=== design 1 ===
Fig. 1: design 1, PDN straps and rails
Drawn at 2 px/um. Pins as bars on the die edge.
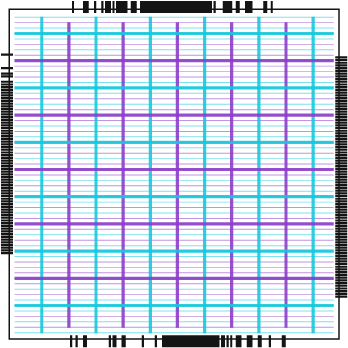
[src/rtl/ppu_vram_block_loader_pkg.sv]
// Shared constants for the PPU VRAM block loader: palette defaults, loader
// state encoding and the tag index width helper.
package ppu_pkg;

   localparam logic [15:0] PPU_PALETTE_BASE    = 16'h3F00;
   localparam int          PPU_PALETTE_ENTRIES = 32;

   typedef logic [1:0] loader_state_t;

   localparam loader_state_t ST_IDLE  = 2'd0;
   localparam loader_state_t ST_ISSUE = 2'd1;
   localparam loader_state_t ST_DRAIN = 2'd2;

   // A single-entry load still needs a one-bit tag.
   function automatic int idx_width(input int n);
      return (n > 1) ? $clog2(n) : 1;
   endfunction

endpackage

[src/rtl/ppu_vram_block_loader_if.sv]
// Sequencer/VRAM-facing bundle of the block loader. The loader uses the slave
// modport; the sequencer plus VRAM read port side uses master.
interface ppu_vram_block_loader_if #(
   parameter int ADDR_W      = 16,
   parameter int DATA_W      = 8,
   parameter int NUM_ENTRIES = 32
);
   logic                          start;
   logic                          abort;
   logic                          busy;
   logic                          done;
   logic [ADDR_W-1:0]             vram_addr;
   logic                          vram_rd;
   logic [DATA_W-1:0]             vram_data_in;
   logic [NUM_ENTRIES*DATA_W-1:0] entries;

   modport master (
      output start, abort, vram_data_in,
      input  busy, done, vram_addr, vram_rd, entries
   );

   modport slave (
      input  start, abort, vram_data_in,
      output busy, done, vram_addr, vram_rd, entries
   );
endinterface

[src/rtl/ppu_vram_block_loader_tag_pipe.sv]
// ppu_read_tag_pipe: LAT-stage valid+index shift register that tracks which
// entry each outstanding VRAM read belongs to; synchronous flush kills all.
module ppu_read_tag_pipe #(
   parameter int LAT   = 1,
   parameter int IDX_W = 5
) (
   input  logic             clk,
   input  logic             rst,
   input  logic             i_flush,
   input  logic             i_valid,
   input  logic [IDX_W-1:0] i_idx,
   output logic             o_valid,
   output logic [IDX_W-1:0] o_idx
);

   logic [LAT-1:0]   r_valid;
   logic [IDX_W-1:0] r_idx [LAT];
   logic [LAT-1:0]   w_valid_d;
   logic [IDX_W-1:0] w_idx_d [LAT];

   genvar gi;
   generate
      for (gi = 0; gi < LAT; gi++) begin : g_stage
         if (gi == 0) begin : g_head
            assign w_valid_d[gi] = i_valid;
            assign w_idx_d[gi]   = i_idx;
         end else begin : g_tail
            assign w_valid_d[gi] = r_valid[gi-1];
            assign w_idx_d[gi]   = r_idx[gi-1];
         end
      end
   endgenerate

   always_ff @(posedge clk or negedge rst) begin
      if (!rst) begin
         r_valid <= '0;
         for (int i = 0; i < LAT; i++) r_idx[i] <= '0;
      end else begin
         r_valid <= i_flush ? '0 : w_valid_d;
         for (int i = 0; i < LAT; i++) r_idx[i] <= w_idx_d[i];
      end
   end

   assign o_valid = r_valid[LAT-1];
   assign o_idx   = r_idx[LAT-1];

endmodule

[src/rtl/ppu_vram_block_loader.sv]
// Bulk VRAM-to-register loader: reads NUM_ENTRIES bytes from BASE_ADDR into a
// flat entry bus. Optional PALETTE_MIRROR_EN maps slots 16/20/24/28 onto 0/4/8/12.
module ppu_vram_block_loader
   import ppu_pkg::*;
#(
   parameter int                ADDR_W      = 16,
   parameter int                DATA_W      = 8,
   parameter int                NUM_ENTRIES = PPU_PALETTE_ENTRIES,
   parameter logic [ADDR_W-1:0] BASE_ADDR   = PPU_PALETTE_BASE,
   parameter int                READ_LAT    = 1
) (
   input logic                   clk,
   input logic                   rst,
   ppu_vram_block_loader_if.slave bus
);

   localparam int               IDX_W    = idx_width(NUM_ENTRIES);
   localparam logic [IDX_W-1:0] LAST_IDX = IDX_W'(NUM_ENTRIES - 1);

   loader_state_t     r_state;
   logic [IDX_W-1:0]  r_issue_idx;
   logic [ADDR_W-1:0] r_vram_addr;
   logic              r_vram_rd;
   logic              r_done;
   logic [DATA_W-1:0] r_entries [NUM_ENTRIES];

   logic              w_flush;
   logic              w_cap_valid;
   logic [IDX_W-1:0]  w_cap_idx;

   assign w_flush = bus.abort && (r_state != ST_IDLE);

   ppu_read_tag_pipe #(
      .LAT   (READ_LAT),
      .IDX_W (IDX_W)
   ) u_tag_pipe (
      .clk     (clk),
      .rst     (rst),
      .i_flush (w_flush),
      .i_valid (r_vram_rd),
      .i_idx   (r_issue_idx),
      .o_valid (w_cap_valid),
      .o_idx   (w_cap_idx)
   );

   always_ff @(posedge clk or negedge rst) begin
      if (!rst) begin
         r_state     <= ST_IDLE;
         r_issue_idx <= '0;
         r_vram_addr <= '0;
         r_vram_rd   <= 1'b0;
         r_done      <= 1'b0;
      end else begin
         r_done <= 1'b0;
         case (r_state)
            ST_IDLE: begin
               if (bus.start) begin
                  r_state     <= ST_ISSUE;
                  r_issue_idx <= '0;
                  r_vram_addr <= BASE_ADDR;
                  r_vram_rd   <= 1'b1;
               end
            end
            ST_ISSUE: begin
               if (bus.abort) begin
                  r_state   <= ST_IDLE;
                  r_vram_rd <= 1'b0;
               end else if (r_issue_idx == LAST_IDX) begin
                  r_state   <= ST_DRAIN;
                  r_vram_rd <= 1'b0;
               end else begin
                  r_issue_idx <= r_issue_idx + 1'b1;
                  r_vram_addr <= r_vram_addr + 1'b1;
               end
            end
            ST_DRAIN: begin
               // Abort beats a coinciding final capture: no done pulse.
               if (bus.abort) begin
                  r_state <= ST_IDLE;
               end else if (w_cap_valid && (w_cap_idx == LAST_IDX)) begin
                  r_state <= ST_IDLE;
                  r_done  <= 1'b1;
               end
            end
            default: r_state <= ST_IDLE;
         endcase
      end
   end

   always_ff @(posedge clk or negedge rst) begin
      if (!rst) begin
         for (int i = 0; i < NUM_ENTRIES; i++) r_entries[i] <= '0;
      end else if (w_cap_valid) begin
         r_entries[w_cap_idx] <= bus.vram_data_in;
      end
   end

   assign bus.busy      = (r_state != ST_IDLE);
   assign bus.done      = r_done;
   assign bus.vram_addr = r_vram_addr;
   assign bus.vram_rd   = r_vram_rd;

   genvar gi;
   generate
      for (gi = 0; gi < NUM_ENTRIES; gi++) begin : g_out
`ifdef PALETTE_MIRROR_EN
         if ((NUM_ENTRIES >= 32) && (gi >= 16) && (gi <= 28) && ((gi % 4) == 0)) begin : g_mirror
            assign bus.entries[gi*DATA_W +: DATA_W] = r_entries[gi-16];
         end else begin : g_direct
            assign bus.entries[gi*DATA_W +: DATA_W] = r_entries[gi];
         end
`else
         assign bus.entries[gi*DATA_W +: DATA_W] = r_entries[gi];
`endif
      end
   endgenerate

endmodule

[src/flat_wrapper.sv]
// flat-port wrapper written by rule: the top's interface ports become plain ports
module ppu_vram_block_loader_flat import ppu_pkg::*;
#(
   parameter int                ADDR_W      = 16,
   parameter int                DATA_W      = 8,
   parameter int                NUM_ENTRIES = PPU_PALETTE_ENTRIES,
   parameter logic [ADDR_W-1:0] BASE_ADDR   = PPU_PALETTE_BASE,
   parameter int                READ_LAT    = 1
)
  (clk, rst, bus_start, bus_abort, bus_vram_data_in, bus_busy, bus_done, bus_vram_addr, bus_vram_rd, bus_entries);
  ppu_vram_block_loader_if #(.ADDR_W(ADDR_W), .DATA_W(DATA_W), .NUM_ENTRIES(NUM_ENTRIES)) bus_i ();
  input logic clk;
  input logic rst;
  input wire logic [$bits(bus_i.start)-1:0] bus_start;
  input wire logic [$bits(bus_i.abort)-1:0] bus_abort;
  input wire logic [$bits(bus_i.vram_data_in)-1:0] bus_vram_data_in;
  output wire logic [$bits(bus_i.busy)-1:0] bus_busy;
  output wire logic [$bits(bus_i.done)-1:0] bus_done;
  output wire logic [$bits(bus_i.vram_addr)-1:0] bus_vram_addr;
  output wire logic [$bits(bus_i.vram_rd)-1:0] bus_vram_rd;
  output wire logic [$bits(bus_i.entries)-1:0] bus_entries;
  assign bus_i.start = bus_start;
  assign bus_i.abort = bus_abort;
  assign bus_i.vram_data_in = bus_vram_data_in;
  assign bus_busy = bus_i.busy;
  assign bus_done = bus_i.done;
  assign bus_vram_addr = bus_i.vram_addr;
  assign bus_vram_rd = bus_i.vram_rd;
  assign bus_entries = bus_i.entries;
  ppu_vram_block_loader #(.ADDR_W(ADDR_W), .DATA_W(DATA_W), .NUM_ENTRIES(NUM_ENTRIES), .BASE_ADDR(BASE_ADDR), .READ_LAT(READ_LAT)) u_core (.clk(clk), .rst(rst), .bus(bus_i));
endmodule
[config.mk]
export PLATFORM = sky130hd
export DESIGN_NAME = ppu_vram_block_loader_flat
export DESIGN_NICKNAME = d
export VERILOG_FILES = /design/src/rtl/ppu_vram_block_loader_pkg.sv /design/src/rtl/ppu_vram_block_loader_if.sv /design/src/rtl/ppu_vram_block_loader_tag_pipe.sv /design/src/rtl/ppu_vram_block_loader.sv /design/src/flat_wrapper.sv
export SDC_FILE = /design/constraint.sdc
export NUM_CORES = 1
export LEC_CHECK = 0
export CAP_MARGIN = 0
export CORE_MARGIN = 2
export CORE_UTILIZATION = 44
export DETAILED_ROUTE_END_ITERATION = 10
export PLACE_DENSITY = 0.76
export SETUP_SLACK_MARGIN = 0.1
export SYNTH_ARGS = -nofsm -noshare
export SYNTH_HDL_FRONTEND = slang
export SYNTH_SLANG_ARGS = --single-unit
[constraint.sdc]
create_clock -name clk -period 2.1 [get_ports clk]
set_clock_uncertainty 0.05 [all_clocks]
set_input_delay 0.42 -clock clk [delete_from_list [all_inputs] [get_ports clk]]
set_output_delay 0.42 -clock clk [all_outputs]
set_load 0.05 [all_outputs]
==> flow_summary.yaml <==
# physical design summary
worst_setup_path:
  crit_cells: 6
  critical_path.reg2reg.startpoint: "u_core.r_issue_idx[0]"
  crit_type: "reg -> reg"
  worst_path_largest_cell_delay_ps: 540
  critical_path.endpoint: "u_core.r_issue_idx[1]"
  crit_arrival_ps: 2450
  cp_num_buf_inv: 0
  worst_setup_path_end_kind: "register"
  setup.worst_path.start: "u_core.r_issue_idx[0]"
  critical_path_required_time_ps: 2510
clocking:
  clk-insertion-delay-late_ps: 540
  ctsLongestPathBuffers: 3
  cts_tree: "yes"
  clock_sink_count: 287
power:
  power_density_mw_per_mm2: 1050
  total_power_mw: 16.3
  seq-power_mw: 6.55
  power_combinational_mw: 4.55
  total_leakage_power_nw: 7.96
  intPower_mw: 10.7
finish:
  final_cell_mix: "284 x sky130_fd_sc_hd__dfrtp_1, 250 x sky130_fd_sc_hd__dlygate4sd2_1, 242 x sky130_fd_sc_hd__mux2_2, 52 x sky130_fd_sc_hd__buf_4, 34 x sky130_fd_sc_hd__nand2_1"
  clock_buffer_count: 45
  num-nets-final: 1067
  final-comb-area_mm2: 0.00401
  dominant-cell-class: "flip-flops and latches"
  fraction_of_final_layout_cells_with_drive_strength_greater_than_1: 0.372
  layout.core_utilization: 0.616
  clk_share: 0.0634
  regArea_mm2: 0.00719
global_routing:
  global_route.peak_usage_layer: "met2"
  grt_overflow: 0
  gr-usage-all-layers: 0.215
  first_global_vias: 7388
  grt_pass1_wl_mm: 44.3
  grt_util_met3: 0.0573
synth:
  aoi_oai_family_share_of_the_synthesized_area: 0.0184
  synth.most_common_cell: "sky130_fd_sc_hd__dfrtp_1"
  post_synthesis_share_of_cell_area_spent_on_xor_and_xnor_gates: 0.00777
  netlist_logic_family_top: "multiplexers"
  netlist_top_cells_count: "287 x sky130_fd_sc_hd__dfrtp_1, 242 x sky130_fd_sc_hd__mux2_2, 35 x sky130_fd_sc_hd__nand2_1"
  ys_sh_mux: 0.256
  synth_sequential_area_ratio: 0.637
  postSynth.topFlopCell: "sky130_fd_sc_hd__dfrtp_1"
  syn_avg_cell_area_um2: 15.5
  synth.top_cells.by_area: "sky130_fd_sc_hd__dfrtp_1 64%, sky130_fd_sc_hd__mux2_2 24%, sky130_fd_sc_hd__mux2_1 1.4%"
  synth_cell_types: 48
  edf_count: 0
  synth_flops: 287
timing:
  layout_min_cycle_time_ps: 2050
  grt_setup_unrepaired: "true"
  hold_violations: 0
  transition_time_at_the_pin_with_the_least_slew_margin_ps: 583
  final.hold.worst_slack_ps: 327
detailed_routing:
  route.detailed.vias_per_inst: 5.16
  drtPass1Iterations: 4
  wl_per_cell_um: 20.8
place:
  placedInstanceArea_mm2: 0.0147
  buffer_ports.inserted: 286
  globalplace.congestion: 0.772
outcome:
  status: "completed"
job:
  maxCapViolCount: 0
floorplanning:
  num_io_pins: 287
## Picture notes: Fig. 1
legend:
  cyan:
    net: VSS
  purple:
    net: VDD
signal pins: 287
met4 straps: 11
Die W: 164 um
DIE HEIGHT: 164 um
Max rail drop VDD: 0.000778 V
core box area: 0.0252 mm^2

## worst min-delay path by stage
| stage | from | end | slack (ps) | cells past startpoint |
|---|---|---|---|---|
| detailed placement | rst | u_core.bus.entries[60] | 310 | 1 |
| finish | rst | u_core.bus.entries[131] | 330 | 2 |
| CTS | rst | u_core.bus.entries[60] | 330 | 2 |
| global placement | rst | u_core.bus.entries[60] | 310 | 1 |
| floorplan | rst | u_core.bus.done | 70 | 0 |
| global route | rst | u_core.bus.entries[60] | 360 | 2 |

=== design 2 ===
Fig. 2: design 2, clock network drawn from the DEF
Drawn at 4 px/um.
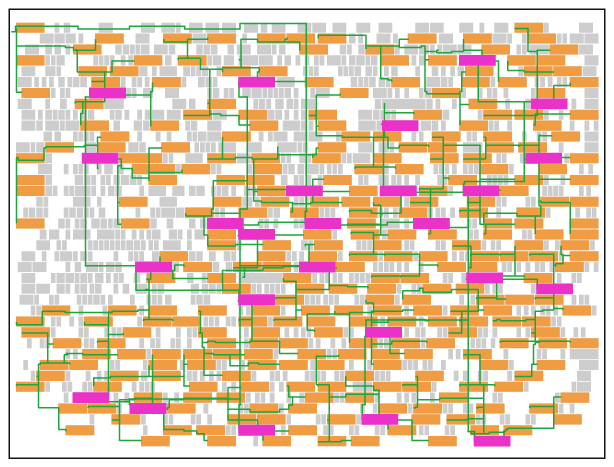
Fig. 3: design 2, routing congestion
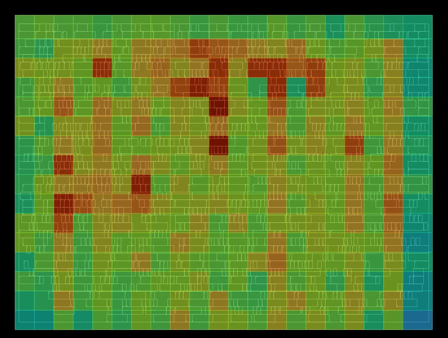
Fig. 4: design 2, where the registers sit
Drawn at 3 px/um. Other sequential cells in the stronger grey, the rest of the logic in the fainter grey.
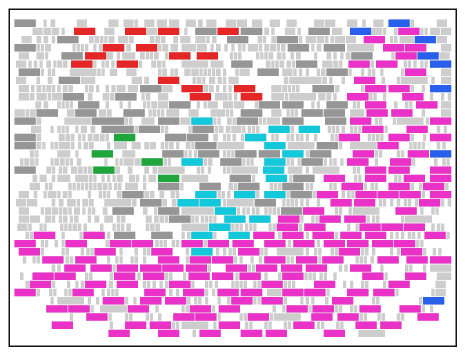
### src/rtl/eth_pkg.sv
// eth_pkg: shared Ethernet receive constants and the frame route encoding.
// No ports; imported by the demultiplexer and its delay line.
package eth_pkg;
    localparam logic [15:0] ETH_TYPE_ARP  = 16'h0806;
    localparam logic [15:0] ETH_TYPE_IP   = 16'h0800;
    localparam logic [7:0]  PREAMBLE_BYTE = 8'h55;
    localparam logic [7:0]  SFD_BYTE      = 8'hD5;
    localparam int          HDR_LEN       = 22;

    typedef enum logic [1:0] {ROUTE_DROP, ROUTE_ARP, ROUTE_UDP} route_t;

    function automatic route_t type_route(input logic [15:0] eth_type);
        return eth_type == ETH_TYPE_ARP ? ROUTE_ARP :
               eth_type == ETH_TYPE_IP  ? ROUTE_UDP : ROUTE_DROP;
    endfunction
endpackage

### src/rtl/gmii_delay_line.sv
// gmii_delay_line: fixed-depth shift register of {valid, sof, data} GMII stages.
// Ports: i_clk clock; i_clr synchronous clear of every stage;
//        i_valid/i_sof/i_data stage-0 entry; o_valid/o_sof/o_data head stage.
module gmii_delay_line #(
    parameter int DEPTH = 22
) (
    input  logic       i_clk,
    input  logic       i_clr,
    input  logic       i_valid,
    input  logic       i_sof,
    input  logic [7:0] i_data,
    output logic       o_valid,
    output logic       o_sof,
    output logic [7:0] o_data
);
    logic [DEPTH-1:0]      r_valid;
    logic [DEPTH-1:0]      r_sof;
    logic [DEPTH-1:0][7:0] r_data;

    always_ff @(posedge i_clk) begin
        if (i_clr) begin
            r_valid <= '0;
            r_sof   <= '0;
            r_data  <= '0;
        end else begin
            r_valid <= {r_valid[DEPTH-2:0], i_valid};
            r_sof   <= {r_sof[DEPTH-2:0], i_sof};
            r_data  <= {r_data[DEPTH-2:0], i_data};
        end
    end

    assign o_valid = r_valid[DEPTH-1];
    assign o_sof   = r_sof[DEPTH-1];
    assign o_data  = r_data[DEPTH-1];
endmodule

### src/rtl/arp_udp_rx_demux.sv
// arp_udp_rx_demux: steers whole GMII receive frames to the ARP or UDP receiver.
// Ports: gmii_rx_clk/rst clock and sync reset; gmii_rx_dv/gmii_rxd input stream;
//        arp_*/udp_* the same stream delayed 22 cycles, valid only for its route;
//        arp_frame_cnt/udp_frame_cnt/drop_cnt wrapping per-frame statistics.
module arp_udp_rx_demux
    import eth_pkg::*;
#(
    parameter logic [47:0] BOARD_MAC     = 48'h00_11_22_33_44_55,
    parameter bit          MAC_FILTER_EN = 1'b1,
    parameter int          CNT_W         = 16
) (
    input  logic             gmii_rx_clk,
    input  logic             rst,
    input  logic             gmii_rx_dv,
    input  logic [7:0]       gmii_rxd,
    output logic             arp_gmii_rx_dv,
    output logic [7:0]       arp_gmii_rxd,
    output logic             udp_gmii_rx_dv,
    output logic [7:0]       udp_gmii_rxd,
    output logic [CNT_W-1:0] arp_frame_cnt,
    output logic [CNT_W-1:0] udp_frame_cnt,
    output logic [CNT_W-1:0] drop_cnt
);
    localparam logic [1:0] S_IDLE     = 2'd0;
    localparam logic [1:0] S_HDR      = 2'd1;
    localparam logic [1:0] S_BODY     = 2'd2;
    localparam logic [1:0] S_WAIT_END = 2'd3;
    localparam logic [4:0] LAST_IDX   = 5'(HDR_LEN - 1);

    logic [1:0] r_state;
    logic [4:0] r_idx;
    logic       r_hdr_ok;
    logic       r_da_bcast;
    logic       r_da_board;
    logic [7:0] r_type_hi;
    logic       r_strobe;
    route_t     r_decision;
    route_t     r_route;

    logic       w_sof_in;
    logic       w_head_valid;
    logic       w_head_sof;
    logic [7:0] w_head_data;
    logic [7:0] w_mac_byte;
    logic       w_is_da;
    route_t     w_decision;
    route_t     w_route;

    assign w_sof_in = r_state == S_IDLE && gmii_rx_dv;

    gmii_delay_line #(.DEPTH(HDR_LEN)) u_line (
        .i_clk  (gmii_rx_clk),
        .i_clr  (rst),
        .i_valid(gmii_rx_dv),
        .i_sof  (w_sof_in),
        .i_data (gmii_rxd),
        .o_valid(w_head_valid),
        .o_sof  (w_head_sof),
        .o_data (w_head_data)
    );

    // DA byte n (index 8+n) is BOARD_MAC byte n counted from the MSB.
    assign w_mac_byte = 8'(BOARD_MAC >> {5'd13 - r_idx, 3'b000});
    assign w_is_da    = r_idx >= 5'd8 && r_idx <= 5'd13;
    // Evaluated on the last header byte, which is also the EtherType low byte.
    assign w_decision = r_hdr_ok && (!MAC_FILTER_EN || r_da_bcast || r_da_board) ?
                        type_route({r_type_hi, gmii_rxd}) : ROUTE_DROP;

    always_ff @(posedge gmii_rx_clk) begin
        if (rst) begin
            r_state    <= gmii_rx_dv ? S_WAIT_END : S_IDLE;
            r_idx      <= '0;
            r_hdr_ok   <= 1'b0;
            r_da_bcast <= 1'b0;
            r_da_board <= 1'b0;
            r_type_hi  <= '0;
            r_strobe   <= 1'b0;
            r_decision <= ROUTE_DROP;
        end else begin
            r_strobe <= 1'b0;
            case (r_state)
                S_IDLE: if (gmii_rx_dv) begin
                    r_state    <= S_HDR;
                    r_idx      <= 5'd1;
                    r_hdr_ok   <= gmii_rxd == PREAMBLE_BYTE;
                    r_da_bcast <= 1'b1;
                    r_da_board <= 1'b1;
                end
                S_HDR: if (!gmii_rx_dv) begin
                    r_state <= S_IDLE;
                end else begin
                    r_idx <= r_idx + 5'd1;
                    if (r_idx <= 5'd6) r_hdr_ok <= r_hdr_ok && gmii_rxd == PREAMBLE_BYTE;
                    if (r_idx == 5'd7) r_hdr_ok <= r_hdr_ok && gmii_rxd == SFD_BYTE;
                    if (w_is_da) begin
                        r_da_bcast <= r_da_bcast && gmii_rxd == 8'hFF;
                        r_da_board <= r_da_board && gmii_rxd == w_mac_byte;
                    end
                    if (r_idx == 5'd20) r_type_hi <= gmii_rxd;
                    if (r_idx == LAST_IDX) begin
                        r_state    <= S_BODY;
                        r_strobe   <= 1'b1;
                        r_decision <= w_decision;
                    end
                end
                default: if (!gmii_rx_dv) r_state <= S_IDLE;
            endcase
        end
    end

    // The strobe lands exactly when its own SOF is at the head; a SOF without
    // a strobe belongs to a runt that never completed its header.
    assign w_route = w_head_sof ? (r_strobe ? r_decision : ROUTE_DROP) : r_route;

    always_ff @(posedge gmii_rx_clk) begin
        if (rst) begin
            r_route       <= ROUTE_DROP;
            arp_frame_cnt <= '0;
            udp_frame_cnt <= '0;
            drop_cnt      <= '0;
        end else begin
            r_route       <= w_route;
            arp_frame_cnt <= arp_frame_cnt + CNT_W'(w_head_sof && w_route == ROUTE_ARP);
            udp_frame_cnt <= udp_frame_cnt + CNT_W'(w_head_sof && w_route == ROUTE_UDP);
            drop_cnt      <= drop_cnt + CNT_W'(w_head_sof && w_route == ROUTE_DROP);
        end
    end

    assign arp_gmii_rx_dv = w_head_valid && w_route == ROUTE_ARP;
    assign udp_gmii_rx_dv = w_head_valid && w_route == ROUTE_UDP;
    assign arp_gmii_rxd   = w_head_data;
    assign udp_gmii_rxd   = w_head_data;
endmodule

### config.mk
export PLATFORM = sky130hd
export DESIGN_NAME = arp_udp_rx_demux
export DESIGN_NICKNAME = d
export VERILOG_FILES = /design/src/rtl/eth_pkg.sv /design/src/rtl/gmii_delay_line.sv /design/src/rtl/arp_udp_rx_demux.sv
export SDC_FILE = /design/constraint.sdc
export NUM_CORES = 1
export LEC_CHECK = 0
export ABC_AREA = 1
export ABC_CLOCK_PERIOD_IN_PS = 4120
export CORE_ASPECT_RATIO = 0.75
export CORE_UTILIZATION = 61
export CTS_BUF_LIST = sky130_fd_sc_hd__clkbuf_8 sky130_fd_sc_hd__clkbuf_16
export DETAILED_ROUTE_END_ITERATION = 10
export GPL_ROUTABILITY_DRIVEN = 0
export PLACE_DENSITY_LB_ADDON = 0.15
export SETUP_SLACK_MARGIN = 0.3
export SYNTH_ARGS = -nofsm -noshare
export SYNTH_HDL_FRONTEND = slang
export SYNTH_HIERARCHICAL = 1
export SYNTH_SLANG_ARGS = --single-unit
### constraint.sdc
create_clock -name gmii_rx_clk -period 4.12 [get_ports gmii_rx_clk]
set_input_delay 0.618 -clock gmii_rx_clk [delete_from_list [all_inputs] [get_ports gmii_rx_clk]]
set_output_delay 0.618 -clock gmii_rx_clk [all_outputs]
set_load 0.02 [all_outputs]
==> flow_summary.yaml <==
# physical design summary
outcome:
  status: "completed"
power:
  seq-power_mw: 2.85
  pwr-share-seq: 0.541
  power-top-group: "registers"
worst_setup_path:
  critical_path_required_time_ps: 3500
  critical_path.reg2reg.startpoint: "u_line/r_sof[21]"
  worst_path_largest_cell_delay_ps: 630
  reg2reg_setup_slack_ps: 1540
  crit_path_cell_trace: "o21ai_0 -> nand2_1 -> nor2_1 -> clkdlybuf4s50_1"
  critical_path.endpoint: "udp_gmii_rx_dv"
floorplanning:
  floorplan.initialDensity: 0.635
hold_path:
  hold-path-endpoint: "u_line/r_data[135]"
finish:
  num-nets-final: 1262
  clk_share: 0.0725
place:
  post-dp-hpwl_mm: 9.19
  post-place-ws_ps: 1580
  cell_count_after_placement: 1417
job:
  stage_log_warnings: 35
detailed_routing:
  route.detailed.vias_per_inst: 4.50
  drtPass1Iterations: 4
  dr_total_vias: 6571
  top_layer: "met4"
synth:
  synth.most_common_cell: "sky130_fd_sc_hd__nor2_1"
  edf_count: 2
  synth_simple_gate_area_share: 0.194
timing:
  fmaxAchievable_mhz: 377
  finClkSkew_ps: 9.95
Notes on Fig. 2 above:
legend:
  orange:
    item: flip-flops
    count: 291
  green:
    item: clock wires
    length: 2820 um
  magenta:
    item: clock drivers
    count: 25
flops lie: widely spread
routed clock nets: 26

Notes on Fig. 3 above:
met2 usage: 0.314
met3 Use GR: 0.0311

Notes on Fig. 4 above:
legend:
  magenta:
    signal: u_line/r_data
    placed_flops: 168
  cyan:
    signal: u_line/r_sof
    placed_flops: 22
    where: centre
  blue:
    signal: u_line/o_data
    placed_flops: 8
  red:
    signal: udp_frame_cnt
    placed_flops: 16
  green:
    signal: r_idx
    placed_flops: 5
    where: west
proportion of cell area occupied by registers: 0.517
final core utilization: 0.731

## registers in the layout (all words and copies together) (netlist names), 5 cells and up
signal          cells
arp_frame_cnt      16
drop_cnt           16
r_idx               5
r_type_hi           8
u_line/o_data       8
u_line/r_data     168
u_line/r_sof       22
u_line/r_valid     22
udp_frame_cnt      16
## cells by family (layout without fill, tap and decap cells)
logic type / after synthesis / count (layout)
XOR/XNOR: 2 / 2
buffers and inverters: 337 / 407
AND-OR/OR-AND: 82 / 82
flip-flops: 291 / 291
adder cells (fa/ha/maj): 12 / 12
AND/OR/NAND/NOR: 460 / 460

=== design 3 ===
Fig. 5: design 3, clock network drawn from the DEF
Drawn at 2 px/um.
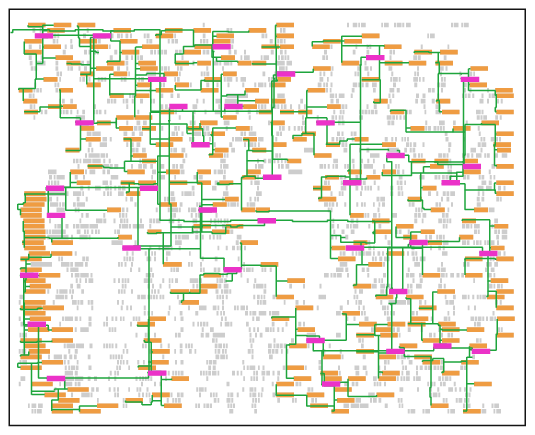
Fig. 6: design 3, routing congestion
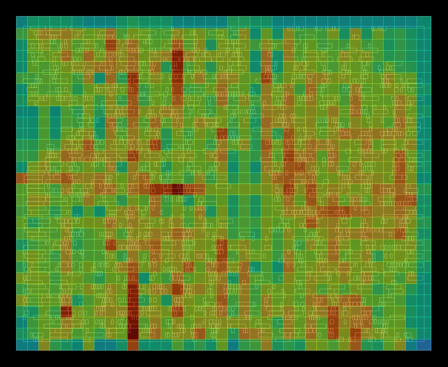
Fig. 7: design 3, where the registers sit
Drawn at 2 px/um. Other sequential cells in the stronger grey, the rest of the logic in the fainter grey.
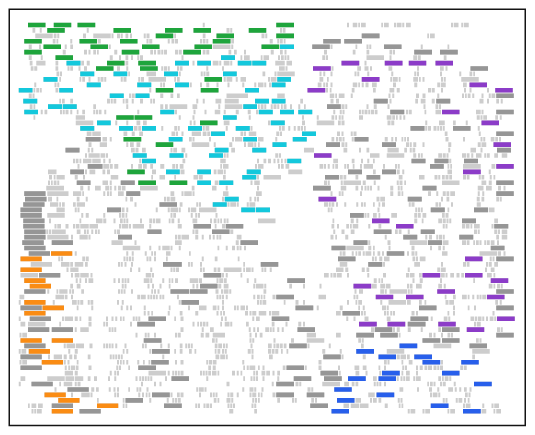
`src/rtl/fault_campaign_ctrl.sv`:
```
// Batch fault-injection campaign controller: golden pass, then one LFSR-stimulated pass per fault ID.
// Each pass is compacted by a MISR; results leave over a valid/ready handshake.
module fault_campaign_ctrl #(
  parameter int               IN_W      = 64,
  parameter int               OBS_W     = 32,
  parameter int               FID_W     = 16,
  parameter int               STEPS_W   = 10,
  parameter logic [IN_W-1:0]  LFSR_POLY = 64'hD800000000000000,
  parameter logic [IN_W-1:0]  LFSR_SEED = 64'h1,
  parameter logic [OBS_W-1:0] MISR_POLY = 32'h04C11DB7,
  parameter logic [IN_W-1:0]  CORE_MASK = 64'h00000FFFFFF00000,
  parameter logic [IN_W-1:0]  AUX_MASK  = 64'h000FF000000FF000,
  parameter int               CORE_DIV  = 2,
  parameter int               AUX_DIV   = 8
) (
  input  logic               clk,
  input  logic               rst_n,
  input  logic               start,
  input  logic               abort,
  input  logic [FID_W-1:0]   batch_start,
  input  logic [FID_W-1:0]   batch_end,
  input  logic [STEPS_W-1:0] num_steps,
  output logic [IN_W-1:0]    dut_in,
  input  logic [OBS_W-1:0]   dut_obs,
  output logic               fault_en,
  output logic [FID_W-1:0]   fault_id,
  output logic               res_valid,
  input  logic               res_ready,
  output logic [FID_W-1:0]   res_fid,
  output logic               res_detected,
  output logic [OBS_W-1:0]   res_sig,
  output logic [OBS_W-1:0]   golden_sig,
  output logic [FID_W:0]     det_count,
  output logic               busy,
  output logic               done
);

  typedef enum logic [2:0] {IDLE, APPLY, CAPTURE, REPORT, FIN} state_t;

  localparam logic [STEPS_W-1:0] CORE_M = STEPS_W'(CORE_DIV - 1);
  localparam logic [STEPS_W-1:0] AUX_M  = STEPS_W'(AUX_DIV - 1);

  function automatic logic [IN_W-1:0] lfsr_step(input logic [IN_W-1:0] v);
    return v[0] ? ((v >> 1) ^ LFSR_POLY) : (v >> 1);
  endfunction

  function automatic logic [OBS_W-1:0] misr_step(input logic [OBS_W-1:0] m,
                                                 input logic [OBS_W-1:0] d);
    return {m[OBS_W-2:0], 1'b0} ^ (m[OBS_W-1] ? MISR_POLY : '0) ^ d;
  endfunction

  state_t             state, state_nx;
  logic [FID_W-1:0]   b_start, b_end;
  logic [STEPS_W-1:0] n_steps, step;
  logic [IN_W-1:0]    lfsr;
  logic [OBS_W-1:0]   misr;

  logic               start_c, abort_c, apply_c, cap_c, end_c, hs_c, step_inc_c, pass_c;
  logic               more_steps, empty, fid_last;
  logic [STEPS_W:0]   step_p1;
  logic [FID_W-1:0]   fid_inc;
  logic [IN_W-1:0]    upd_mask;
  logic [OBS_W-1:0]   misr_nx, sig_end;

  assign step_p1    = {1'b0, step} + (STEPS_W+1)'(1);
  assign more_steps = step_p1 < {1'b0, n_steps};
  assign empty      = (b_end <= b_start);
  assign fid_inc    = fault_id + FID_W'(1);
  assign fid_last   = (fid_inc == b_end);
  assign misr_nx    = misr_step(misr, dut_obs);
  // A zero-step pass ends straight from APPLY with the cleared signature.
  assign sig_end    = (state == CAPTURE) ? misr_nx : misr;
  // Overlapping bits belong to the CORE group, so AUX never touches them.
  assign upd_mask   = (((step & CORE_M) == '0) ? CORE_MASK : '0)
                    | (((step & AUX_M) == '0) ? (AUX_MASK & ~CORE_MASK) : '0);

  assign busy = (state != IDLE);
  assign done = (state == FIN);

  always_ff @(posedge clk or negedge rst_n) begin
    if (!rst_n) state <= IDLE;
    else        state <= state_nx;
  end

  always_comb begin
    state_nx   = state;
    start_c    = 1'b0;
    abort_c    = 1'b0;
    apply_c    = 1'b0;
    cap_c      = 1'b0;
    end_c      = 1'b0;
    hs_c       = 1'b0;
    step_inc_c = 1'b0;
    case (state)
      IDLE:    if (start && !abort) begin start_c = 1'b1; state_nx = APPLY; end
      APPLY:   if (n_steps == '0) end_c = 1'b1;
               else begin apply_c = 1'b1; state_nx = CAPTURE; end
      CAPTURE: begin
        cap_c = 1'b1;
        if (more_steps) begin step_inc_c = 1'b1; state_nx = APPLY; end
        else end_c = 1'b1;
      end
      REPORT:  if (res_ready) begin hs_c = 1'b1; state_nx = fid_last ? FIN : APPLY; end
      FIN:     state_nx = IDLE;
      default: state_nx = IDLE;
    endcase
    if (end_c) state_nx = fault_en ? REPORT : (empty ? FIN : APPLY);
    // Abort outranks every other event, including a pending handshake.
    if (abort && state != IDLE) begin
      abort_c    = 1'b1;
      state_nx   = IDLE;
      apply_c    = 1'b0;
      cap_c      = 1'b0;
      end_c      = 1'b0;
      hs_c       = 1'b0;
      step_inc_c = 1'b0;
    end
    pass_c = start_c | (end_c & ~fault_en & ~empty) | (hs_c & ~fid_last);
  end

  // Externally visible state: cleared by reset.
  always_ff @(posedge clk or negedge rst_n) begin
    if (!rst_n) begin
      dut_in       <= '0;
      fault_en     <= 1'b0;
      fault_id     <= '0;
      res_valid    <= 1'b0;
      res_fid      <= '0;
      res_detected <= 1'b0;
      res_sig      <= '0;
      golden_sig   <= '0;
      det_count    <= '0;
    end else if (abort_c) begin
      dut_in    <= '0;
      fault_en  <= 1'b0;
      fault_id  <= '0;
      res_valid <= 1'b0;
    end else begin
      if (start_c) begin
        det_count  <= '0;
        golden_sig <= '0;
        fault_en   <= 1'b0;
        fault_id   <= '0;
      end
      if (apply_c) dut_in <= (dut_in & ~upd_mask) | (lfsr & upd_mask);
      if (end_c && !fault_en) begin
        golden_sig <= sig_end;
        if (!empty) begin
          fault_en <= 1'b1;
          fault_id <= b_start;
        end
      end
      if (end_c && fault_en) begin
        res_valid    <= 1'b1;
        res_fid      <= fault_id;
        res_sig      <= sig_end;
        res_detected <= (sig_end != golden_sig);
      end
      if (hs_c) begin
        res_valid <= 1'b0;
        det_count <= det_count + {{FID_W{1'b0}}, res_detected};
        if (!fid_last) fault_id <= fid_inc;
      end
      if (state == FIN) begin
        dut_in   <= '0;
        fault_en <= 1'b0;
        fault_id <= '0;
      end
    end
  end

  // Stimulus/compaction datapath: every field is reloaded before use.
  always_ff @(posedge clk) begin
    if (start_c) begin
      b_start <= batch_start;
      b_end   <= batch_end;
      n_steps <= num_steps;
    end
    if (pass_c) begin
      lfsr <= LFSR_SEED;
      misr <= '0;
      step <= '0;
    end else begin
      if (apply_c)    lfsr <= lfsr_step(lfsr);
      if (cap_c)      misr <= misr_nx;
      if (step_inc_c) step <= step_p1[STEPS_W-1:0];
    end
  end

endmodule

```
`config.mk`:
```
export PLATFORM = sky130hd
export DESIGN_NAME = fault_campaign_ctrl
export DESIGN_NICKNAME = d
export VERILOG_FILES = /design/src/rtl/fault_campaign_ctrl.sv
export SDC_FILE = /design/constraint.sdc
export NUM_CORES = 1
export LEC_CHECK = 0
export ABC_AREA = 1
export CAP_MARGIN = 10
export CELL_PAD_IN_SITES_DETAIL_PLACEMENT = 0
export CELL_PAD_IN_SITES_GLOBAL_PLACEMENT = 2
export CORE_ASPECT_RATIO = 0.8
export CORE_MARGIN = 4
export CORE_UTILIZATION = 31
export DETAILED_ROUTE_END_ITERATION = 10
export DONT_BUFFER_PORTS = 1
export GPL_TIMING_DRIVEN = 0
export HOLD_SLACK_MARGIN = 0.12
export PLACE_DENSITY_LB_ADDON = 0.12
export SLEW_MARGIN = 20
export SYNTH_ARGS = -nofsm -noshare
export SYNTH_HDL_FRONTEND = slang
export SYNTH_SLANG_ARGS = --single-unit
```
`constraint.sdc`:
```
create_clock -name clk -period 3.4 [get_ports clk]
set_input_delay 0.68 -clock clk [delete_from_list [all_inputs] [get_ports clk]]
set_output_delay 0.68 -clock clk [all_outputs]
set_load 0.05 [all_outputs]
```
==> flow_summary.yaml <==
# physical design summary
outcome:
  status: "finished, violations left"
  violations: "hold timing"
detailed_routing:
  met3WireLength_mm: 3.25
  drtPass1Iterations: 5
  top_layer: "met5"
  dr_total_vias: 13100
  wl_per_cell_um: 18.8
  met2_wirelength_mm: 22.4
  route.detailed.vias_per_inst: 4.76
finish:
  dominant-cell-class: "flip-flops and latches"
  clock_buffer_count: 52
  clk_share: 0.0696
  max_flop_register: "lfsr"
  largest_register_ffs: 64
  nNonClkBuffers: 119
  comb-cell-share: 0.387
  regArea_mm2: 0.00737
  final_cell_area_mm2: 0.0178
  syn2layout_area_growth_pct: 15.7
  biggest_registers_after_layout: "lfsr: 64 flops, dut_in: 40 flops"
timing:
  hold_violations: 159
  transition_time_at_the_pin_with_the_least_slew_margin_ps: 1140
  finalCritPeriodShare: 0.933
  report.final.setup_viol: 0
  final.hold.worst_slack_ps: -163
synth:
  synthDominantCellAreaShare: 0.258
  syn_avg_cell_area_um2: 7.74
  netlist_logic_family_top: "simple AND/OR/NAND/NOR gates"
  synth_sequential_area_ratio: 0.478
  synth.top_cells.by_area: "sky130_fd_sc_hd__dfrtp_1 26%, sky130_fd_sc_hd__nand2_1 14%, sky130_fd_sc_hd__dfxtp_1 14%"
  synth_cell_types: 49
  netlist_top_cells_count: "588 x sky130_fd_sc_hd__nand2_1, 189 x sky130_fd_sc_hd__inv_1, 159 x sky130_fd_sc_hd__dfrtp_1"
  netlist_area_mm2: 0.0154
  postSynth.topFlopCell: "sky130_fd_sc_hd__dfrtp_1"
  synth.yosys.warnings: 0
  synth.most_common_cell: "sky130_fd_sc_hd__nand2_1"
  yosys_area_mm2: 0.0154
  aoi_oai_family_share_of_the_synthesized_area: 0.114
worst_setup_path:
  timing.reg2reg.worst_path_depth: 18
  cp_num_buf_inv: 5
  crit_path_cell_trace: "buf_6 -> inv_1 -> nor3_4 -> nand2_1 -> nor2_4 -> a21oi_1 -> a21oi_1 -> ha_1 -> and3_1 -> nand2_1 -> nand3_2 -> nand2_1 -> nand2_2 -> nand3_2 -> buf_4 -> buf_6 -> clkbuf_4 -> o22ai_1"
  critical_path.reg2reg.startpoint: "step[0]"
  crit_slowest_cell: "sky130_fd_sc_hd__dfxtp_2"
  crit_arrival_ps: 3570
  reg2reg_setup_slack_ps: 230
  startpoint_type_of_the_worst_setup_path: "register"
  setup.worst_path.start: "step[0]"
power:
  power.share.clock: 0.284
  swShare: 0.424
  intPower_mw: 8.31
  worst_ir_drop_vdd_v: 0.000533
  power_combinational_mw: 4.40
  combinationalPowerShare: 0.305
  clk-power_mw: 4.10
clocking:
  ctsLongestPathBuffers: 3
  numCtsBuffers: 37
floorplanning:
  chip_area_mm2: 0.0534
  rows: 72
  fp.dieH_um: 207
  floorplan.initialDensity: 0.316
job:
  stage_log_warnings: 32
global_routing:
  grt_max_degree: 160
About Fig. 5:
legend:
  orange:
    item: flip-flops
    count: 307
  green:
    item: clock wires
    length: 4960 um
  magenta:
    item: clock drivers
    count: 37
routed clock nets: 38
flops lie: widely spread

About Fig. 6:
met3 Use GR: 0.0485
met1 Use GR: 0.275
overall global routing resource usage: 0.190
most used routing layer: met2
final core utilization: 0.366

About Fig. 7:
legend:
  cyan:
    signal: lfsr
    placed_flops: 64
  purple:
    signal: golden_sig
    placed_flops: 32
  blue:
    signal: det_count
    placed_flops: 17
    where: south-east
  green:
    signal: dut_in
    placed_flops: 40
  orange:
    signal: b_end
    placed_flops: 16
    where: south-west
not coloured: 138

==> per-stage QoR <==
| stage | setup WS (ps) | util | std cells | setup TNS [ps] | power (mW) |
|---|---|---|---|---|---|
| global route | -13.2 | 0.366 | 2752 | -16.3 | 15.4 |
| CTS | 9.08 | 0.364 | 2747 | 0 | 14.6 |
| floorplan | 74.8 | - | 2013 | 0 | 8.99 |
| finish | 227 | 0.366 | 2752 | 0 | 14.4 |
| global placement | -1430 | 0.335 | 2679 | -147200 | 10.3 |
| detailed placement | -900 | 0.336 | 2680 | -102710 | 10.4 |

=== design 4 ===
Fig. 8: design 4, placement by cell class
Drawn at 3 px/um. Fill, decap, tap and diode cells in grey.
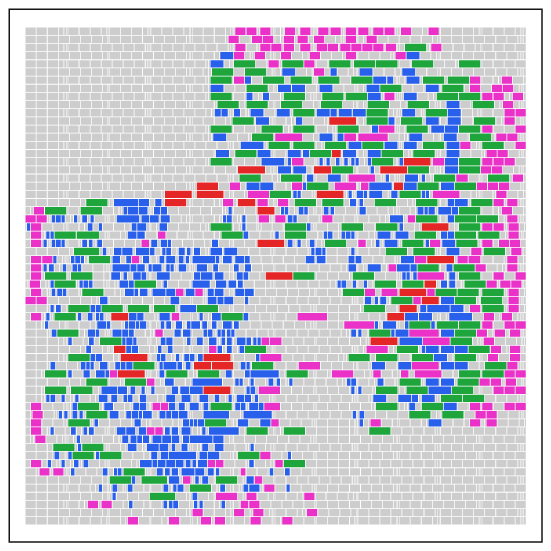
Fig. 9: design 4, PDN straps and rails
Drawn at 2 px/um. Pins as bars on the die edge.
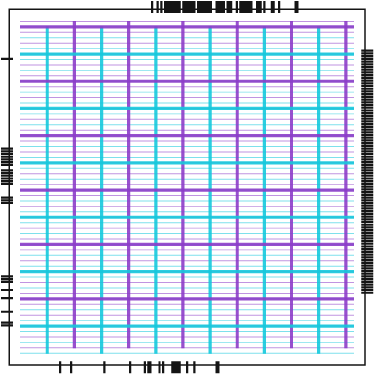
File: config.mk
export PLATFORM = sky130hd
export DESIGN_NAME = os_fault_inject_ctrl
export DESIGN_NICKNAME = d
export VERILOG_FILES = /design/src/rtl/fault_inj_pkg.sv /design/src/rtl/pe_mask_demux.sv /design/src/rtl/os_fault_inject_ctrl.sv
export SDC_FILE = /design/constraint.sdc
export NUM_CORES = 1
export LEC_CHECK = 0
export ABC_AREA = 0
export CORE_MARGIN = 5
export CORE_UTILIZATION = 30
export DETAILED_ROUTE_END_ITERATION = 8
export SETUP_SLACK_MARGIN = 0.3
export SLEW_MARGIN = 20
export SYNTH_ARGS = -nofsm -noshare
export SYNTH_HDL_FRONTEND = slang
export SYNTH_SLANG_ARGS = --single-unit
File: constraint.sdc
create_clock -name clk -period 3.3 [get_ports clk]
set_clock_uncertainty 0.05 [all_clocks]
set_input_delay 0.825 -clock clk [delete_from_list [all_inputs] [get_ports clk]]
set_output_delay 0.825 -clock clk [all_outputs]
set_load 0.02 [all_outputs]
File: src/rtl/fault_inj_pkg.sv
// Shared types and constants for the OS-array fault-injection controller.
`default_nettype none

package fault_inj_pkg;

  typedef enum logic [2:0] {
    IDLE   = 3'd0,
    ARMED  = 3'd1,
    WAIT   = 3'd2,
    INJECT = 3'd3,
    DONE   = 3'd4
  } state_e;

  localparam logic MODE_TIMED = 1'b0;
  localparam logic MODE_PERM  = 1'b1;

  // Which PE operand the array top routes the mask onto.
  localparam logic [1:0] FAULT_TARGET_WEIGHT = 2'd0;
  localparam logic [1:0] FAULT_TARGET_INPUT  = 2'd1;
  localparam logic [1:0] FAULT_TARGET_PSUM   = 2'd2;

endpackage

`default_nettype wire

File: src/rtl/pe_mask_demux.sv
// Registered one-hot placement of a fault mask onto one PE slice of the bus.
`default_nettype none

module pe_mask_demux #(
  parameter int D_W  = 8,
  parameter int ROWS = 4,
  parameter int COLS = 4,
  parameter int RW   = 2,
  parameter int CW   = 2
) (
  input  logic                     clk,
  input  logic                     rst,
  input  logic                     en_i,
  input  logic [RW-1:0]            row_i,
  input  logic [CW-1:0]            col_i,
  input  logic [D_W-1:0]           mask_i,
  output logic [ROWS*COLS*D_W-1:0] bus_o,
  output logic                     active_o
);

  logic [ROWS*COLS*D_W-1:0] bus_d;
  logic [ROWS*COLS*D_W-1:0] bus_q;
  logic                     active_d;
  logic                     active_q;

  for (genvar r = 0; r < ROWS; r++) begin : g_row
    for (genvar c = 0; c < COLS; c++) begin : g_col
      assign bus_d[(r*COLS+c)*D_W +: D_W] =
        (en_i && (row_i == RW'(r)) && (col_i == CW'(c))) ? mask_i : '0;
    end
  end

  // Only one slice can be selected, so the flag is just enable and nonzero mask.
  assign active_d = en_i && (|mask_i);

  always_ff @(posedge clk) begin
    if (rst) begin
      bus_q    <= '0;
      active_q <= 1'b0;
    end else begin
      bus_q    <= bus_d;
      active_q <= active_d;
    end
  end

  assign bus_o    = bus_q;
  assign active_o = active_q;

endmodule

`default_nettype wire

File: src/rtl/os_fault_inject_ctrl.sv
// Fault-schedule controller: drives one PE's XOR mask for a window timed from run_start.
`default_nettype none

module os_fault_inject_ctrl
  import fault_inj_pkg::*;
#(
  parameter int D_W   = 8,
  parameter int ROWS  = 4,
  parameter int COLS  = 4,
  parameter int CNT_W = 16,
  localparam int RW   = (ROWS > 1) ? $clog2(ROWS) : 1,
  localparam int CW   = (COLS > 1) ? $clog2(COLS) : 1
) (
  input  logic                     clk,
  input  logic                     rst,
  input  logic                     cfg_valid,
  output logic                     cfg_ready,
  input  logic [RW-1:0]            cfg_row,
  input  logic [CW-1:0]            cfg_col,
  input  logic [D_W-1:0]           cfg_mask,
  input  logic [CNT_W-1:0]         cfg_start,
  input  logic [CNT_W-1:0]         cfg_duration,
  input  logic                     cfg_mode,
  output logic                     cfg_err,
  input  logic                     run_start,
  input  logic                     disarm,
  output logic [ROWS*COLS*D_W-1:0] fault_mask_bus,
  output logic                     fault_active,
  output logic                     inj_done,
  output logic [2:0]               state_o
);

  localparam logic [RW:0] ROWS_L = (RW+1)'(ROWS);
  localparam logic [CW:0] COLS_L = (CW+1)'(COLS);

  state_e           state_q, state_d;
  logic [CNT_W-1:0] cnt_q, cnt_d, cnt_inc;
  logic [RW-1:0]    row_q;
  logic [CW-1:0]    col_q;
  logic [D_W-1:0]   mask_q;
  logic [CNT_W-1:0] start_q, dur_q;
  logic             mode_q;
  logic             done_q, err_q;
  logic             in_range, cfg_take, cfg_bad;
  logic             inj_en, done_d;

  assign in_range = ({1'b0, cfg_row} < ROWS_L) && ({1'b0, cfg_col} < COLS_L);
  assign cfg_take = (state_q == IDLE) && cfg_valid && !disarm && in_range;
  assign cfg_bad  = (state_q == IDLE) && cfg_valid && !disarm && !in_range;
  assign cnt_inc  = (&cnt_q) ? cnt_q : cnt_q + CNT_W'(1);

  always_ff @(posedge clk) begin
    if (rst) begin
      state_q <= IDLE;
      cnt_q   <= '0;
      row_q   <= '0;
      col_q   <= '0;
      mask_q  <= '0;
      start_q <= '0;
      dur_q   <= '0;
      mode_q  <= MODE_TIMED;
      done_q  <= 1'b0;
      err_q   <= 1'b0;
    end else begin
      state_q <= state_d;
      cnt_q   <= cnt_d;
      done_q  <= done_d;
      err_q   <= cfg_bad;
      if (cfg_take) begin
        row_q   <= cfg_row;
        col_q   <= cfg_col;
        mask_q  <= cfg_mask;
        start_q <= cfg_start;
        dur_q   <= cfg_duration;
        mode_q  <= cfg_mode;
      end
    end
  end

  always_comb begin
    state_d = state_q;
    cnt_d   = cnt_q;
    if (disarm) begin
      state_d = IDLE;
      cnt_d   = '0;
    end else begin
      case (state_q)
        IDLE: if (cfg_take) state_d = ARMED;
        ARMED: begin
          if (run_start) begin
            cnt_d = '0;
            if (mode_q == MODE_TIMED && dur_q == '0) state_d = DONE;
            else if (start_q == '0)                  state_d = INJECT;
            else                                     state_d = WAIT;
          end
        end
        WAIT: begin
          cnt_d = cnt_inc;
          if (cnt_q == start_q - CNT_W'(1)) begin
            state_d = INJECT;
            cnt_d   = '0;
          end
        end
        INJECT: begin
          cnt_d = cnt_inc;
          if (mode_q == MODE_TIMED && cnt_q == dur_q - CNT_W'(1)) state_d = DONE;
        end
        DONE:    state_d = ARMED;
        default: state_d = IDLE;
      endcase
    end
  end

  // Registered outputs are loaded from the next state so they line up with it.
  always_comb begin
    cfg_ready = (state_q == IDLE);
    state_o   = state_q;
    inj_en    = (state_d == INJECT);
    done_d    = (state_d == DONE);
  end

  pe_mask_demux #(
    .D_W  (D_W),
    .ROWS (ROWS),
    .COLS (COLS),
    .RW   (RW),
    .CW   (CW)
  ) u_demux (
    .clk      (clk),
    .rst      (rst),
    .en_i     (inj_en),
    .row_i    (row_q),
    .col_i    (col_q),
    .mask_i   (mask_q),
    .bus_o    (fault_mask_bus),
    .active_o (fault_active)
  );

  assign inj_done = done_q;
  assign cfg_err  = err_q;

endmodule

`default_nettype wire

==> flow_summary.yaml <==
# physical design summary
outcome:
  status: "completed"
floorplanning:
  floorplan.initialDensity: 0.302
finish:
  multi_input_comb_cells: 580
  clk_share: 0.0549
  num-nets-final: 1104
  ff_count: 194
  comb-cell-share: 0.353
  largest_register_ffs: 128
  layout_top_cell: "sky130_fd_sc_hd__dfxtp_1"
  final-comb-area_mm2: 0.00422
clocking:
  clock_sink_count: 194
  cts_repair_resize_count: 22
power:
  pwr-share-seq: 0.457
  power-top-group: "registers"
  intPower_mw: 3.73
  net_switching_power_of_the_design_mw: 1.57
synth:
  synth_cells: 875
  synth.top_cells.by_area: "sky130_fd_sc_hd__dfxtp_1 46%, sky130_fd_sc_hd__nor4_2 13%, sky130_fd_sc_hd__nand2_1 6.6%"
  synth.yosys.warnings: 0
  synth_sequential_area_ratio: 0.464
  yosys_area_mm2: 0.00837
  synth_stat.cells: 875
  synth_flops: 194
  synthDominantAreaCellType: "sky130_fd_sc_hd__dfxtp_1"
  synthArstFlopShare: 0
worst_setup_path:
  cp_max_fo: 6
  setup.worst_path.start: "dur_q[1]"
  rr_endpoint: "u_demux.bus_o[34]"
  critical_path.reg2reg.startpoint: "dur_q[1]"
  cp_num_buf_inv: 4
  timing.reg2reg.worst_path_depth: 12
  critical_path.endpoint: "u_demux.bus_o[34]"
detailed_routing:
  wl_per_cell_um: 18.7
  dr_total_vias: 7279
  drc: 0
place:
  post-place-ws_ps: 0.507
  cell_count_after_placement: 1387
global_routing:
  grt_util_met3: 0.0323
  grt_overflow: 0
  first_global_vias: 7010
hold_path:
  hold_path.class: "reg -> reg"
  min_delay_path_depth: 2
timing:
  report.final.setup_viol: 0
  timing.final.max_slew_violations: 0
  hold_violations: 0
Notes on Fig. 8 above:
legend:
  magenta:
    class: remaining buffers and delay cells
    cells: 242
  blue:
    class: combinational and other logic
    cells: 596
  green:
    class: sequential cells
    cells: 194
  red:
    class: clock drivers and dummy loads
    cells: 32
final standard cell area without fillers: 0.0119 mm^2
standard-cell row count: 61
core box area: 0.0277 mm^2

Notes on Fig. 9 above:
legend:
  purple:
    net: VDD
  cyan:
    net: VSS
met4 straps: 12
met5 straps: 12
Die W: 177 um
Max rail drop VDD: 0.000242 V
DIE HEIGHT: 177 um

-- cells by family after synthesis --
family / after synthesis / share of synthesized area
and+or+nand+nor: 400 / 0.318
DFF: 194 / 0.464
AOI/OAI and AO/OA: 134 / 0.103
buffers and inverters: 101 / 0.0635
xor gates and xnor gates: 37 / 0.0403
muxes: 5 / 0.00613
adders and majority gates: 3 / 0.00448
other: 1 / 0.000448
-- metal layers --
layer	part of all wire	routed length (um)	up-vias
met5	0	0	-
met4	0.019	506	0
met3	0.061	1640	37
met2	0.48	12900	263
met1	0.44	11900	3466
li1	-	-	3513

=== design 5 ===
Fig. 10: design 5, clock network drawn from the DEF
Drawn at 10 px/um.
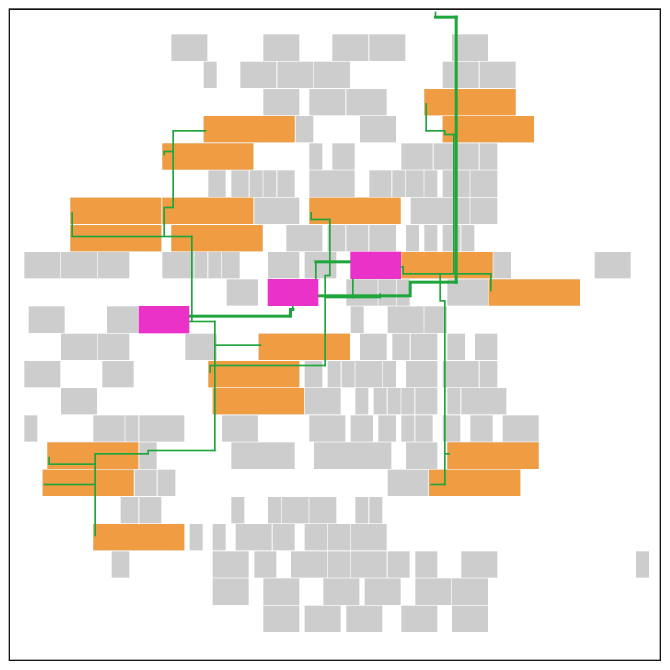
===== config.mk =====
export PLATFORM = sky130hd
export DESIGN_NAME = mem_bist
export DESIGN_NICKNAME = d
export VERILOG_FILES = /design/src/rtl/mem_bist.sv
export SDC_FILE = /design/constraint.sdc
export NUM_CORES = 1
export LEC_CHECK = 0
export ABC_CLOCK_PERIOD_IN_PS = 4900
export CORE_UTILIZATION = 32
export DETAILED_ROUTE_END_ITERATION = 8
export GPL_TIMING_DRIVEN = 1
export PLACE_DENSITY = 0.63
export SYNTH_ARGS = -nofsm -noshare
export SYNTH_HDL_FRONTEND = slang
export SYNTH_SLANG_ARGS = --single-unit

===== constraint.sdc =====
create_clock -name clk -period 4.9 [get_ports clk]
set_clock_uncertainty 0.1 [all_clocks]
set_input_delay 0.49 -clock clk [delete_from_list [all_inputs] [get_ports clk]]
set_output_delay 0.49 -clock clk [all_outputs]
set_load 0.02 [all_outputs]

===== src/rtl/mem_bist.sv =====
// mem_bist: write-pattern / read-compare march BIST initiator for mem_mod.
// Define MEM_BIST_INV_PASS_EN to add the inverted-pattern WR1/RD1 pass.
module mem_bist #(
    parameter int                    DATA_WIDTH = 8,
    parameter int                    MAX_ADDR   = 16,
    parameter int                    ADDRSIZE   = $clog2(MAX_ADDR),
    parameter logic [DATA_WIDTH-1:0] SEED       = 8'hA5
) (
    input  logic                  clk,
    input  logic                  rst,
    input  logic                  start,
    output logic                  busy,
    output logic                  done,
    output logic                  pass,
    output logic [ADDRSIZE-1:0]   fail_addr,
    output logic [ADDRSIZE+1:0]   err_count,
    output logic                  wr_en,
    output logic [ADDRSIZE-1:0]   wr_addr,
    output logic [DATA_WIDTH-1:0] wr_data,
    output logic                  rd_en,
    output logic [ADDRSIZE-1:0]   rd_addr,
    input  logic [DATA_WIDTH-1:0] rd_data
);

    typedef enum logic [2:0] {IDLE, WR0, RD0, WR1, RD1, DONE} state_t;

    localparam logic [ADDRSIZE-1:0] LAST = ADDRSIZE'(MAX_ADDR - 1);

    state_t                  state;
    logic [ADDRSIZE-1:0]     cnt;
    logic                    first_seen;
    logic [DATA_WIDTH-1:0]   pat;
    logic [DATA_WIDTH-1:0]   expected;
    logic                    mismatch;
    logic                    last;

    // Address zero-extended or truncated to the word width, then XORed with SEED.
    function automatic logic [DATA_WIDTH-1:0] pattern(input logic [ADDRSIZE-1:0] a);
        logic [DATA_WIDTH+ADDRSIZE-1:0] ext;
        ext = {{DATA_WIDTH{1'b0}}, a};
        return ext[DATA_WIDTH-1:0] ^ SEED;
    endfunction

    always_comb begin
        pat  = pattern(cnt);
        last = (cnt == LAST);
`ifdef MEM_BIST_INV_PASS_EN
        expected = (state == RD1) ? ~pat : pat;
`else
        expected = pat;
`endif
        mismatch = (rd_data != expected);
    end

    // Memory port and status outputs decode from state/counter flops only.
    always_comb begin
        busy    = 1'b0;
        done    = 1'b0;
        wr_en   = 1'b0;
        wr_addr = '0;
        wr_data = '0;
        rd_en   = 1'b0;
        rd_addr = '0;
        case (state)
            WR0: begin
                busy    = 1'b1;
                wr_en   = 1'b1;
                wr_addr = cnt;
                wr_data = pat;
            end
            RD0: begin
                busy    = 1'b1;
                rd_en   = 1'b1;
                rd_addr = cnt;
            end
`ifdef MEM_BIST_INV_PASS_EN
            WR1: begin
                busy    = 1'b1;
                wr_en   = 1'b1;
                wr_addr = cnt;
                wr_data = ~pat;
            end
            RD1: begin
                busy    = 1'b1;
                rd_en   = 1'b1;
                rd_addr = cnt;
            end
`endif
            DONE:    done = 1'b1;
            default: ;
        endcase
    end

    always_ff @(posedge clk or posedge rst) begin
        if (rst) begin
            state      <= IDLE;
            cnt        <= '0;
            first_seen <= 1'b0;
            pass       <= 1'b0;
            fail_addr  <= '0;
            err_count  <= '0;
        end else begin
            case (state)
                IDLE: begin
                    if (start) begin
                        state      <= WR0;
                        cnt        <= '0;
                        first_seen <= 1'b0;
                        fail_addr  <= '0;
                        err_count  <= '0;
                    end
                end
                WR0: begin
                    if (last) begin
                        state <= RD0;
                        cnt   <= '0;
                    end else begin
                        cnt <= cnt + 1'b1;
                    end
                end
                RD0, RD1: begin
                    if (mismatch) begin
                        err_count <= err_count + 1'b1;
                        if (!first_seen) begin
                            first_seen <= 1'b1;
                            fail_addr  <= cnt;
                        end
                    end
                    if (last) begin
                        cnt <= '0;
`ifdef MEM_BIST_INV_PASS_EN
                        if (state == RD0) begin
                            state <= WR1;
                        end else begin
                            state <= DONE;
                            pass  <= (err_count == '0) && !mismatch;
                        end
`else
                        state <= DONE;
                        pass  <= (err_count == '0) && !mismatch;
`endif
                    end else begin
                        cnt <= cnt + 1'b1;
                    end
                end
`ifdef MEM_BIST_INV_PASS_EN
                WR1: begin
                    if (last) begin
                        state <= RD1;
                        cnt   <= '0;
                    end else begin
                        cnt <= cnt + 1'b1;
                    end
                end
`endif
                DONE:    state <= IDLE;
                default: state <= IDLE;
            endcase
        end
    end

endmodule


==> flow_summary.yaml <==
# physical design summary
worst_setup_path:
  critical_path.reg2reg.startpoint: "state[1]"
  crit_slowest_cell: "sky130_fd_sc_hd__clkdlybuf4s50_1"
  crit_path_cell_trace: "nor2b_1 -> nand2_1 -> inv_1 -> or2_2 -> clkdlybuf4s50_1"
  startpoint_type_of_the_worst_setup_path: "register"
floorplanning:
  rows: 22
hold_path:
  hold_path.class: "reg -> reg"
clocking:
  ctsLongestPathBuffers: 2
  numCtsBuffers: 3
  cts.reportedPaths.clkPinSlew_ps: 70
detailed_routing:
  route.antenna.remaining_nets: 0
job:
  maxCapViolCount: 0
finish:
  num-nets-final: 186
  final_cell_mix: "39 x sky130_fd_sc_hd__clkdlybuf4s50_1, 19 x sky130_fd_sc_hd__dfrtp_1, 11 x sky130_fd_sc_hd__nor2_1, 10 x sky130_fd_sc_hd__nand2_1"
synth:
  post_synthesis_share_of_cell_area_spent_on_xor_and_xnor_gates: 0.0276
  synth_cells: 139
  netlist_top_cells_count: "19 x sky130_fd_sc_hd__dfrtp_1, 11 x sky130_fd_sc_hd__nor2_1, 10 x sky130_fd_sc_hd__nand2_1"
  synthDominantAreaCellType: "sky130_fd_sc_hd__dfrtp_1"
power:
  seq-power_mw: 0.285
  intPower_mw: 0.500
outcome:
  status: "completed"
timing:
  grt_setup_unrepaired: "false"
## Picture notes: Fig. 10
legend:
  orange:
    item: flip-flops
    count: 19
  magenta:
    item: clock drivers
    count: 3
  green:
    item: clock wires
    length: 266 um
routed clock nets: 4

[metrics by stage]
step                total power [mW]  std cells  hold slack, ps  setup slack, ps
floorplan                      0.645        140             341             2850
global placement               0.809        215             377             2330
detailed placement             0.813        215             392             2290
CTS                            0.928        219             415             1990
global route                   0.990        219             439             1750
finish                         0.923        219             414             2000
[layout make-up]
cell class,count,area (um^2),share of cell area
Clock buffer,3,41.3,0.0244
Clock inverter,1,5.00,0.00296
Inverter,8,30.0,0.0178
Multi-Input combinational cell,101,689,0.408
Sequential cell,19,475,0.281
Tap cell,48,60.1,0.0355
Timing Repair Buffer,39,390,0.231

=== design 6 ===
Fig. 11: design 6, placement by cell class
Drawn at 8 px/um. Fill, decap, tap and diode cells in grey.
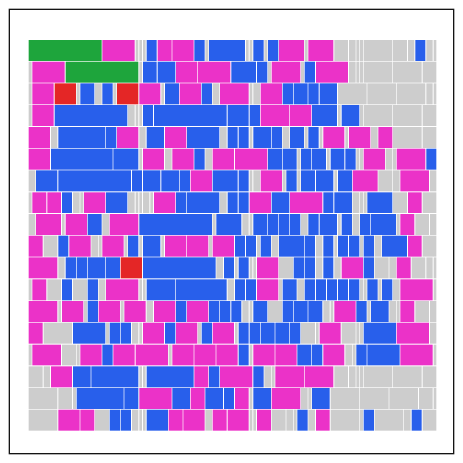
Fig. 12: design 6, clock network drawn from the DEF
Drawn at 10 px/um.
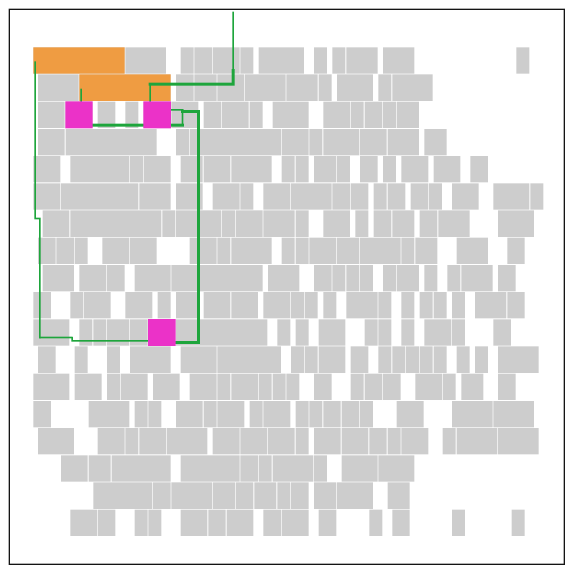
[src/rtl/ctrl_sequencer_if.sv]
// Bus between the instruction register / datapath and the control sequencer.
// master = datapath/testbench side, slave = the sequencer itself.
interface ctrl_sequencer_if #(
  parameter int NREG = 8,
  parameter int ALUW = 4
);
  logic            Run;
  logic [9:0]      INSTR;
  logic            IR_EN;
  logic [NREG-1:0] Rin;
  logic [NREG-1:0] Rout;
  logic            ENA;
  logic            ENG;
  logic            GOUT;
  logic            EXTRN;
  logic            IMM_OUT;
  logic [9:0]      IMM;
  logic [ALUW-1:0] ALU_OP;
  logic [1:0]      TS;
  logic            Done;

  modport master (
    output Run, INSTR,
    input  IR_EN, Rin, Rout, ENA, ENG, GOUT, EXTRN, IMM_OUT, IMM, ALU_OP, TS, Done
  );

  modport slave (
    input  Run, INSTR,
    output IR_EN, Rin, Rout, ENA, ENG, GOUT, EXTRN, IMM_OUT, IMM, ALU_OP, TS, Done
  );
endinterface

[src/rtl/ctrl_sequencer.sv]
// Timestep sequencer: fetches via IR_EN in T0, then decodes the held
// instruction over T1..T3 into one-hot register/ALU/bus controls.
module ctrl_sequencer #(
  parameter int NREG = 8,
  parameter int ALUW = 4
) (
  input  logic             CLKb,
  input  logic             Clrb,
  ctrl_sequencer_if.slave  bus
);

  localparam logic [1:0] T0 = 2'd0;
  localparam logic [1:0] T1 = 2'd1;
  localparam logic [1:0] T2 = 2'd2;
  localparam logic [1:0] T3 = 2'd3;

  logic [1:0]      r_ts;
  logic [1:0]      w_ts_nxt;
  logic [3:0]      w_op;
  logic [2:0]      w_x;
  logic [2:0]      w_y;
  logic [NREG-1:0] w_rx;
  logic [NREG-1:0] w_ry;

  logic            w_is_load;
  logic            w_is_mov;
  logic            w_is_bin;
  logic            w_is_imm;
  logic            w_is_not;
  logic [1:0]      w_last;
  logic [ALUW-1:0] w_alu;

  logic            w_ir_en;
  logic [NREG-1:0] w_rin;
  logic [NREG-1:0] w_rout;
  logic            w_ena;
  logic            w_eng;
  logic            w_gout;
  logic            w_extrn;
  logic            w_imm_out;
  logic [ALUW-1:0] w_alu_op;
  logic            w_done;

  assign w_op = bus.INSTR[9:6];
  assign w_x  = bus.INSTR[5:3];
  assign w_y  = bus.INSTR[2:0];
  assign w_rx = NREG'(1) << w_x;
  assign w_ry = NREG'(1) << w_y;

  // Instruction classes; anything not matched is a reserved single-step NOP.
  always_comb begin
    w_is_load = (w_op == 4'b0000);
    w_is_mov  = (w_op == 4'b0001);
    w_is_not  = (w_op == 4'b0100);
    w_is_imm  = (w_op == 4'b1000) || (w_op == 4'b1001);
    w_is_bin  = w_is_imm || (w_op == 4'b0010) || (w_op == 4'b0011) ||
                (w_op == 4'b0101) || (w_op == 4'b0110) || (w_op == 4'b0111);
  end

  always_comb begin
    w_last = T1;
    if (w_is_bin)      w_last = T3;
    else if (w_is_not) w_last = T2;
  end

  always_comb begin
    w_alu = '0;
    case (w_op)
      4'b0010, 4'b1000: w_alu = ALUW'(0);
      4'b0011, 4'b1001: w_alu = ALUW'(1);
      4'b0100:          w_alu = ALUW'(2);
      4'b0101:          w_alu = ALUW'(3);
      4'b0110:          w_alu = ALUW'(4);
      4'b0111:          w_alu = ALUW'(5);
      default:          w_alu = '0;
    endcase
  end

  always_comb begin
    w_ir_en   = 1'b0;
    w_rin     = '0;
    w_rout    = '0;
    w_ena     = 1'b0;
    w_eng     = 1'b0;
    w_gout    = 1'b0;
    w_extrn   = 1'b0;
    w_imm_out = 1'b0;
    w_alu_op  = '0;
    w_done    = 1'b0;
    case (r_ts)
      T0: w_ir_en = bus.Run;
      T1: begin
        if (w_is_load) begin
          w_extrn = 1'b1;
          w_rin   = w_rx;
          w_done  = 1'b1;
        end else if (w_is_mov) begin
          w_rout = w_ry;
          w_rin  = w_rx;
          w_done = 1'b1;
        end else if (w_is_bin) begin
          w_rout = w_rx;
          w_ena  = 1'b1;
        end else if (w_is_not) begin
          w_rout   = w_ry;
          w_eng    = 1'b1;
          w_alu_op = w_alu;
        end else begin
          w_done = 1'b1;
        end
      end
      T2: begin
        if (w_is_bin) begin
          if (w_is_imm) w_imm_out = 1'b1;
          else          w_rout    = w_ry;
          w_eng    = 1'b1;
          w_alu_op = w_alu;
        end else if (w_is_not) begin
          w_gout = 1'b1;
          w_rin  = w_rx;
          w_done = 1'b1;
        end
      end
      T3: begin
        if (w_is_bin) begin
          w_gout = 1'b1;
          w_rin  = w_rx;
          w_done = 1'b1;
        end
      end
      default: ;
    endcase
  end

  // A step past the instruction's last one can only come from a mid-flight
  // INSTR change; fall back to T0 rather than walking into T3.
  always_comb begin
    w_ts_nxt = T0;
    if (r_ts == T0)        w_ts_nxt = bus.Run ? T1 : T0;
    else if (r_ts < w_last) w_ts_nxt = r_ts + 2'd1;
  end

  always_ff @(negedge CLKb or negedge Clrb) begin
    if (!Clrb) r_ts <= T0;
    else       r_ts <= w_ts_nxt;
  end

  assign bus.IR_EN   = w_ir_en;
  assign bus.Rin     = w_rin;
  assign bus.Rout    = w_rout;
  assign bus.ENA     = w_ena;
  assign bus.ENG     = w_eng;
  assign bus.GOUT    = w_gout;
  assign bus.EXTRN   = w_extrn;
  assign bus.IMM_OUT = w_imm_out;
  assign bus.ALU_OP  = w_alu_op;
  assign bus.TS      = r_ts;
  assign bus.Done    = w_done;
  // Immediate field is held at 0 while in reset so only IR_EN can be live.
  assign bus.IMM     = Clrb ? {7'b0, w_y} : 10'd0;

endmodule

[src/flat_wrapper.sv]
// flat-port wrapper written by rule: the top's interface ports become plain ports
module ctrl_sequencer_flat 
#(
  parameter int NREG = 8,
  parameter int ALUW = 4
)
  (CLKb, Clrb, bus_Run, bus_INSTR, bus_IR_EN, bus_Rin, bus_Rout, bus_ENA, bus_ENG, bus_GOUT, bus_EXTRN, bus_IMM_OUT, bus_IMM, bus_ALU_OP, bus_TS, bus_Done);
  ctrl_sequencer_if #(.NREG(NREG), .ALUW(ALUW)) bus_i ();
  input  logic CLKb;
  input  logic Clrb;
  input wire logic [$bits(bus_i.Run)-1:0] bus_Run;
  input wire logic [$bits(bus_i.INSTR)-1:0] bus_INSTR;
  output wire logic [$bits(bus_i.IR_EN)-1:0] bus_IR_EN;
  output wire logic [$bits(bus_i.Rin)-1:0] bus_Rin;
  output wire logic [$bits(bus_i.Rout)-1:0] bus_Rout;
  output wire logic [$bits(bus_i.ENA)-1:0] bus_ENA;
  output wire logic [$bits(bus_i.ENG)-1:0] bus_ENG;
  output wire logic [$bits(bus_i.GOUT)-1:0] bus_GOUT;
  output wire logic [$bits(bus_i.EXTRN)-1:0] bus_EXTRN;
  output wire logic [$bits(bus_i.IMM_OUT)-1:0] bus_IMM_OUT;
  output wire logic [$bits(bus_i.IMM)-1:0] bus_IMM;
  output wire logic [$bits(bus_i.ALU_OP)-1:0] bus_ALU_OP;
  output wire logic [$bits(bus_i.TS)-1:0] bus_TS;
  output wire logic [$bits(bus_i.Done)-1:0] bus_Done;
  assign bus_i.Run = bus_Run;
  assign bus_i.INSTR = bus_INSTR;
  assign bus_IR_EN = bus_i.IR_EN;
  assign bus_Rin = bus_i.Rin;
  assign bus_Rout = bus_i.Rout;
  assign bus_ENA = bus_i.ENA;
  assign bus_ENG = bus_i.ENG;
  assign bus_GOUT = bus_i.GOUT;
  assign bus_EXTRN = bus_i.EXTRN;
  assign bus_IMM_OUT = bus_i.IMM_OUT;
  assign bus_IMM = bus_i.IMM;
  assign bus_ALU_OP = bus_i.ALU_OP;
  assign bus_TS = bus_i.TS;
  assign bus_Done = bus_i.Done;
  ctrl_sequencer #(.NREG(NREG), .ALUW(ALUW)) u_core (.CLKb(CLKb), .Clrb(Clrb), .bus(bus_i));
endmodule
[config.mk]
export PLATFORM = sky130hd
export DESIGN_NAME = ctrl_sequencer_flat
export DESIGN_NICKNAME = d
export VERILOG_FILES = /design/src/rtl/ctrl_sequencer_if.sv /design/src/rtl/ctrl_sequencer.sv /design/src/flat_wrapper.sv
export SDC_FILE = /design/constraint.sdc
export NUM_CORES = 1
export LEC_CHECK = 0
export ABC_AREA = 1
export CORE_MARGIN = 2
export CORE_UTILIZATION = 34
export CTS_CLUSTER_SIZE = 14
export DETAILED_ROUTE_END_ITERATION = 8
export GPL_TIMING_DRIVEN = 1
export PLACE_DENSITY = 0.79
export SLEW_MARGIN = 0
export SYNTH_ARGS = -nofsm -noshare
export SYNTH_HDL_FRONTEND = slang
export SYNTH_SLANG_ARGS = --single-unit
export TNS_END_PERCENT = 30
[constraint.sdc]
create_clock -name CLKb -period 1.7 [get_ports CLKb]
set_input_delay 0.34 -clock CLKb [delete_from_list [all_inputs] [get_ports CLKb]]
set_output_delay 0.34 -clock CLKb [all_outputs]
set_load 0.01 [all_outputs]
==> flow_summary.yaml <==
# physical design summary
finish:
  syn2layout_area_growth_pct: 113
  fraction_of_final_layout_cells_with_drive_strength_greater_than_1: 0.504
  nNonClkInverters: 30
  layout_top_cell: "sky130_fd_sc_hd__buf_4"
  ff_count: 2
  largest_register_ffs: 2
  insertedDiodeCount: 0
  regArea_um2: 50.0
  comb-cell-share: 0.455
  final_cell_mix: "54 x sky130_fd_sc_hd__buf_4, 44 x sky130_fd_sc_hd__nand2_1, 25 x sky130_fd_sc_hd__inv_1, 20 x sky130_fd_sc_hd__buf_2, 14 x sky130_fd_sc_hd__nor3_1"
timing:
  aggregate_negative_setup_slack_ps: -32090
  grt_setup_unrepaired: "true"
  report.final.setup_viol: 30
  hold_violations: 0
  timing.final.max_slew_violations: 0
  setup_ws_ps: -1240
job:
  maxCapViolCount: 0
global_routing:
  grt_overflow: 0
  gr-usage-all-layers: 0.239
  gr-usage-met1: 0.279
detailed_routing:
  met2_wirelength_mm: 2.05
  route.detailed.vias_per_inst: 4.82
  drtPass1Iterations: 4
  top_layer: "met4"
  met3WireLength_um: 197
  route.antenna.remaining_nets: 0
  drc: 0
  wirelength_mm: 3.92
worst_setup_path:
  rr_endpoint: "u_core.bus.TS[0]"
  crit_family: "flip-flops"
  critical_path.reg2reg.startpoint: "u_core.bus.TS[0]"
  cp_max_fo: 7
  critical_path_required_time_ps: 1360
  setup.worst_path.start: "u_core.bus.TS[1]"
  worst_setup_path_end_kind: "output port"
clocking:
  ctsLongestPathBuffers: 2
  clock_tree.htree_level_count: 1
  cts_tree: "yes"
  ctsHoldBuffers: 0
  cts.reportedPaths.clkPinSlew_ps: 30
  numCtsBuffers: 3
  cts_root_buf: "sky130_fd_sc_hd__clkbuf_4"
outcome:
  violations: "setup timing"
  status: "finished, violations left"
synth:
  postSynth.topFlopCell: "sky130_fd_sc_hd__dfrtn_1"
  syn_avg_cell_area_um2: 5.25
  netlist_top_cells_count: "53 x sky130_fd_sc_hd__nand2_1, 30 x sky130_fd_sc_hd__inv_1, 20 x sky130_fd_sc_hd__nor2_1"
  synth.cellmix.adderShare: 0.0837
  synth.most_common_cell: "sky130_fd_sc_hd__nand2_1"
  aoi_oai_family_share_of_the_synthesized_area: 0.110
  edf_count: 0
  synth_cells: 171
  netlist_area_um2: 897
  synth.yosys.warnings: 0
  synth_simple_gate_area_share: 0.524
  synthDominantCellAreaShare: 0.222
  synth_sequential_area_ratio: 0.0558
floorplanning:
  die_width_um: 55.4
  floorplan.initialDensity: 0.359
  chip_area_mm2: 0.00307
power:
  pwr-share-seq: 0.065
  total_power_mw: 1.55
  swShare: 0.492
  clk-power_mw: 0.123
  power_density_mw_per_mm2: 813
  power.share.clock: 0.079
  seq-power_mw: 0.100
place:
  globalplace.congestion: 0.918
  post-dp-hpwl_mm: 2.45
  cell_count_after_placement: 287
About Fig. 11:
legend:
  magenta:
    class: remaining buffers and delay cells
    cells: 103
  green:
    class: sequential cells
    cells: 2
  red:
    class: clock drivers
    cells: 3
  blue:
    class: combinational and other logic
    cells: 164
core box area: 0.00250 mm^2
proportion of cell area occupied by registers: 0.0262
final core utilization: 0.763
final standard cell area without fillers: 0.00191 mm^2

About Fig. 12:
legend:
  orange:
    item: flip-flops
    count: 2
  green:
    item: clock wires
    length: 106 um
  magenta:
    item: clock drivers
    count: 3
routed clock nets: 4

repair_timing:
item / CTS / global route
pin swaps: 21 / 7
setup endpoints to repair: 33 / 31
resized: 148 / 13
buffers inserted: 8 / 4
worst reg2reg max path, stage by stage (launching register included):
cell and delay, ps:
sky130_fd_sc_hd__dfrtn_1 480, sky130_fd_sc_hd__inv_2 110, sky130_fd_sc_hd__buf_4 150, sky130_fd_sc_hd__buf_4 130, sky130_fd_sc_hd__ha_4 150, sky130_fd_sc_hd__buf_4 120
sky130_fd_sc_hd__or2_2 260, sky130_fd_sc_hd__o21ai_0 170

=== design 7 ===
Fig. 13: design 7, clock network drawn from the DEF
Drawn at 12 px/um.
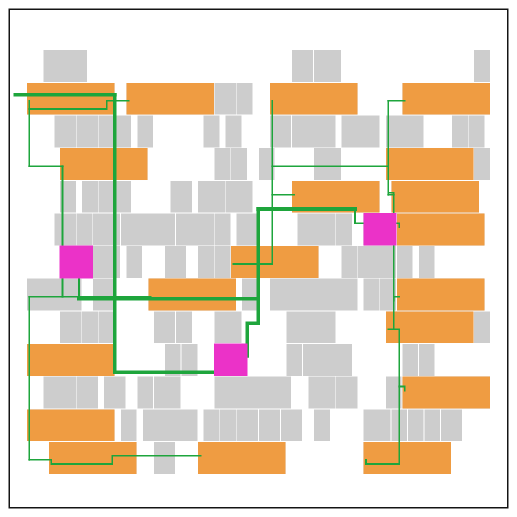
===== config.mk =====
export PLATFORM = sky130hd
export DESIGN_NAME = sc_stream_decoder_flat
export DESIGN_NICKNAME = d
export VERILOG_FILES = /design/src/rtl/sc_stream_decoder_if.sv /design/src/rtl/sc_stream_decoder.sv /design/src/flat_wrapper.sv
export SDC_FILE = /design/constraint.sdc
export NUM_CORES = 1
export LEC_CHECK = 0
export ABC_AREA = 1
export CAP_MARGIN = 20
export CORE_UTILIZATION = 59
export DETAILED_ROUTE_END_ITERATION = 6
export DONT_BUFFER_PORTS = 1
export PLACE_DENSITY = 0.72
export REMOVE_ABC_BUFFERS = 1
export SYNTH_ARGS = -nofsm -noshare
export SYNTH_HDL_FRONTEND = slang
export SYNTH_SLANG_ARGS = --single-unit

===== constraint.sdc =====
create_clock -name clk -period 1.7 [get_ports clk]
set_clock_uncertainty 0.15 [all_clocks]
set_input_delay 0.34 -clock clk [delete_from_list [all_inputs] [get_ports clk]]
set_output_delay 0.34 -clock clk [all_outputs]
set_load 0.005 [all_outputs]

===== src/rtl/sc_stream_decoder_if.sv =====
// Handshake and result bundle between a stochastic bitstream source and sc_stream_decoder.
// The source drives start/bit_in/bit_en; the decoder returns window status and counts.
interface sc_stream_decoder_if #(
  parameter int WIDTH = 4
);
  logic                    start;
  logic                    bit_in;
  logic                    bit_en;
  logic                    busy;
  logic                    done;
  logic        [WIDTH:0]   result;
  logic signed [WIDTH+1:0] bipolar;

  modport master (
    output start, bit_in, bit_en,
    input  busy, done, result, bipolar
  );

  modport slave (
    input  start, bit_in, bit_en,
    output busy, done, result, bipolar
  );
endinterface


===== src/rtl/sc_stream_decoder.sv =====
// Stochastic-to-binary converter: counts ones over a window of 2**WIDTH accepted samples
// and publishes the count as unipolar (0..2**WIDTH) and bipolar (2*count - 2**WIDTH) values.
module sc_stream_decoder #(
  parameter int WIDTH      = 4,
  parameter bit CONTINUOUS = 1'b0
) (
  input  logic                 clk,
  input  logic                 rst,
  sc_stream_decoder_if.slave   bus
);

  typedef enum logic {IDLE, ACCUM} state_t;

  localparam logic [WIDTH-1:0] CNT_LAST   = '1;
  localparam logic [WIDTH+1:0] FULL_SCALE = {2'b01, {WIDTH{1'b0}}};

  state_t                  state;
  logic        [WIDTH:0]   acc;
  logic        [WIDTH-1:0] cnt;
  logic        [WIDTH:0]   result;
  logic signed [WIDTH+1:0] bipolar;
  logic                    busy;
  logic                    done;
  logic        [WIDTH:0]   acc_next;

  function automatic logic [WIDTH:0] add_bit(input logic [WIDTH:0] sum, input logic b);
    return sum + {{WIDTH{1'b0}}, b};
  endfunction

  // Twice the count fits exactly in WIDTH+2 bits, so the subtraction cannot wrap.
  function automatic logic signed [WIDTH+1:0] to_bipolar(input logic [WIDTH:0] ones);
    logic [WIDTH+1:0] twice;
    twice = {ones, 1'b0};
    return signed'(twice - FULL_SCALE);
  endfunction

  assign acc_next = add_bit(acc, bus.bit_in);

  always_ff @(posedge clk) begin
    if (rst) begin
      state   <= IDLE;
      acc     <= '0;
      cnt     <= '0;
      result  <= '0;
      bipolar <= '0;
      busy    <= 1'b0;
      done    <= 1'b0;
    end else begin
      done <= 1'b0;
      case (state)
        IDLE: begin
          if (bus.start || CONTINUOUS) begin
            state <= ACCUM;
            busy  <= 1'b1;
            acc   <= '0;
            cnt   <= '0;
          end
        end
        ACCUM: begin
          if (bus.bit_en) begin
            if (cnt == CNT_LAST) begin
              // Final sample of the window is folded straight into the published result.
              result  <= acc_next;
              bipolar <= to_bipolar(acc_next);
              done    <= 1'b1;
              acc     <= '0;
              cnt     <= '0;
              if (!CONTINUOUS) begin
                state <= IDLE;
                busy  <= 1'b0;
              end
            end else begin
              acc <= acc_next;
              cnt <= cnt + 1'b1;
            end
          end
        end
        default: begin
          state <= IDLE;
          busy  <= 1'b0;
        end
      endcase
    end
  end

  assign bus.busy    = busy;
  assign bus.done    = done;
  assign bus.result  = result;
  assign bus.bipolar = bipolar;

endmodule

===== src/flat_wrapper.sv =====
// flat-port wrapper written by rule: the top's interface ports become plain ports
module sc_stream_decoder_flat 
#(
  parameter int WIDTH      = 4,
  parameter bit CONTINUOUS = 1'b0
)
  (clk, rst, bus_start, bus_bit_in, bus_bit_en, bus_busy, bus_done, bus_result, bus_bipolar);
  sc_stream_decoder_if #(.WIDTH(WIDTH)) bus_i ();
  input  logic clk;
  input  logic rst;
  input wire logic [$bits(bus_i.start)-1:0] bus_start;
  input wire logic [$bits(bus_i.bit_in)-1:0] bus_bit_in;
  input wire logic [$bits(bus_i.bit_en)-1:0] bus_bit_en;
  output wire logic [$bits(bus_i.busy)-1:0] bus_busy;
  output wire logic [$bits(bus_i.done)-1:0] bus_done;
  output wire logic [$bits(bus_i.result)-1:0] bus_result;
  output wire logic [$bits(bus_i.bipolar)-1:0] bus_bipolar;
  assign bus_i.start = bus_start;
  assign bus_i.bit_in = bus_bit_in;
  assign bus_i.bit_en = bus_bit_en;
  assign bus_busy = bus_i.busy;
  assign bus_done = bus_i.done;
  assign bus_result = bus_i.result;
  assign bus_bipolar = bus_i.bipolar;
  sc_stream_decoder #(.WIDTH(WIDTH), .CONTINUOUS(CONTINUOUS)) u_core (.clk(clk), .rst(rst), .bus(bus_i));
endmodule

==> flow_summary.yaml <==
# physical design summary
finish:
  fillCellCount: 133
  num-nets-final: 123
  final_cell_area_um2: 930
  biggest_registers_after_layout: "u_core.acc: 5 flops, u_core.bus.result: 5 flops, u_core.cnt: 4 flops"
  finalNonFillerCells: 129
  fraction_of_final_layout_cells_with_drive_strength_greater_than_1: 0.211
  layout_top_cell: "sky130_fd_sc_hd__nand2_1"
  final-comb-area_um2: 452
  syn2layout_area_growth_pct: 1.50
  nNonClkBuffers: 1
synth:
  synth.yosys.warnings: 0
  synth.most_common_cell: "sky130_fd_sc_hd__nand2_1"
  synth.cellmix.adderShare: 0.0410
  netlist_top_cells_count: "32 x sky130_fd_sc_hd__nand2_1, 19 x sky130_fd_sc_hd__dfxtp_1, 10 x sky130_fd_sc_hd__a21oi_1"
  synthArstFlopShare: 0
  synth_cell_types: 24
  yosys_area_um2: 916
  postSynth.topFlopCell: "sky130_fd_sc_hd__dfxtp_1"
  edf_count: 0
  synth_simple_gate_area_share: 0.337
  synth.top_cells.by_area: "sky130_fd_sc_hd__dfxtp_1 42%, sky130_fd_sc_hd__nand2_1 13%, sky130_fd_sc_hd__a21oi_1 5.5%"
floorplanning:
  rows: 13
  fp.dieH_um: 41.4
  num_io_pins: 18
  floorplan.initialDensity: 0.670
  die_width_um: 41.4
timing:
  grt_setup_unrepaired: "false"
  finalCritPeriodShare: 0.904
  fmaxAchievable_mhz: 651
  timing.final.max_slew_violations: 0
power:
  power_density_mw_per_mm2: 782
  pwr-share-seq: 0.629
  clk-power_mw: 0.224
  power-top-group: "registers"
  power.share.clock: 0.308
  combinationalPowerShare: 0.063
  intPower_mw: 0.554
  total_leakage_power_nw: 0.404
clocking:
  ctsLongestPathBuffers: 2
  clk-insertion-delay-late_ps: 300
  ctsHoldBuffers: 1
  cts_setup_buffers: 0
  clock_sink_count: 19
  clock_tree.htree_level_count: 1
detailed_routing:
  detail_route.iter0.violations: 9
  wl_per_cell_um: 11.6
  dr_total_vias: 685
  route.antenna.remaining_nets: 0
  met2_wirelength_um: 654
global_routing:
  global_route.peak_usage_layer: "met2"
  grt_util_met3: 0.0870
  gr-usage-all-layers: 0.204
worst_setup_path:
  setup.worst_path.start: "u_core.acc[0]"
  rr_endpoint: "u_core.acc[2]"
  reg2reg_setup_slack_ps: 160
  critical_path_required_time_ps: 1740
outcome:
  status: "completed"
place:
  post-place-ws_ps: 129
  cell_count_after_placement: 124
  globalplace.congestion: 0.743
  placedInstanceArea_um2: 892
hold_path:
  hold_path.class: "in -> reg"
## Picture notes: Fig. 13
legend:
  magenta:
    item: clock drivers
    count: 3
  green:
    item: clock wires
    length: 220 um
  orange:
    item: flip-flops
    count: 19
routed clock nets: 4
flops lie: widely spread

-- worst max-delay path, cell delays in order (launching register included) --
cell	delay (ps)
sky130_fd_sc_hd__dfxtp_1	330
sky130_fd_sc_hd__ha_1	220
sky130_fd_sc_hd__ha_1	250
sky130_fd_sc_hd__xnor2_1	240
sky130_fd_sc_hd__nor2_1	70
sky130_fd_sc_hd__a21oi_1	120
sky130_fd_sc_hd__nor2_1	50
-- through the flow --
step / total power [mW] / utilization
floorplan: 0.500 / -
global placement: 0.509 / 0.653
detailed placement: 0.510 / 0.653
CTS: 0.736 / 0.680
global route: 0.758 / 0.680
finish: 0.727 / 0.680

=== design 8 ===
===== config.mk =====
export PLATFORM = sky130hd
export DESIGN_NAME = decode_stage_flat
export DESIGN_NICKNAME = d
export VERILOG_FILES = /design/src/rtl/decode_stage_if.sv /design/src/rtl/decode_stage.sv /design/src/flat_wrapper.sv
export SDC_FILE = /design/constraint.sdc
export NUM_CORES = 1
export LEC_CHECK = 0
export CAP_MARGIN = 30
export CORE_MARGIN = 3
export CORE_UTILIZATION = 25
export CTS_BUF_LIST = sky130_fd_sc_hd__clkbuf_16
export CTS_CLUSTER_DIAMETER = 120
export DETAILED_ROUTE_END_ITERATION = 8
export DONT_BUFFER_PORTS = 1
export HOLD_SLACK_MARGIN = 0.1
export PLACE_DENSITY_LB_ADDON = 0.05
export SYNTH_ARGS = -nofsm -noshare
export SYNTH_HDL_FRONTEND = slang
export SYNTH_SLANG_ARGS = --single-unit

===== constraint.sdc =====
create_clock -name I_CLOCK -period 5.45 [get_ports I_CLOCK]
set_clock_uncertainty 0.2 [all_clocks]
set_input_delay 1.09 -clock I_CLOCK [delete_from_list [all_inputs] [get_ports I_CLOCK]]
set_output_delay 1.09 -clock I_CLOCK [all_outputs]
set_load 0.03 [all_outputs]

===== src/rtl/decode_stage_if.sv =====
// decode_stage_if: fetch/writeback inputs and execute-latch outputs of the decode stage.
// O_DepStallCnt/O_BrStallCnt exist only when DECODE_PERF_CNT_EN is defined.
interface decode_stage_if #(
  parameter int PC_WIDTH   = 16,
  parameter int IR_WIDTH   = 32,
  parameter int DATA_WIDTH = 16
);
  logic [PC_WIDTH-1:0]   I_PC;
  logic [IR_WIDTH-1:0]   I_IR;
  logic                  I_FE_Valid;
  logic                  I_BranchAddrSelect;
  logic                  I_WB_Valid;
  logic [3:0]            I_WB_DestReg;
  logic [DATA_WIDTH-1:0] I_WB_Data;
  logic                  O_DepStallSignal;
  logic                  O_BranchStallSignal;
  logic                  O_DE_Valid;
  logic [PC_WIDTH-1:0]   O_PC;
  logic [7:0]            O_Opcode;
  logic [3:0]            O_DestReg;
  logic [DATA_WIDTH-1:0] O_Src1Value;
  logic [DATA_WIDTH-1:0] O_Src2Value;
  logic [15:0]           O_Imm;
`ifdef DECODE_PERF_CNT_EN
  logic [15:0]           O_DepStallCnt;
  logic [15:0]           O_BrStallCnt;
`endif
  modport master (
    output I_PC, I_IR, I_FE_Valid, I_BranchAddrSelect, I_WB_Valid, I_WB_DestReg, I_WB_Data,
`ifdef DECODE_PERF_CNT_EN
    input  O_DepStallCnt, O_BrStallCnt,
`endif
    input  O_DepStallSignal, O_BranchStallSignal, O_DE_Valid, O_PC, O_Opcode, O_DestReg,
           O_Src1Value, O_Src2Value, O_Imm
  );
  modport slave (
    input  I_PC, I_IR, I_FE_Valid, I_BranchAddrSelect, I_WB_Valid, I_WB_DestReg, I_WB_Data,
`ifdef DECODE_PERF_CNT_EN
    output O_DepStallCnt, O_BrStallCnt,
`endif
    output O_DepStallSignal, O_BranchStallSignal, O_DE_Valid, O_PC, O_Opcode, O_DestReg,
           O_Src1Value, O_Src2Value, O_Imm
  );
endinterface


===== src/rtl/decode_stage.sv =====
// decode_stage: decode, register file and busy scoreboard between fetch and execute; negedge-clocked.
// Define DECODE_PERF_CNT_EN to add saturating dependency/branch stall counters.
module decode_stage #(
  parameter int DATA_WIDTH = 16,
  parameter int NUM_REGS   = 16
) (
  input logic           I_CLOCK,
  input logic           I_LOCK,
  decode_stage_if.slave bus
);
  typedef enum logic {RUN, BR_WAIT} state_t;
  state_t state_q, state_d;
  logic [7:0] opcode;
  logic [3:0] rd, rs1, rs2;
  logic is_alu, is_br, is_ld, is_st, uses1, uses2, writes;
  logic [NUM_REGS-1:0] busy, wb_hit, set_mask, eff_busy;
  logic [DATA_WIDTH-1:0] rf [NUM_REGS];
  logic [DATA_WIDTH-1:0] src1, src2;
  logic dep_stall, br_stall, issue;
  assign opcode = bus.I_IR[31:24];
  assign rd     = bus.I_IR[23:20];
  assign rs1    = bus.I_IR[19:16];
  assign rs2    = bus.I_IR[11:8];
  assign is_alu = opcode[7:5] == 3'b000;
  assign is_br  = opcode[7:5] == 3'b001;
  assign is_ld  = opcode == 8'h40;
  assign is_st  = opcode == 8'h41;
  assign uses1  = is_alu | is_br | is_ld | is_st;
  assign uses2  = is_alu | is_st;
  assign writes = is_alu | is_ld;
  always_comb begin
    wb_hit   = '0;
    set_mask = '0;
    for (int r = 0; r < NUM_REGS; r++) begin
      wb_hit[r]   = bus.I_WB_Valid && bus.I_WB_DestReg == 4'(r);
      set_mask[r] = issue && writes && rd == 4'(r);
    end
  end
  // a writeback landing this cycle already resolves the hazard
  assign eff_busy  = busy & ~wb_hit;
  assign dep_stall = bus.I_FE_Valid && state_q == RUN &&
                     ((uses1 && eff_busy[rs1]) || (uses2 && eff_busy[rs2]) || (writes && eff_busy[rd]));
  assign issue     = state_q == RUN && bus.I_FE_Valid && !dep_stall;
  assign br_stall  = (state_q == BR_WAIT && !bus.I_BranchAddrSelect) ||
                     (state_q == RUN && bus.I_FE_Valid && is_br && !dep_stall);
  assign src1      = wb_hit[rs1] ? bus.I_WB_Data : rf[rs1];
  assign src2      = wb_hit[rs2] ? bus.I_WB_Data : rf[rs2];
  assign bus.O_DepStallSignal    = dep_stall;
  assign bus.O_BranchStallSignal = br_stall;
  always_comb begin
    state_d = state_q;
    if (state_q == RUN)
      state_d = (issue && is_br) ? BR_WAIT : RUN;
    else
      state_d = bus.I_BranchAddrSelect ? RUN : BR_WAIT;
  end
  always_ff @(negedge I_CLOCK or negedge I_LOCK)
    if (!I_LOCK) state_q <= RUN;
    else state_q <= state_d;
  always_ff @(negedge I_CLOCK or negedge I_LOCK)
    if (!I_LOCK) begin
      for (int r = 0; r < NUM_REGS; r++) rf[r] <= '0;
    end else if (bus.I_WB_Valid) begin
      rf[bus.I_WB_DestReg] <= bus.I_WB_Data;
    end
  // set after clear so a same-index issue keeps the register busy
  always_ff @(negedge I_CLOCK or negedge I_LOCK)
    if (!I_LOCK) busy <= '0;
    else busy <= (busy & ~wb_hit) | set_mask;
  always_ff @(negedge I_CLOCK or negedge I_LOCK)
    if (!I_LOCK) begin
      bus.O_DE_Valid  <= 1'b0;
      bus.O_PC        <= '0;
      bus.O_Opcode    <= 8'hFF;
      bus.O_DestReg   <= '0;
      bus.O_Src1Value <= '0;
      bus.O_Src2Value <= '0;
      bus.O_Imm       <= '0;
    end else if (issue) begin
      bus.O_DE_Valid  <= 1'b1;
      bus.O_PC        <= bus.I_PC;
      bus.O_Opcode    <= opcode;
      bus.O_DestReg   <= rd;
      bus.O_Src1Value <= src1;
      bus.O_Src2Value <= src2;
      bus.O_Imm       <= bus.I_IR[15:0];
    end else begin
      bus.O_DE_Valid  <= 1'b0;
      bus.O_Opcode    <= 8'hFF;
    end
`ifdef DECODE_PERF_CNT_EN
  always_ff @(negedge I_CLOCK or negedge I_LOCK)
    if (!I_LOCK) begin
      bus.O_DepStallCnt <= '0;
      bus.O_BrStallCnt  <= '0;
    end else begin
      if (dep_stall && bus.O_DepStallCnt != 16'hFFFF) bus.O_DepStallCnt <= bus.O_DepStallCnt + 16'd1;
      if (br_stall && bus.O_BrStallCnt != 16'hFFFF) bus.O_BrStallCnt <= bus.O_BrStallCnt + 16'd1;
    end
`endif
endmodule


===== src/flat_wrapper.sv =====
// flat-port wrapper written by rule: the top's interface ports become plain ports
module decode_stage_flat 
#(
  parameter int DATA_WIDTH = 16,
  parameter int NUM_REGS   = 16
)
  (I_CLOCK, I_LOCK, bus_I_PC, bus_I_IR, bus_I_FE_Valid, bus_I_BranchAddrSelect, bus_I_WB_Valid, bus_I_WB_DestReg, bus_I_WB_Data, bus_O_DepStallSignal, bus_O_BranchStallSignal, bus_O_DE_Valid, bus_O_PC, bus_O_Opcode, bus_O_DestReg, bus_O_Src1Value, bus_O_Src2Value, bus_O_Imm);
  decode_stage_if #(.DATA_WIDTH(DATA_WIDTH)) bus_i ();
  input logic I_CLOCK;
  input logic I_LOCK;
  input wire logic [$bits(bus_i.I_PC)-1:0] bus_I_PC;
  input wire logic [$bits(bus_i.I_IR)-1:0] bus_I_IR;
  input wire logic [$bits(bus_i.I_FE_Valid)-1:0] bus_I_FE_Valid;
  input wire logic [$bits(bus_i.I_BranchAddrSelect)-1:0] bus_I_BranchAddrSelect;
  input wire logic [$bits(bus_i.I_WB_Valid)-1:0] bus_I_WB_Valid;
  input wire logic [$bits(bus_i.I_WB_DestReg)-1:0] bus_I_WB_DestReg;
  input wire logic [$bits(bus_i.I_WB_Data)-1:0] bus_I_WB_Data;
  output wire logic [$bits(bus_i.O_DepStallSignal)-1:0] bus_O_DepStallSignal;
  output wire logic [$bits(bus_i.O_BranchStallSignal)-1:0] bus_O_BranchStallSignal;
  output wire logic [$bits(bus_i.O_DE_Valid)-1:0] bus_O_DE_Valid;
  output wire logic [$bits(bus_i.O_PC)-1:0] bus_O_PC;
  output wire logic [$bits(bus_i.O_Opcode)-1:0] bus_O_Opcode;
  output wire logic [$bits(bus_i.O_DestReg)-1:0] bus_O_DestReg;
  output wire logic [$bits(bus_i.O_Src1Value)-1:0] bus_O_Src1Value;
  output wire logic [$bits(bus_i.O_Src2Value)-1:0] bus_O_Src2Value;
  output wire logic [$bits(bus_i.O_Imm)-1:0] bus_O_Imm;
  assign bus_i.I_PC = bus_I_PC;
  assign bus_i.I_IR = bus_I_IR;
  assign bus_i.I_FE_Valid = bus_I_FE_Valid;
  assign bus_i.I_BranchAddrSelect = bus_I_BranchAddrSelect;
  assign bus_i.I_WB_Valid = bus_I_WB_Valid;
  assign bus_i.I_WB_DestReg = bus_I_WB_DestReg;
  assign bus_i.I_WB_Data = bus_I_WB_Data;
  assign bus_O_DepStallSignal = bus_i.O_DepStallSignal;
  assign bus_O_BranchStallSignal = bus_i.O_BranchStallSignal;
  assign bus_O_DE_Valid = bus_i.O_DE_Valid;
  assign bus_O_PC = bus_i.O_PC;
  assign bus_O_Opcode = bus_i.O_Opcode;
  assign bus_O_DestReg = bus_i.O_DestReg;
  assign bus_O_Src1Value = bus_i.O_Src1Value;
  assign bus_O_Src2Value = bus_i.O_Src2Value;
  assign bus_O_Imm = bus_i.O_Imm;
  decode_stage #(.DATA_WIDTH(DATA_WIDTH), .NUM_REGS(NUM_REGS)) u_core (.I_CLOCK(I_CLOCK), .I_LOCK(I_LOCK), .bus(bus_i));
endmodule

Fig. 14: design 8, placement by cell class
Drawn at 1.5 px/um. Fill, decap, tap and diode cells in grey.
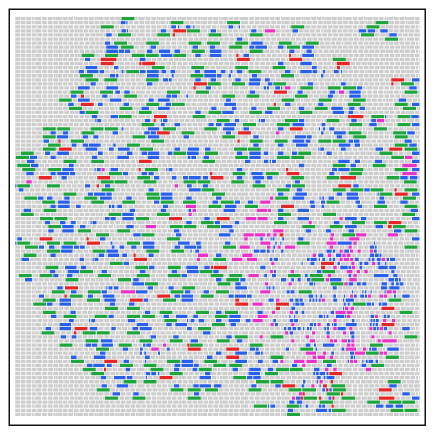
legend:
  magenta:
    class: remaining buffers and delay cells
    cells: 152
  red:
    class: clock drivers and dummy loads
    cells: 91
  blue:
    class: combinational and other logic
    cells: 806
  green:
    class: sequential cells
    cells: 350
standard-cell row count: 98
core box area: 0.0720 mm^2
final standard cell area without fillers: 0.0226 mm^2
proportion of cell area occupied by registers: 0.388
final core utilization: 0.314

==> flow_summary.yaml <==
# physical design summary
place:
  placedInstanceArea_mm2: 0.0204
worst_setup_path:
  worst_setup_path_end_kind: "output port"
synth:
  netlist_area_mm2: 0.0183
  floorplan.nets: 1344
  synth.top_cells.by_area: "sky130_fd_sc_hd__dfrtn_1 47%, sky130_fd_sc_hd__mux2_2 18%, sky130_fd_sc_hd__mux4_2 16%"
  netlist_logic_family_top: "multiplexers"
detailed_routing:
  route.antenna.remaining_nets: 0
  top_layer: "met5"
floorplanning:
  num_io_pins: 152
hold_path:
  hold-path-endpoint: "u_core.rf[84]"
timing:
  setup_ws_ps: -1290
  report.final.setup_viol: 96
finish:
  insertedDiodeCount: 0
outcome:
  violations: "setup timing"
  status: "finished, violations left"
Fig. 15: design 8, clock network drawn from the DEF
Drawn at 2 px/um.
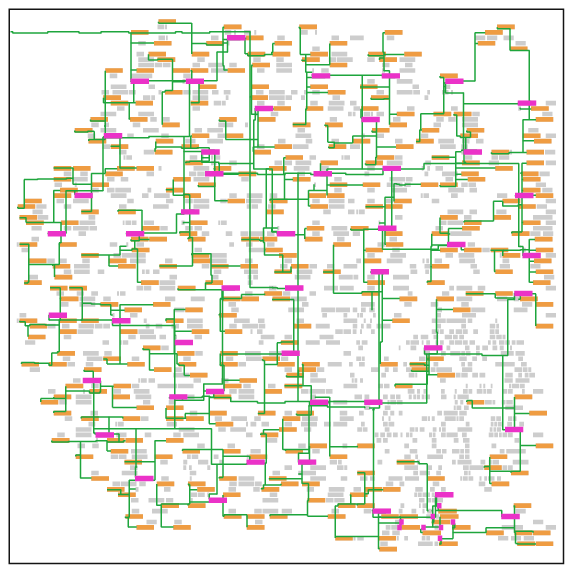
legend:
  green:
    item: clock wires
    length: 6550 um
  magenta:
    item: clock drivers
    count: 55
  orange:
    item: flip-flops
    count: 350
routed clock nets: 56
flops lie: widely spread

## sequential cells by signal, summed over array words and instances (netlist names)
name and flops:
u_core.bus.O_DE_Valid 1, u_core.bus.O_DestReg 4, u_core.bus.O_Imm 16, u_core.bus.O_Opcode 8
u_core.bus.O_PC 16, u_core.bus.O_Src1Value 16, u_core.bus.O_Src2Value 16, u_core.busy 16
u_core.rf 256, u_core.state_q 1

=== design 9 ===
Fig. 16: design 9, clock network drawn from the DEF
Drawn at 6 px/um.
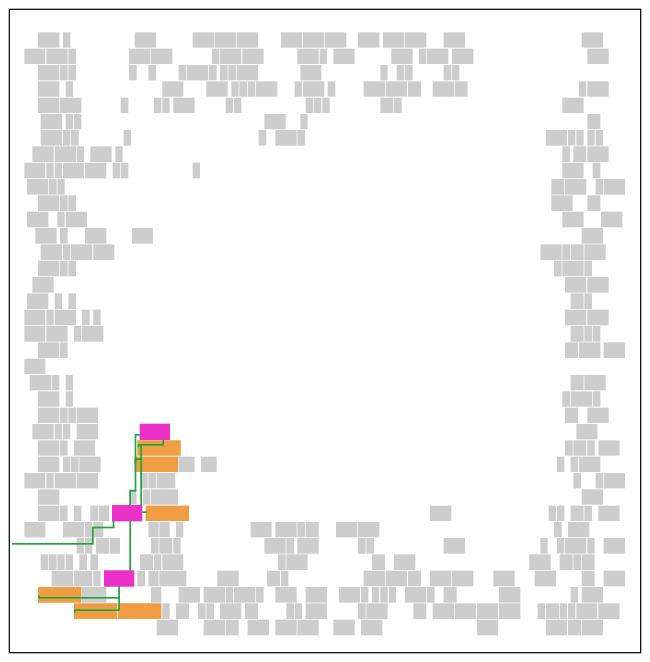
Fig. 17: design 9, placement by cell class
Drawn at 4 px/um. Fill, decap, tap and diode cells in grey.
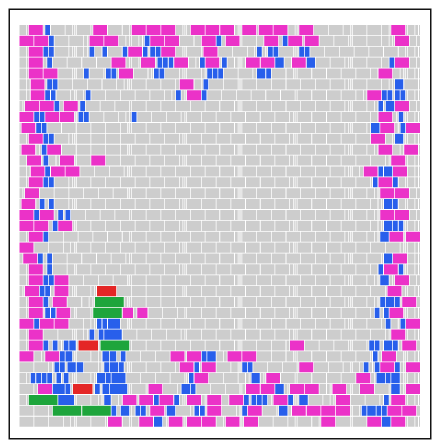
**src/rtl/mem_bus_arbiter_pkg.sv**
```systemverilog
// ----------------------------------------------------------------------------
// mem_bus_arbiter_pkg
// Shared bus widths and master identifiers for the CPU/DMA memory arbiter.
//   ADDR_W : byte address width of every master and of the memory port
//   XLEN   : data word width
//   mst_e  : master id used to tag an outstanding read response
// ----------------------------------------------------------------------------
package mem_bus_arbiter_pkg;

    localparam int ADDR_W = 16;
    localparam int XLEN   = 32;

    typedef enum logic {
        MST_CPU = 1'b0,
        MST_DMA = 1'b1
    } mst_e;

endpackage

```
**src/rtl/mem_bus_arbiter.sv**
```systemverilog
// ----------------------------------------------------------------------------
// mem_bus_arbiter
// Merges the CPU data port and the DMA master port onto one single-port RAM.
// The CPU wins contention unless the DMA has already lost DMA_MAX_WAIT
// consecutive cycles, in which case the DMA is forced through. Read data is
// returned one cycle after the grant, qualified by the owner's rvalid.
//
// Ports
//   clk, rst_n                      : clock, synchronous active-low reset
//   cpu_req/we/addr/wdata/wstrb     : CPU request (held until cpu_gnt)
//   cpu_gnt, cpu_rvalid, cpu_rdata  : CPU grant and read return
//   dma_*                           : same set for the DMA master
//   mem_req/we/addr/wdata/wstrb     : memory port, muxed from the winner
//   mem_rdata                       : memory read data, one cycle after read
// ----------------------------------------------------------------------------
module mem_bus_arbiter
    import mem_bus_arbiter_pkg::*;
#(
    parameter int DMA_MAX_WAIT = 4,
    parameter int WAIT_W       = 4
) (
    input  logic              clk,
    input  logic              rst_n,

    input  logic              cpu_req,
    input  logic              cpu_we,
    input  logic [ADDR_W-1:0] cpu_addr,
    input  logic [XLEN-1:0]   cpu_wdata,
    input  logic [3:0]        cpu_wstrb,
    output logic              cpu_gnt,
    output logic              cpu_rvalid,
    output logic [XLEN-1:0]   cpu_rdata,

    input  logic              dma_req,
    input  logic              dma_we,
    input  logic [ADDR_W-1:0] dma_addr,
    input  logic [XLEN-1:0]   dma_wdata,
    input  logic [3:0]        dma_wstrb,
    output logic              dma_gnt,
    output logic              dma_rvalid,
    output logic [XLEN-1:0]   dma_rdata,

    output logic              mem_req,
    output logic              mem_we,
    output logic [ADDR_W-1:0] mem_addr,
    output logic [XLEN-1:0]   mem_wdata,
    output logic [3:0]        mem_wstrb,
    input  logic [XLEN-1:0]   mem_rdata
);

    logic [WAIT_W-1:0] wait_cnt;
    logic              rsp_pend;
    mst_e              rsp_owner;
    logic              dma_win;

    // DMA wins when alone, or when it has exhausted its wait budget.
    function automatic logic dma_wins(input logic              c_req,
                                      input logic              d_req,
                                      input logic [WAIT_W-1:0] cnt);
        return d_req & (~c_req | (cnt == WAIT_W'(DMA_MAX_WAIT)));
    endfunction

    assign dma_win = dma_wins(cpu_req, dma_req, wait_cnt);

    // Grants are forced low during reset so nothing reaches the RAM.
    assign dma_gnt = rst_n & dma_win;
    assign cpu_gnt = rst_n & cpu_req & ~dma_win;
    assign mem_req = cpu_gnt | dma_gnt;

    always_comb begin
        mem_we    = 1'b0;
        mem_addr  = '0;
        mem_wdata = '0;
        mem_wstrb = '0;
        if (dma_gnt) begin
            mem_we    = dma_we;
            mem_addr  = dma_addr;
            mem_wdata = dma_wdata;
            mem_wstrb = dma_wstrb;
        end else if (cpu_gnt) begin
            mem_we    = cpu_we;
            mem_addr  = cpu_addr;
            mem_wdata = cpu_wdata;
            mem_wstrb = cpu_wstrb;
        end
    end

    // A response left over from before reset must never surface, including
    // in the first reset cycle before the pending flag has been cleared.
    assign cpu_rvalid = rst_n & rsp_pend & (rsp_owner == MST_CPU);
    assign dma_rvalid = rst_n & rsp_pend & (rsp_owner == MST_DMA);
    assign cpu_rdata  = mem_rdata;
    assign dma_rdata  = mem_rdata;

    always_ff @(posedge clk) begin
        if (!rst_n) begin
            rsp_pend  <= 1'b0;
            rsp_owner <= MST_CPU;
            wait_cnt  <= '0;
        end else begin
            rsp_pend  <= mem_req & ~mem_we;
            rsp_owner <= (dma_gnt & ~dma_we) ? MST_DMA : MST_CPU;
            // Counts consecutive lost cycles only; any gap in dma_req restarts it.
            if (!dma_req || dma_gnt) begin
                wait_cnt <= '0;
            end else if (wait_cnt != WAIT_W'(DMA_MAX_WAIT)) begin
                wait_cnt <= wait_cnt + 1'b1;
            end
        end
    end

endmodule

```
**config.mk**
```make
export PLATFORM = sky130hd
export DESIGN_NAME = mem_bus_arbiter
export DESIGN_NICKNAME = d
export VERILOG_FILES = /design/src/rtl/mem_bus_arbiter_pkg.sv /design/src/rtl/mem_bus_arbiter.sv
export SDC_FILE = /design/constraint.sdc
export NUM_CORES = 1
export LEC_CHECK = 0
export ABC_AREA = 1
export CORE_AREA = 2 2 103 105
export CTS_CLUSTER_SIZE = 30
export DETAILED_ROUTE_END_ITERATION = 16
export DIE_AREA = 0 0 105 107
export PLACE_DENSITY = 0.59
export SYNTH_ARGS = -nofsm -noshare
export SYNTH_HDL_FRONTEND = slang
export SYNTH_SLANG_ARGS = --single-unit
```
**constraint.sdc**
```tcl
create_clock -name clk -period 4 [get_ports clk]
set_clock_uncertainty 0.15 [all_clocks]
set_input_delay 0.6 -clock clk [delete_from_list [all_inputs] [get_ports clk]]
set_output_delay 0.6 -clock clk [all_outputs]
set_load 0.02 [all_outputs]
```
==> flow_summary.yaml <==
# physical design summary
outcome:
  status: "completed"
finish:
  insertedDiodeCount: 0
  seqAreaFraction: 0.0417
  dominant-cell-class: "buffers"
  ff_count: 6
  final_cell_area_mm2: 0.00288
  finalNonFillerCells: 509
  fraction_of_final_layout_cells_with_drive_strength_greater_than_1: 0.105
  regArea_um2: 120
  layout.core_utilization: 0.285
  signal_buffer_area_fraction: 0.586
  fillCellCount: 1145
hold_path:
  hold_path.class: "reg -> reg"
  min_delay_path_depth: 1
  hold_path_origin: "wait_cnt[0]"
  hold-path-endpoint: "wait_cnt[0]"
worst_setup_path:
  reg2reg_setup_slack_ps: 2680
  rr_endpoint: "rsp_pend"
  timing.reg2reg.worst_path_depth: 7
  crit_family: "buffers and inverters"
  critical_path_required_time_ps: 3250
  crit_arrival_ps: 2560
  worst_setup_path_end_kind: "output port"
synth:
  yosys_area_mm2: 0.00158
  synthDominantCellAreaShare: 0.319
  synth.top_cells.by_area: "sky130_fd_sc_hd__nand2_1 32%, sky130_fd_sc_hd__buf_4 30%, sky130_fd_sc_hd__nand2_2 12%"
  aoi_oai_family_share_of_the_synthesized_area: 0.00952
  synth.most_common_cell: "sky130_fd_sc_hd__nand2_1"
  synth_cells: 275
  synth.cellmix.adderShare: 0.0159
  synth_flops: 6
  synth_stat.cells: 275
  synth_sequential_area_ratio: 0.0761
  postSynth.topFlopCell: "sky130_fd_sc_hd__dfxtp_1"
  synth_simple_gate_area_share: 0.491
  syn_avg_cell_area_um2: 5.74
  edf_count: 0
floorplanning:
  num_io_pins: 264
  tapcell.inserted: 136
  core_region_area_mm2: 0.0101
  die_width_um: 105
  fp.dieH_um: 107
clocking:
  ctsHoldBuffers: 0
  numCtsBuffers: 3
  cts.reportedPaths.clkPinSlew_ps: 30
  cts_repair_resize_count: 0
  cts_setup_buffers: 0
  clock_sink_count: 6
place:
  post-place-ws_ps: 672
  cell_count_after_placement: 506
global_routing:
  grt_max_degree: 54
  grt_overflow: 0
  grt_util_met3: 0.0407
  grt_pass1_wl_mm: 8.67
  initial_antenna_violation_count: 0
  first_global_vias: 1898
  grt.met2_usage: 0.157
power:
  swShare: 0.323
  pwr-share-seq: 0.145
  power-top-group: "combinational cells"
timing:
  timing.final.max_slew_violations: 0
  hold_violations: 0
  finalCritPeriodShare: 0.829
detailed_routing:
  met2_wirelength_mm: 2.62
## Picture notes: Fig. 16
legend:
  magenta:
    item: clock drivers
    count: 3
  green:
    item: clock wires
    length: 100 um
  orange:
    item: flip-flops
    count: 6
flops lie: south-west
clock network power: 0.0886 mW
Late-Pin Clk Latency: 220 ps
clock group share of total power: 0.205

## Picture notes: Fig. 17
legend:
  magenta:
    class: remaining buffers and delay cells
    cells: 169
  red:
    class: clock drivers
    cells: 3
  green:
    class: sequential cells
    cells: 6
  blue:
    class: combinational and other logic
    cells: 195

-- worst reg2reg max path: stages, from the launching register on --
cell                      delay (ps)
sky130_fd_sc_hd__dfxtp_1         360
sky130_fd_sc_hd__inv_1            60
sky130_fd_sc_hd__ha_1            240
sky130_fd_sc_hd__nand3_2         110
sky130_fd_sc_hd__nand2_2          80
sky130_fd_sc_hd__nand3_1          70
sky130_fd_sc_hd__nand2_1          70
sky130_fd_sc_hd__nor2_1          100
-- flip-flops by register name (all words and copies together) (netlist names) --
name / count
rsp_pend: 1
wait_cnt: 4
rsp_owner: 1

=== design 10 ===
==> src/rtl/hue_sequencer.sv <==
// RGB hue-wheel sequencer: six-phase ramp of r/g/b duty values for downstream PWM blocks.
// Optional HUE_SEQ_SYNC_EN: duties come from shadow registers loaded on period_start.
module hue_sequencer #(
  parameter int PWM_INTERVAL    = 1200,
  parameter int STEPS_PER_PHASE = 100,
  parameter int STEP_CYCLES     = 20000
) (
  input  logic                            clk,
  input  logic                            rst_n,
  input  logic                            enable,
`ifdef HUE_SEQ_SYNC_EN
  input  logic                            period_start,
`endif
  output logic [$clog2(PWM_INTERVAL)-1:0] r_duty,
  output logic [$clog2(PWM_INTERVAL)-1:0] g_duty,
  output logic [$clog2(PWM_INTERVAL)-1:0] b_duty,
  output logic [2:0]                      phase,
  output logic                            phase_start
);
  localparam int W         = $clog2(PWM_INTERVAL);
  localparam int STEP_SIZE = PWM_INTERVAL / STEPS_PER_PHASE;
  localparam int IW        = (STEPS_PER_PHASE > 1) ? $clog2(STEPS_PER_PHASE) : 1;
  localparam int CW        = (STEP_CYCLES > 1) ? $clog2(STEP_CYCLES) : 1;
  localparam int SW        = $clog2(STEP_SIZE + 1);
  // Ramp arithmetic is wide enough for both the full product and PWM_INTERVAL itself.
  localparam int RW        = (IW + SW > W) ? IW + SW : W;

  localparam logic [CW-1:0] CYC_LAST = CW'(STEP_CYCLES - 1);
  localparam logic [IW-1:0] INC_LAST = IW'(STEPS_PER_PHASE - 1);
  localparam logic [RW-1:0] MAX_R    = RW'(PWM_INTERVAL);
  localparam logic [RW-1:0] STEP_R   = RW'(STEP_SIZE);

  if ((PWM_INTERVAL & (PWM_INTERVAL - 1)) == 0) begin : g_err_pow2
    $error("hue_sequencer: PWM_INTERVAL must not be a power of two");
  end
  if (STEPS_PER_PHASE < 1 || (PWM_INTERVAL % STEPS_PER_PHASE) != 0) begin : g_err_steps
    $error("hue_sequencer: STEPS_PER_PHASE must divide PWM_INTERVAL");
  end
  if (STEP_CYCLES < 1) begin : g_err_cycles
    $error("hue_sequencer: STEP_CYCLES must be >= 1");
  end

  logic [CW-1:0] cyc_q, cyc_d;
  logic [IW-1:0] inc_q, inc_d;
  logic [2:0]    phase_q, phase_d;
  logic          phase_start_q, phase_start_d;

  always_comb begin
    cyc_d         = cyc_q;
    inc_d         = inc_q;
    phase_d       = phase_q;
    phase_start_d = 1'b0;
    if (enable) begin
      if (cyc_q == CYC_LAST) begin
        cyc_d = '0;
        if (inc_q == INC_LAST) begin
          inc_d         = '0;
          phase_d       = (phase_q == 3'd5) ? 3'd0 : phase_q + 3'd1;
          phase_start_d = 1'b1;
        end else begin
          inc_d = inc_q + IW'(1);
        end
      end else begin
        cyc_d = cyc_q + CW'(1);
      end
    end
  end

  always_ff @(posedge clk or negedge rst_n) begin
    if (!rst_n) begin
      cyc_q         <= '0;
      inc_q         <= '0;
      phase_q       <= 3'd0;
      phase_start_q <= 1'b0;
    end else begin
      cyc_q         <= cyc_d;
      inc_q         <= inc_d;
      phase_q       <= phase_d;
      phase_start_q <= phase_start_d;
    end
  end

  logic [RW-1:0] ramp_up, ramp_dn;
  logic [RW-1:0] dec_r, dec_g, dec_b;

  assign ramp_up = RW'(inc_q) * STEP_R;
  assign ramp_dn = MAX_R - ramp_up;

  always_comb begin
    dec_r = MAX_R;
    dec_g = '0;
    dec_b = '0;
    case (phase_q)
      3'd0: begin dec_r = MAX_R;   dec_g = ramp_up; dec_b = '0;      end
      3'd1: begin dec_r = ramp_dn; dec_g = MAX_R;   dec_b = '0;      end
      3'd2: begin dec_r = '0;      dec_g = MAX_R;   dec_b = ramp_up; end
      3'd3: begin dec_r = '0;      dec_g = ramp_dn; dec_b = MAX_R;   end
      3'd4: begin dec_r = ramp_up; dec_g = '0;      dec_b = MAX_R;   end
      3'd5: begin dec_r = MAX_R;   dec_g = '0;      dec_b = ramp_dn; end
      default: ;
    endcase
  end

`ifdef HUE_SEQ_SYNC_EN
  logic [W-1:0] r_shadow_q, g_shadow_q, b_shadow_q;

  // Shadows track the period boundary, not enable, so a frozen sequence still publishes.
  always_ff @(posedge clk or negedge rst_n) begin
    if (!rst_n) begin
      r_shadow_q <= W'(PWM_INTERVAL);
      g_shadow_q <= '0;
      b_shadow_q <= '0;
    end else if (period_start) begin
      r_shadow_q <= W'(dec_r);
      g_shadow_q <= W'(dec_g);
      b_shadow_q <= W'(dec_b);
    end
  end

  assign r_duty = r_shadow_q;
  assign g_duty = g_shadow_q;
  assign b_duty = b_shadow_q;
`else
  assign r_duty = W'(dec_r);
  assign g_duty = W'(dec_g);
  assign b_duty = W'(dec_b);
`endif

  assign phase       = phase_q;
  assign phase_start = phase_start_q;

endmodule

==> config.mk <==
export PLATFORM = sky130hd
export DESIGN_NAME = hue_sequencer
export DESIGN_NICKNAME = d
export VERILOG_FILES = /design/src/rtl/hue_sequencer.sv
export SDC_FILE = /design/constraint.sdc
export NUM_CORES = 1
export LEC_CHECK = 0
export ABC_AREA = 1
export CORE_ASPECT_RATIO = 0.5
export CORE_MARGIN = 2
export CORE_UTILIZATION = 45
export CTS_CLUSTER_DIAMETER = 150
export CTS_CLUSTER_SIZE = 12
export DETAILED_ROUTE_END_ITERATION = 7
export PLACE_DENSITY = 0.73
export SKIP_LAST_GASP = 1
export SLEW_MARGIN = 20
export SYNTH_ARGS = -nofsm -noshare
export SYNTH_HDL_FRONTEND = slang
export SYNTH_SLANG_ARGS = --single-unit
export TNS_END_PERCENT = 20
==> constraint.sdc <==
create_clock -name clk -period 2.95 [get_ports clk]
set_input_delay 0.59 -clock clk [delete_from_list [all_inputs] [get_ports clk]]
set_output_delay 0.59 -clock clk [all_outputs]
set_load 0.01 [all_outputs]
Fig. 18: design 10, placement by cell class
Drawn at 6 px/um. Fill, decap, tap and diode cells in grey.
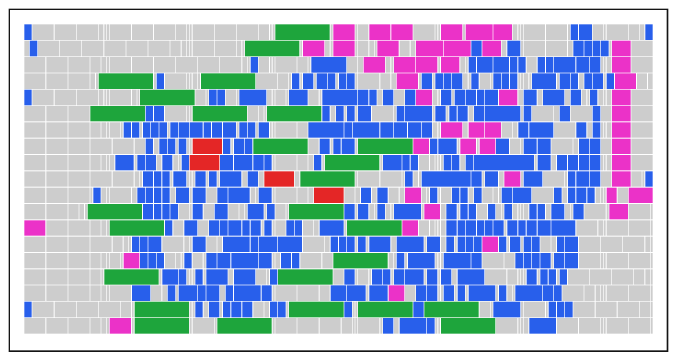
legend:
  green:
    class: sequential cells
    cells: 26
  blue:
    class: combinational and other logic
    cells: 326
  magenta:
    class: remaining buffers and delay cells
    cells: 46
  red:
    class: clock drivers and dummy loads
    cells: 4
proportion of cell area occupied by registers: 0.215
core box area: 0.00542 mm^2
final standard cell area without fillers: 0.00303 mm^2
final core utilization: 0.559
standard-cell row count: 19

==> flow_summary.yaml <==
# physical design summary
place:
  cell_count_after_placement: 470
  buffer_ports.inserted: 33
  globalplace.congestion: 0.839
finish:
  dominant-cell-class: "multi-input combinational cells"
  final_cell_mix: "71 x sky130_fd_sc_hd__nand2_1, 48 x sky130_fd_sc_hd__inv_1, 39 x sky130_fd_sc_hd__nand3_1, 26 x sky130_fd_sc_hd__dfrtp_1, 19 x sky130_fd_sc_hd__nor2_1"
  clk_share: 0.0182
  layout_top_cell: "sky130_fd_sc_hd__nand2_1"
clocking:
  clk-insertion-delay-late_ps: 270
  cts_repair_resize_count: 28
  clock_tree.htree_level_count: 1
hold_path:
  hold-path-endpoint: "cyc_q[1]"
  hold_path.class: "reg -> reg"
power:
  power-top-group: "registers"
  combinationalPowerShare: 0.282
  net_switching_power_of_the_design_mw: 0.402
worst_setup_path:
  reg2reg_setup_slack_ps: 1270
  startpoint_type_of_the_worst_setup_path: "register"
  crit_family: "buffers and inverters"
  critical_path_required_time_ps: 2360
  crit_path_cell_trace: "ha_1 -> inv_1 -> fa_2 -> a21oi_2 -> buf_4 -> xnor2_2 -> nand2_1 -> nand2_1 -> clkdlybuf4s50_1"
  critical_path.reg2reg.startpoint: "cyc_q[1]"
outcome:
  violations: "setup timing"
  status: "finished, violations left"
floorplanning:
  floorplan.initialDensity: 0.462
job:
  maxCapViolCount: 0
global_routing:
  grt_max_degree: 27
  first_global_vias: 2353
  global_route.peak_usage_layer: "met2"
timing:
  setup_ws_ps: -174
  report.final.setup_viol: 14
synth:
  postSynth.topFlopCell: "sky130_fd_sc_hd__dfrtp_1"
  synth.most_common_cell: "sky130_fd_sc_hd__nand2_1"
detailed_routing:
  detail_route.iter0.violations: 135
  drt-met1-wl_mm: 2.79
  route.antenna.remaining_nets: 0
Fig. 19: design 10, where the registers sit
Drawn at 6 px/um. Other sequential cells in the stronger grey, the rest of the logic in the fainter grey.
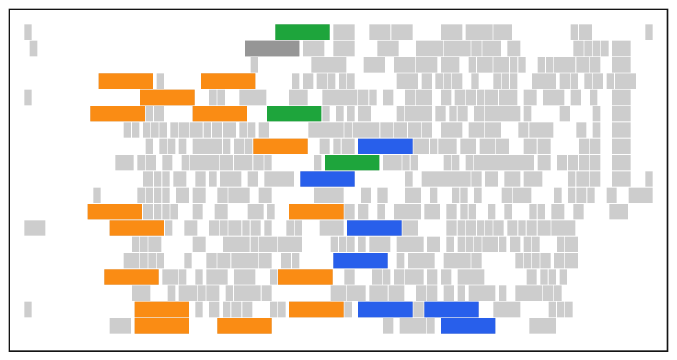
legend:
  orange:
    signal: cyc_q
    placed_flops: 15
  blue:
    signal: inc_q
    placed_flops: 7
  green:
    signal: phase
    placed_flops: 3

[logic make-up after synthesis]
| logic type | count (synthesis) | synth area share |
|---|---|---|
| xor+xnor | 13 | 0.0455 |
| buf+inv | 73 | 0.130 |
| simple gates | 184 | 0.388 |
| fa+ha+maj | 14 | 0.0730 |
| compound gates | 48 | 0.102 |
| flops | 26 | 0.260 |
| other cells | 1 | 0.00150 |
[sequential cells by signal, summed over array words and instances (netlist names)]
register / count
cyc_q: 15
inc_q: 7
phase: 3
phase_start: 1


==> gallery <==
Where the registers sit.
image #1
Drawn at 8 px/um. Other sequential cells in the stronger grey, the rest of the logic in the fainter grey.
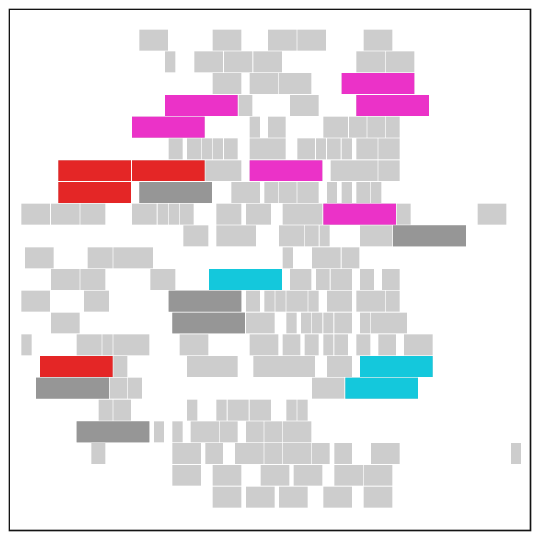
image #2
Drawn at 3 px/um. Other sequential cells in the stronger grey, the rest of the logic in the fainter grey.
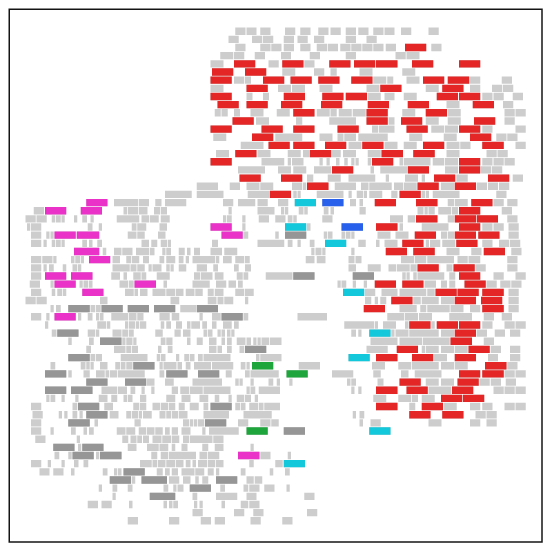
image #3
Drawn at 1.5 px/um. Other sequential cells in the stronger grey, the rest of the logic in the fainter grey.
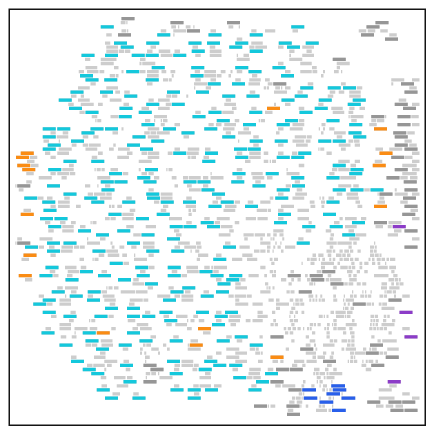
image #4
Drawn at 12 px/um. Other sequential cells in the stronger grey, the rest of the logic in the fainter grey.
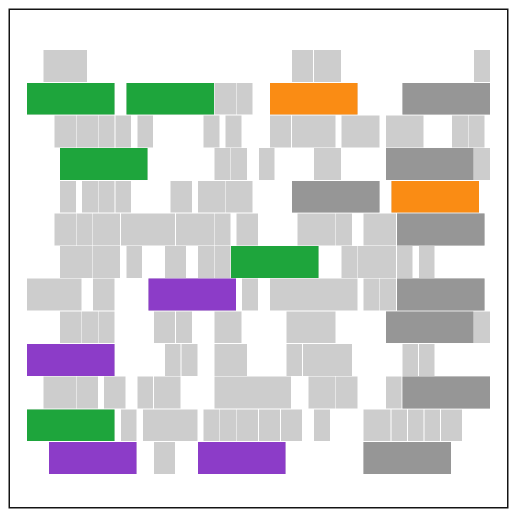
image #5
Drawn at 3 px/um. Other sequential cells in the stronger grey, the rest of the logic in the fainter grey.
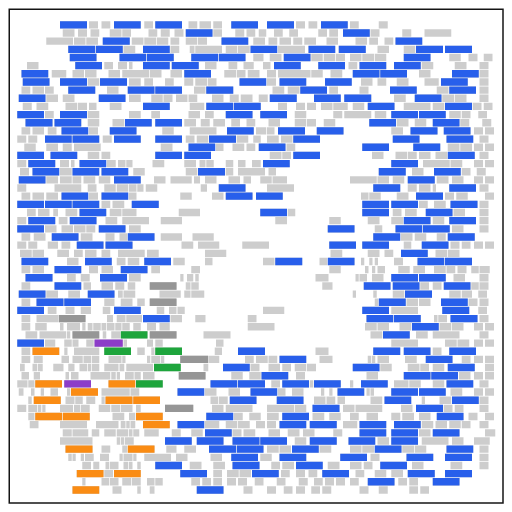
| picture | from |
|---|---|
| image #3 | design 8 |
| image #4 | design 7 |
| image #2 | design 4 |
| image #5 | design 1 |
| image #1 | design 5 |
The one with the largest die is image #3.


==> screenshots <==
Placement by cell class.
shot_01.png
Drawn at 12 px/um. Fill, decap, tap and diode cells in grey.
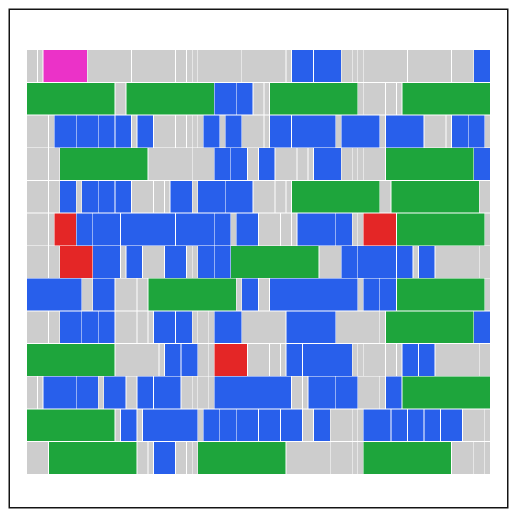
shot_02.png
Drawn at 2 px/um. Fill, decap, tap and diode cells in grey.
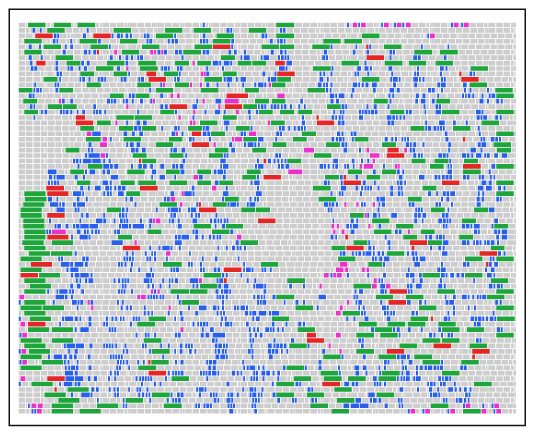
shot_03.png
Drawn at 3 px/um. Fill, decap, tap and diode cells in grey.
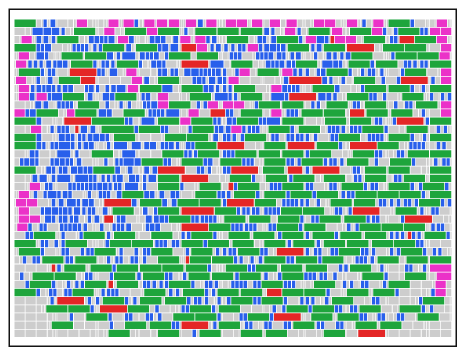
shot_04.png
Drawn at 3 px/um. Fill, decap, tap and diode cells in grey.
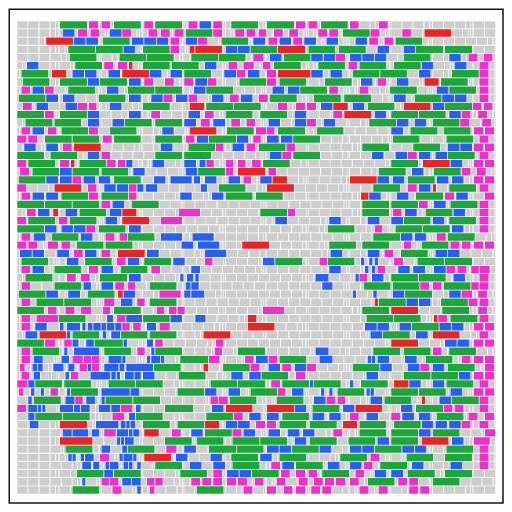
shot_05.png
Drawn at 8 px/um. Fill, decap, tap and diode cells in grey.
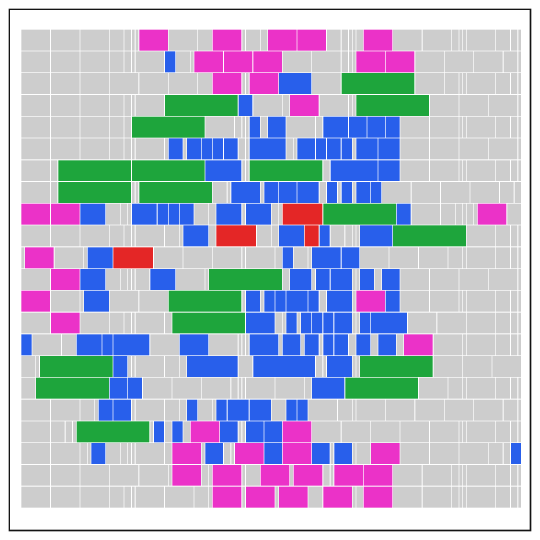
The one with the smallest die is shot_01.png.
The one with the fewest cells is shot_01.png.
- design 7 = shot_01.png
- design 1 = shot_04.png
- design 2 = shot_03.png
- design 3 = shot_02.png
- design 5 = shot_05.png

Key to shot_03.png:
legend:
  red:
    class: clock drivers and dummy loads
    cells: 42
  blue:
    class: combinational and other logic
    cells: 843
  green:
    class: sequential cells
    cells: 291
  magenta:
    class: remaining buffers and delay cells
    cells: 78

No activity file was given, so power comes from the tool's default toggle rates.
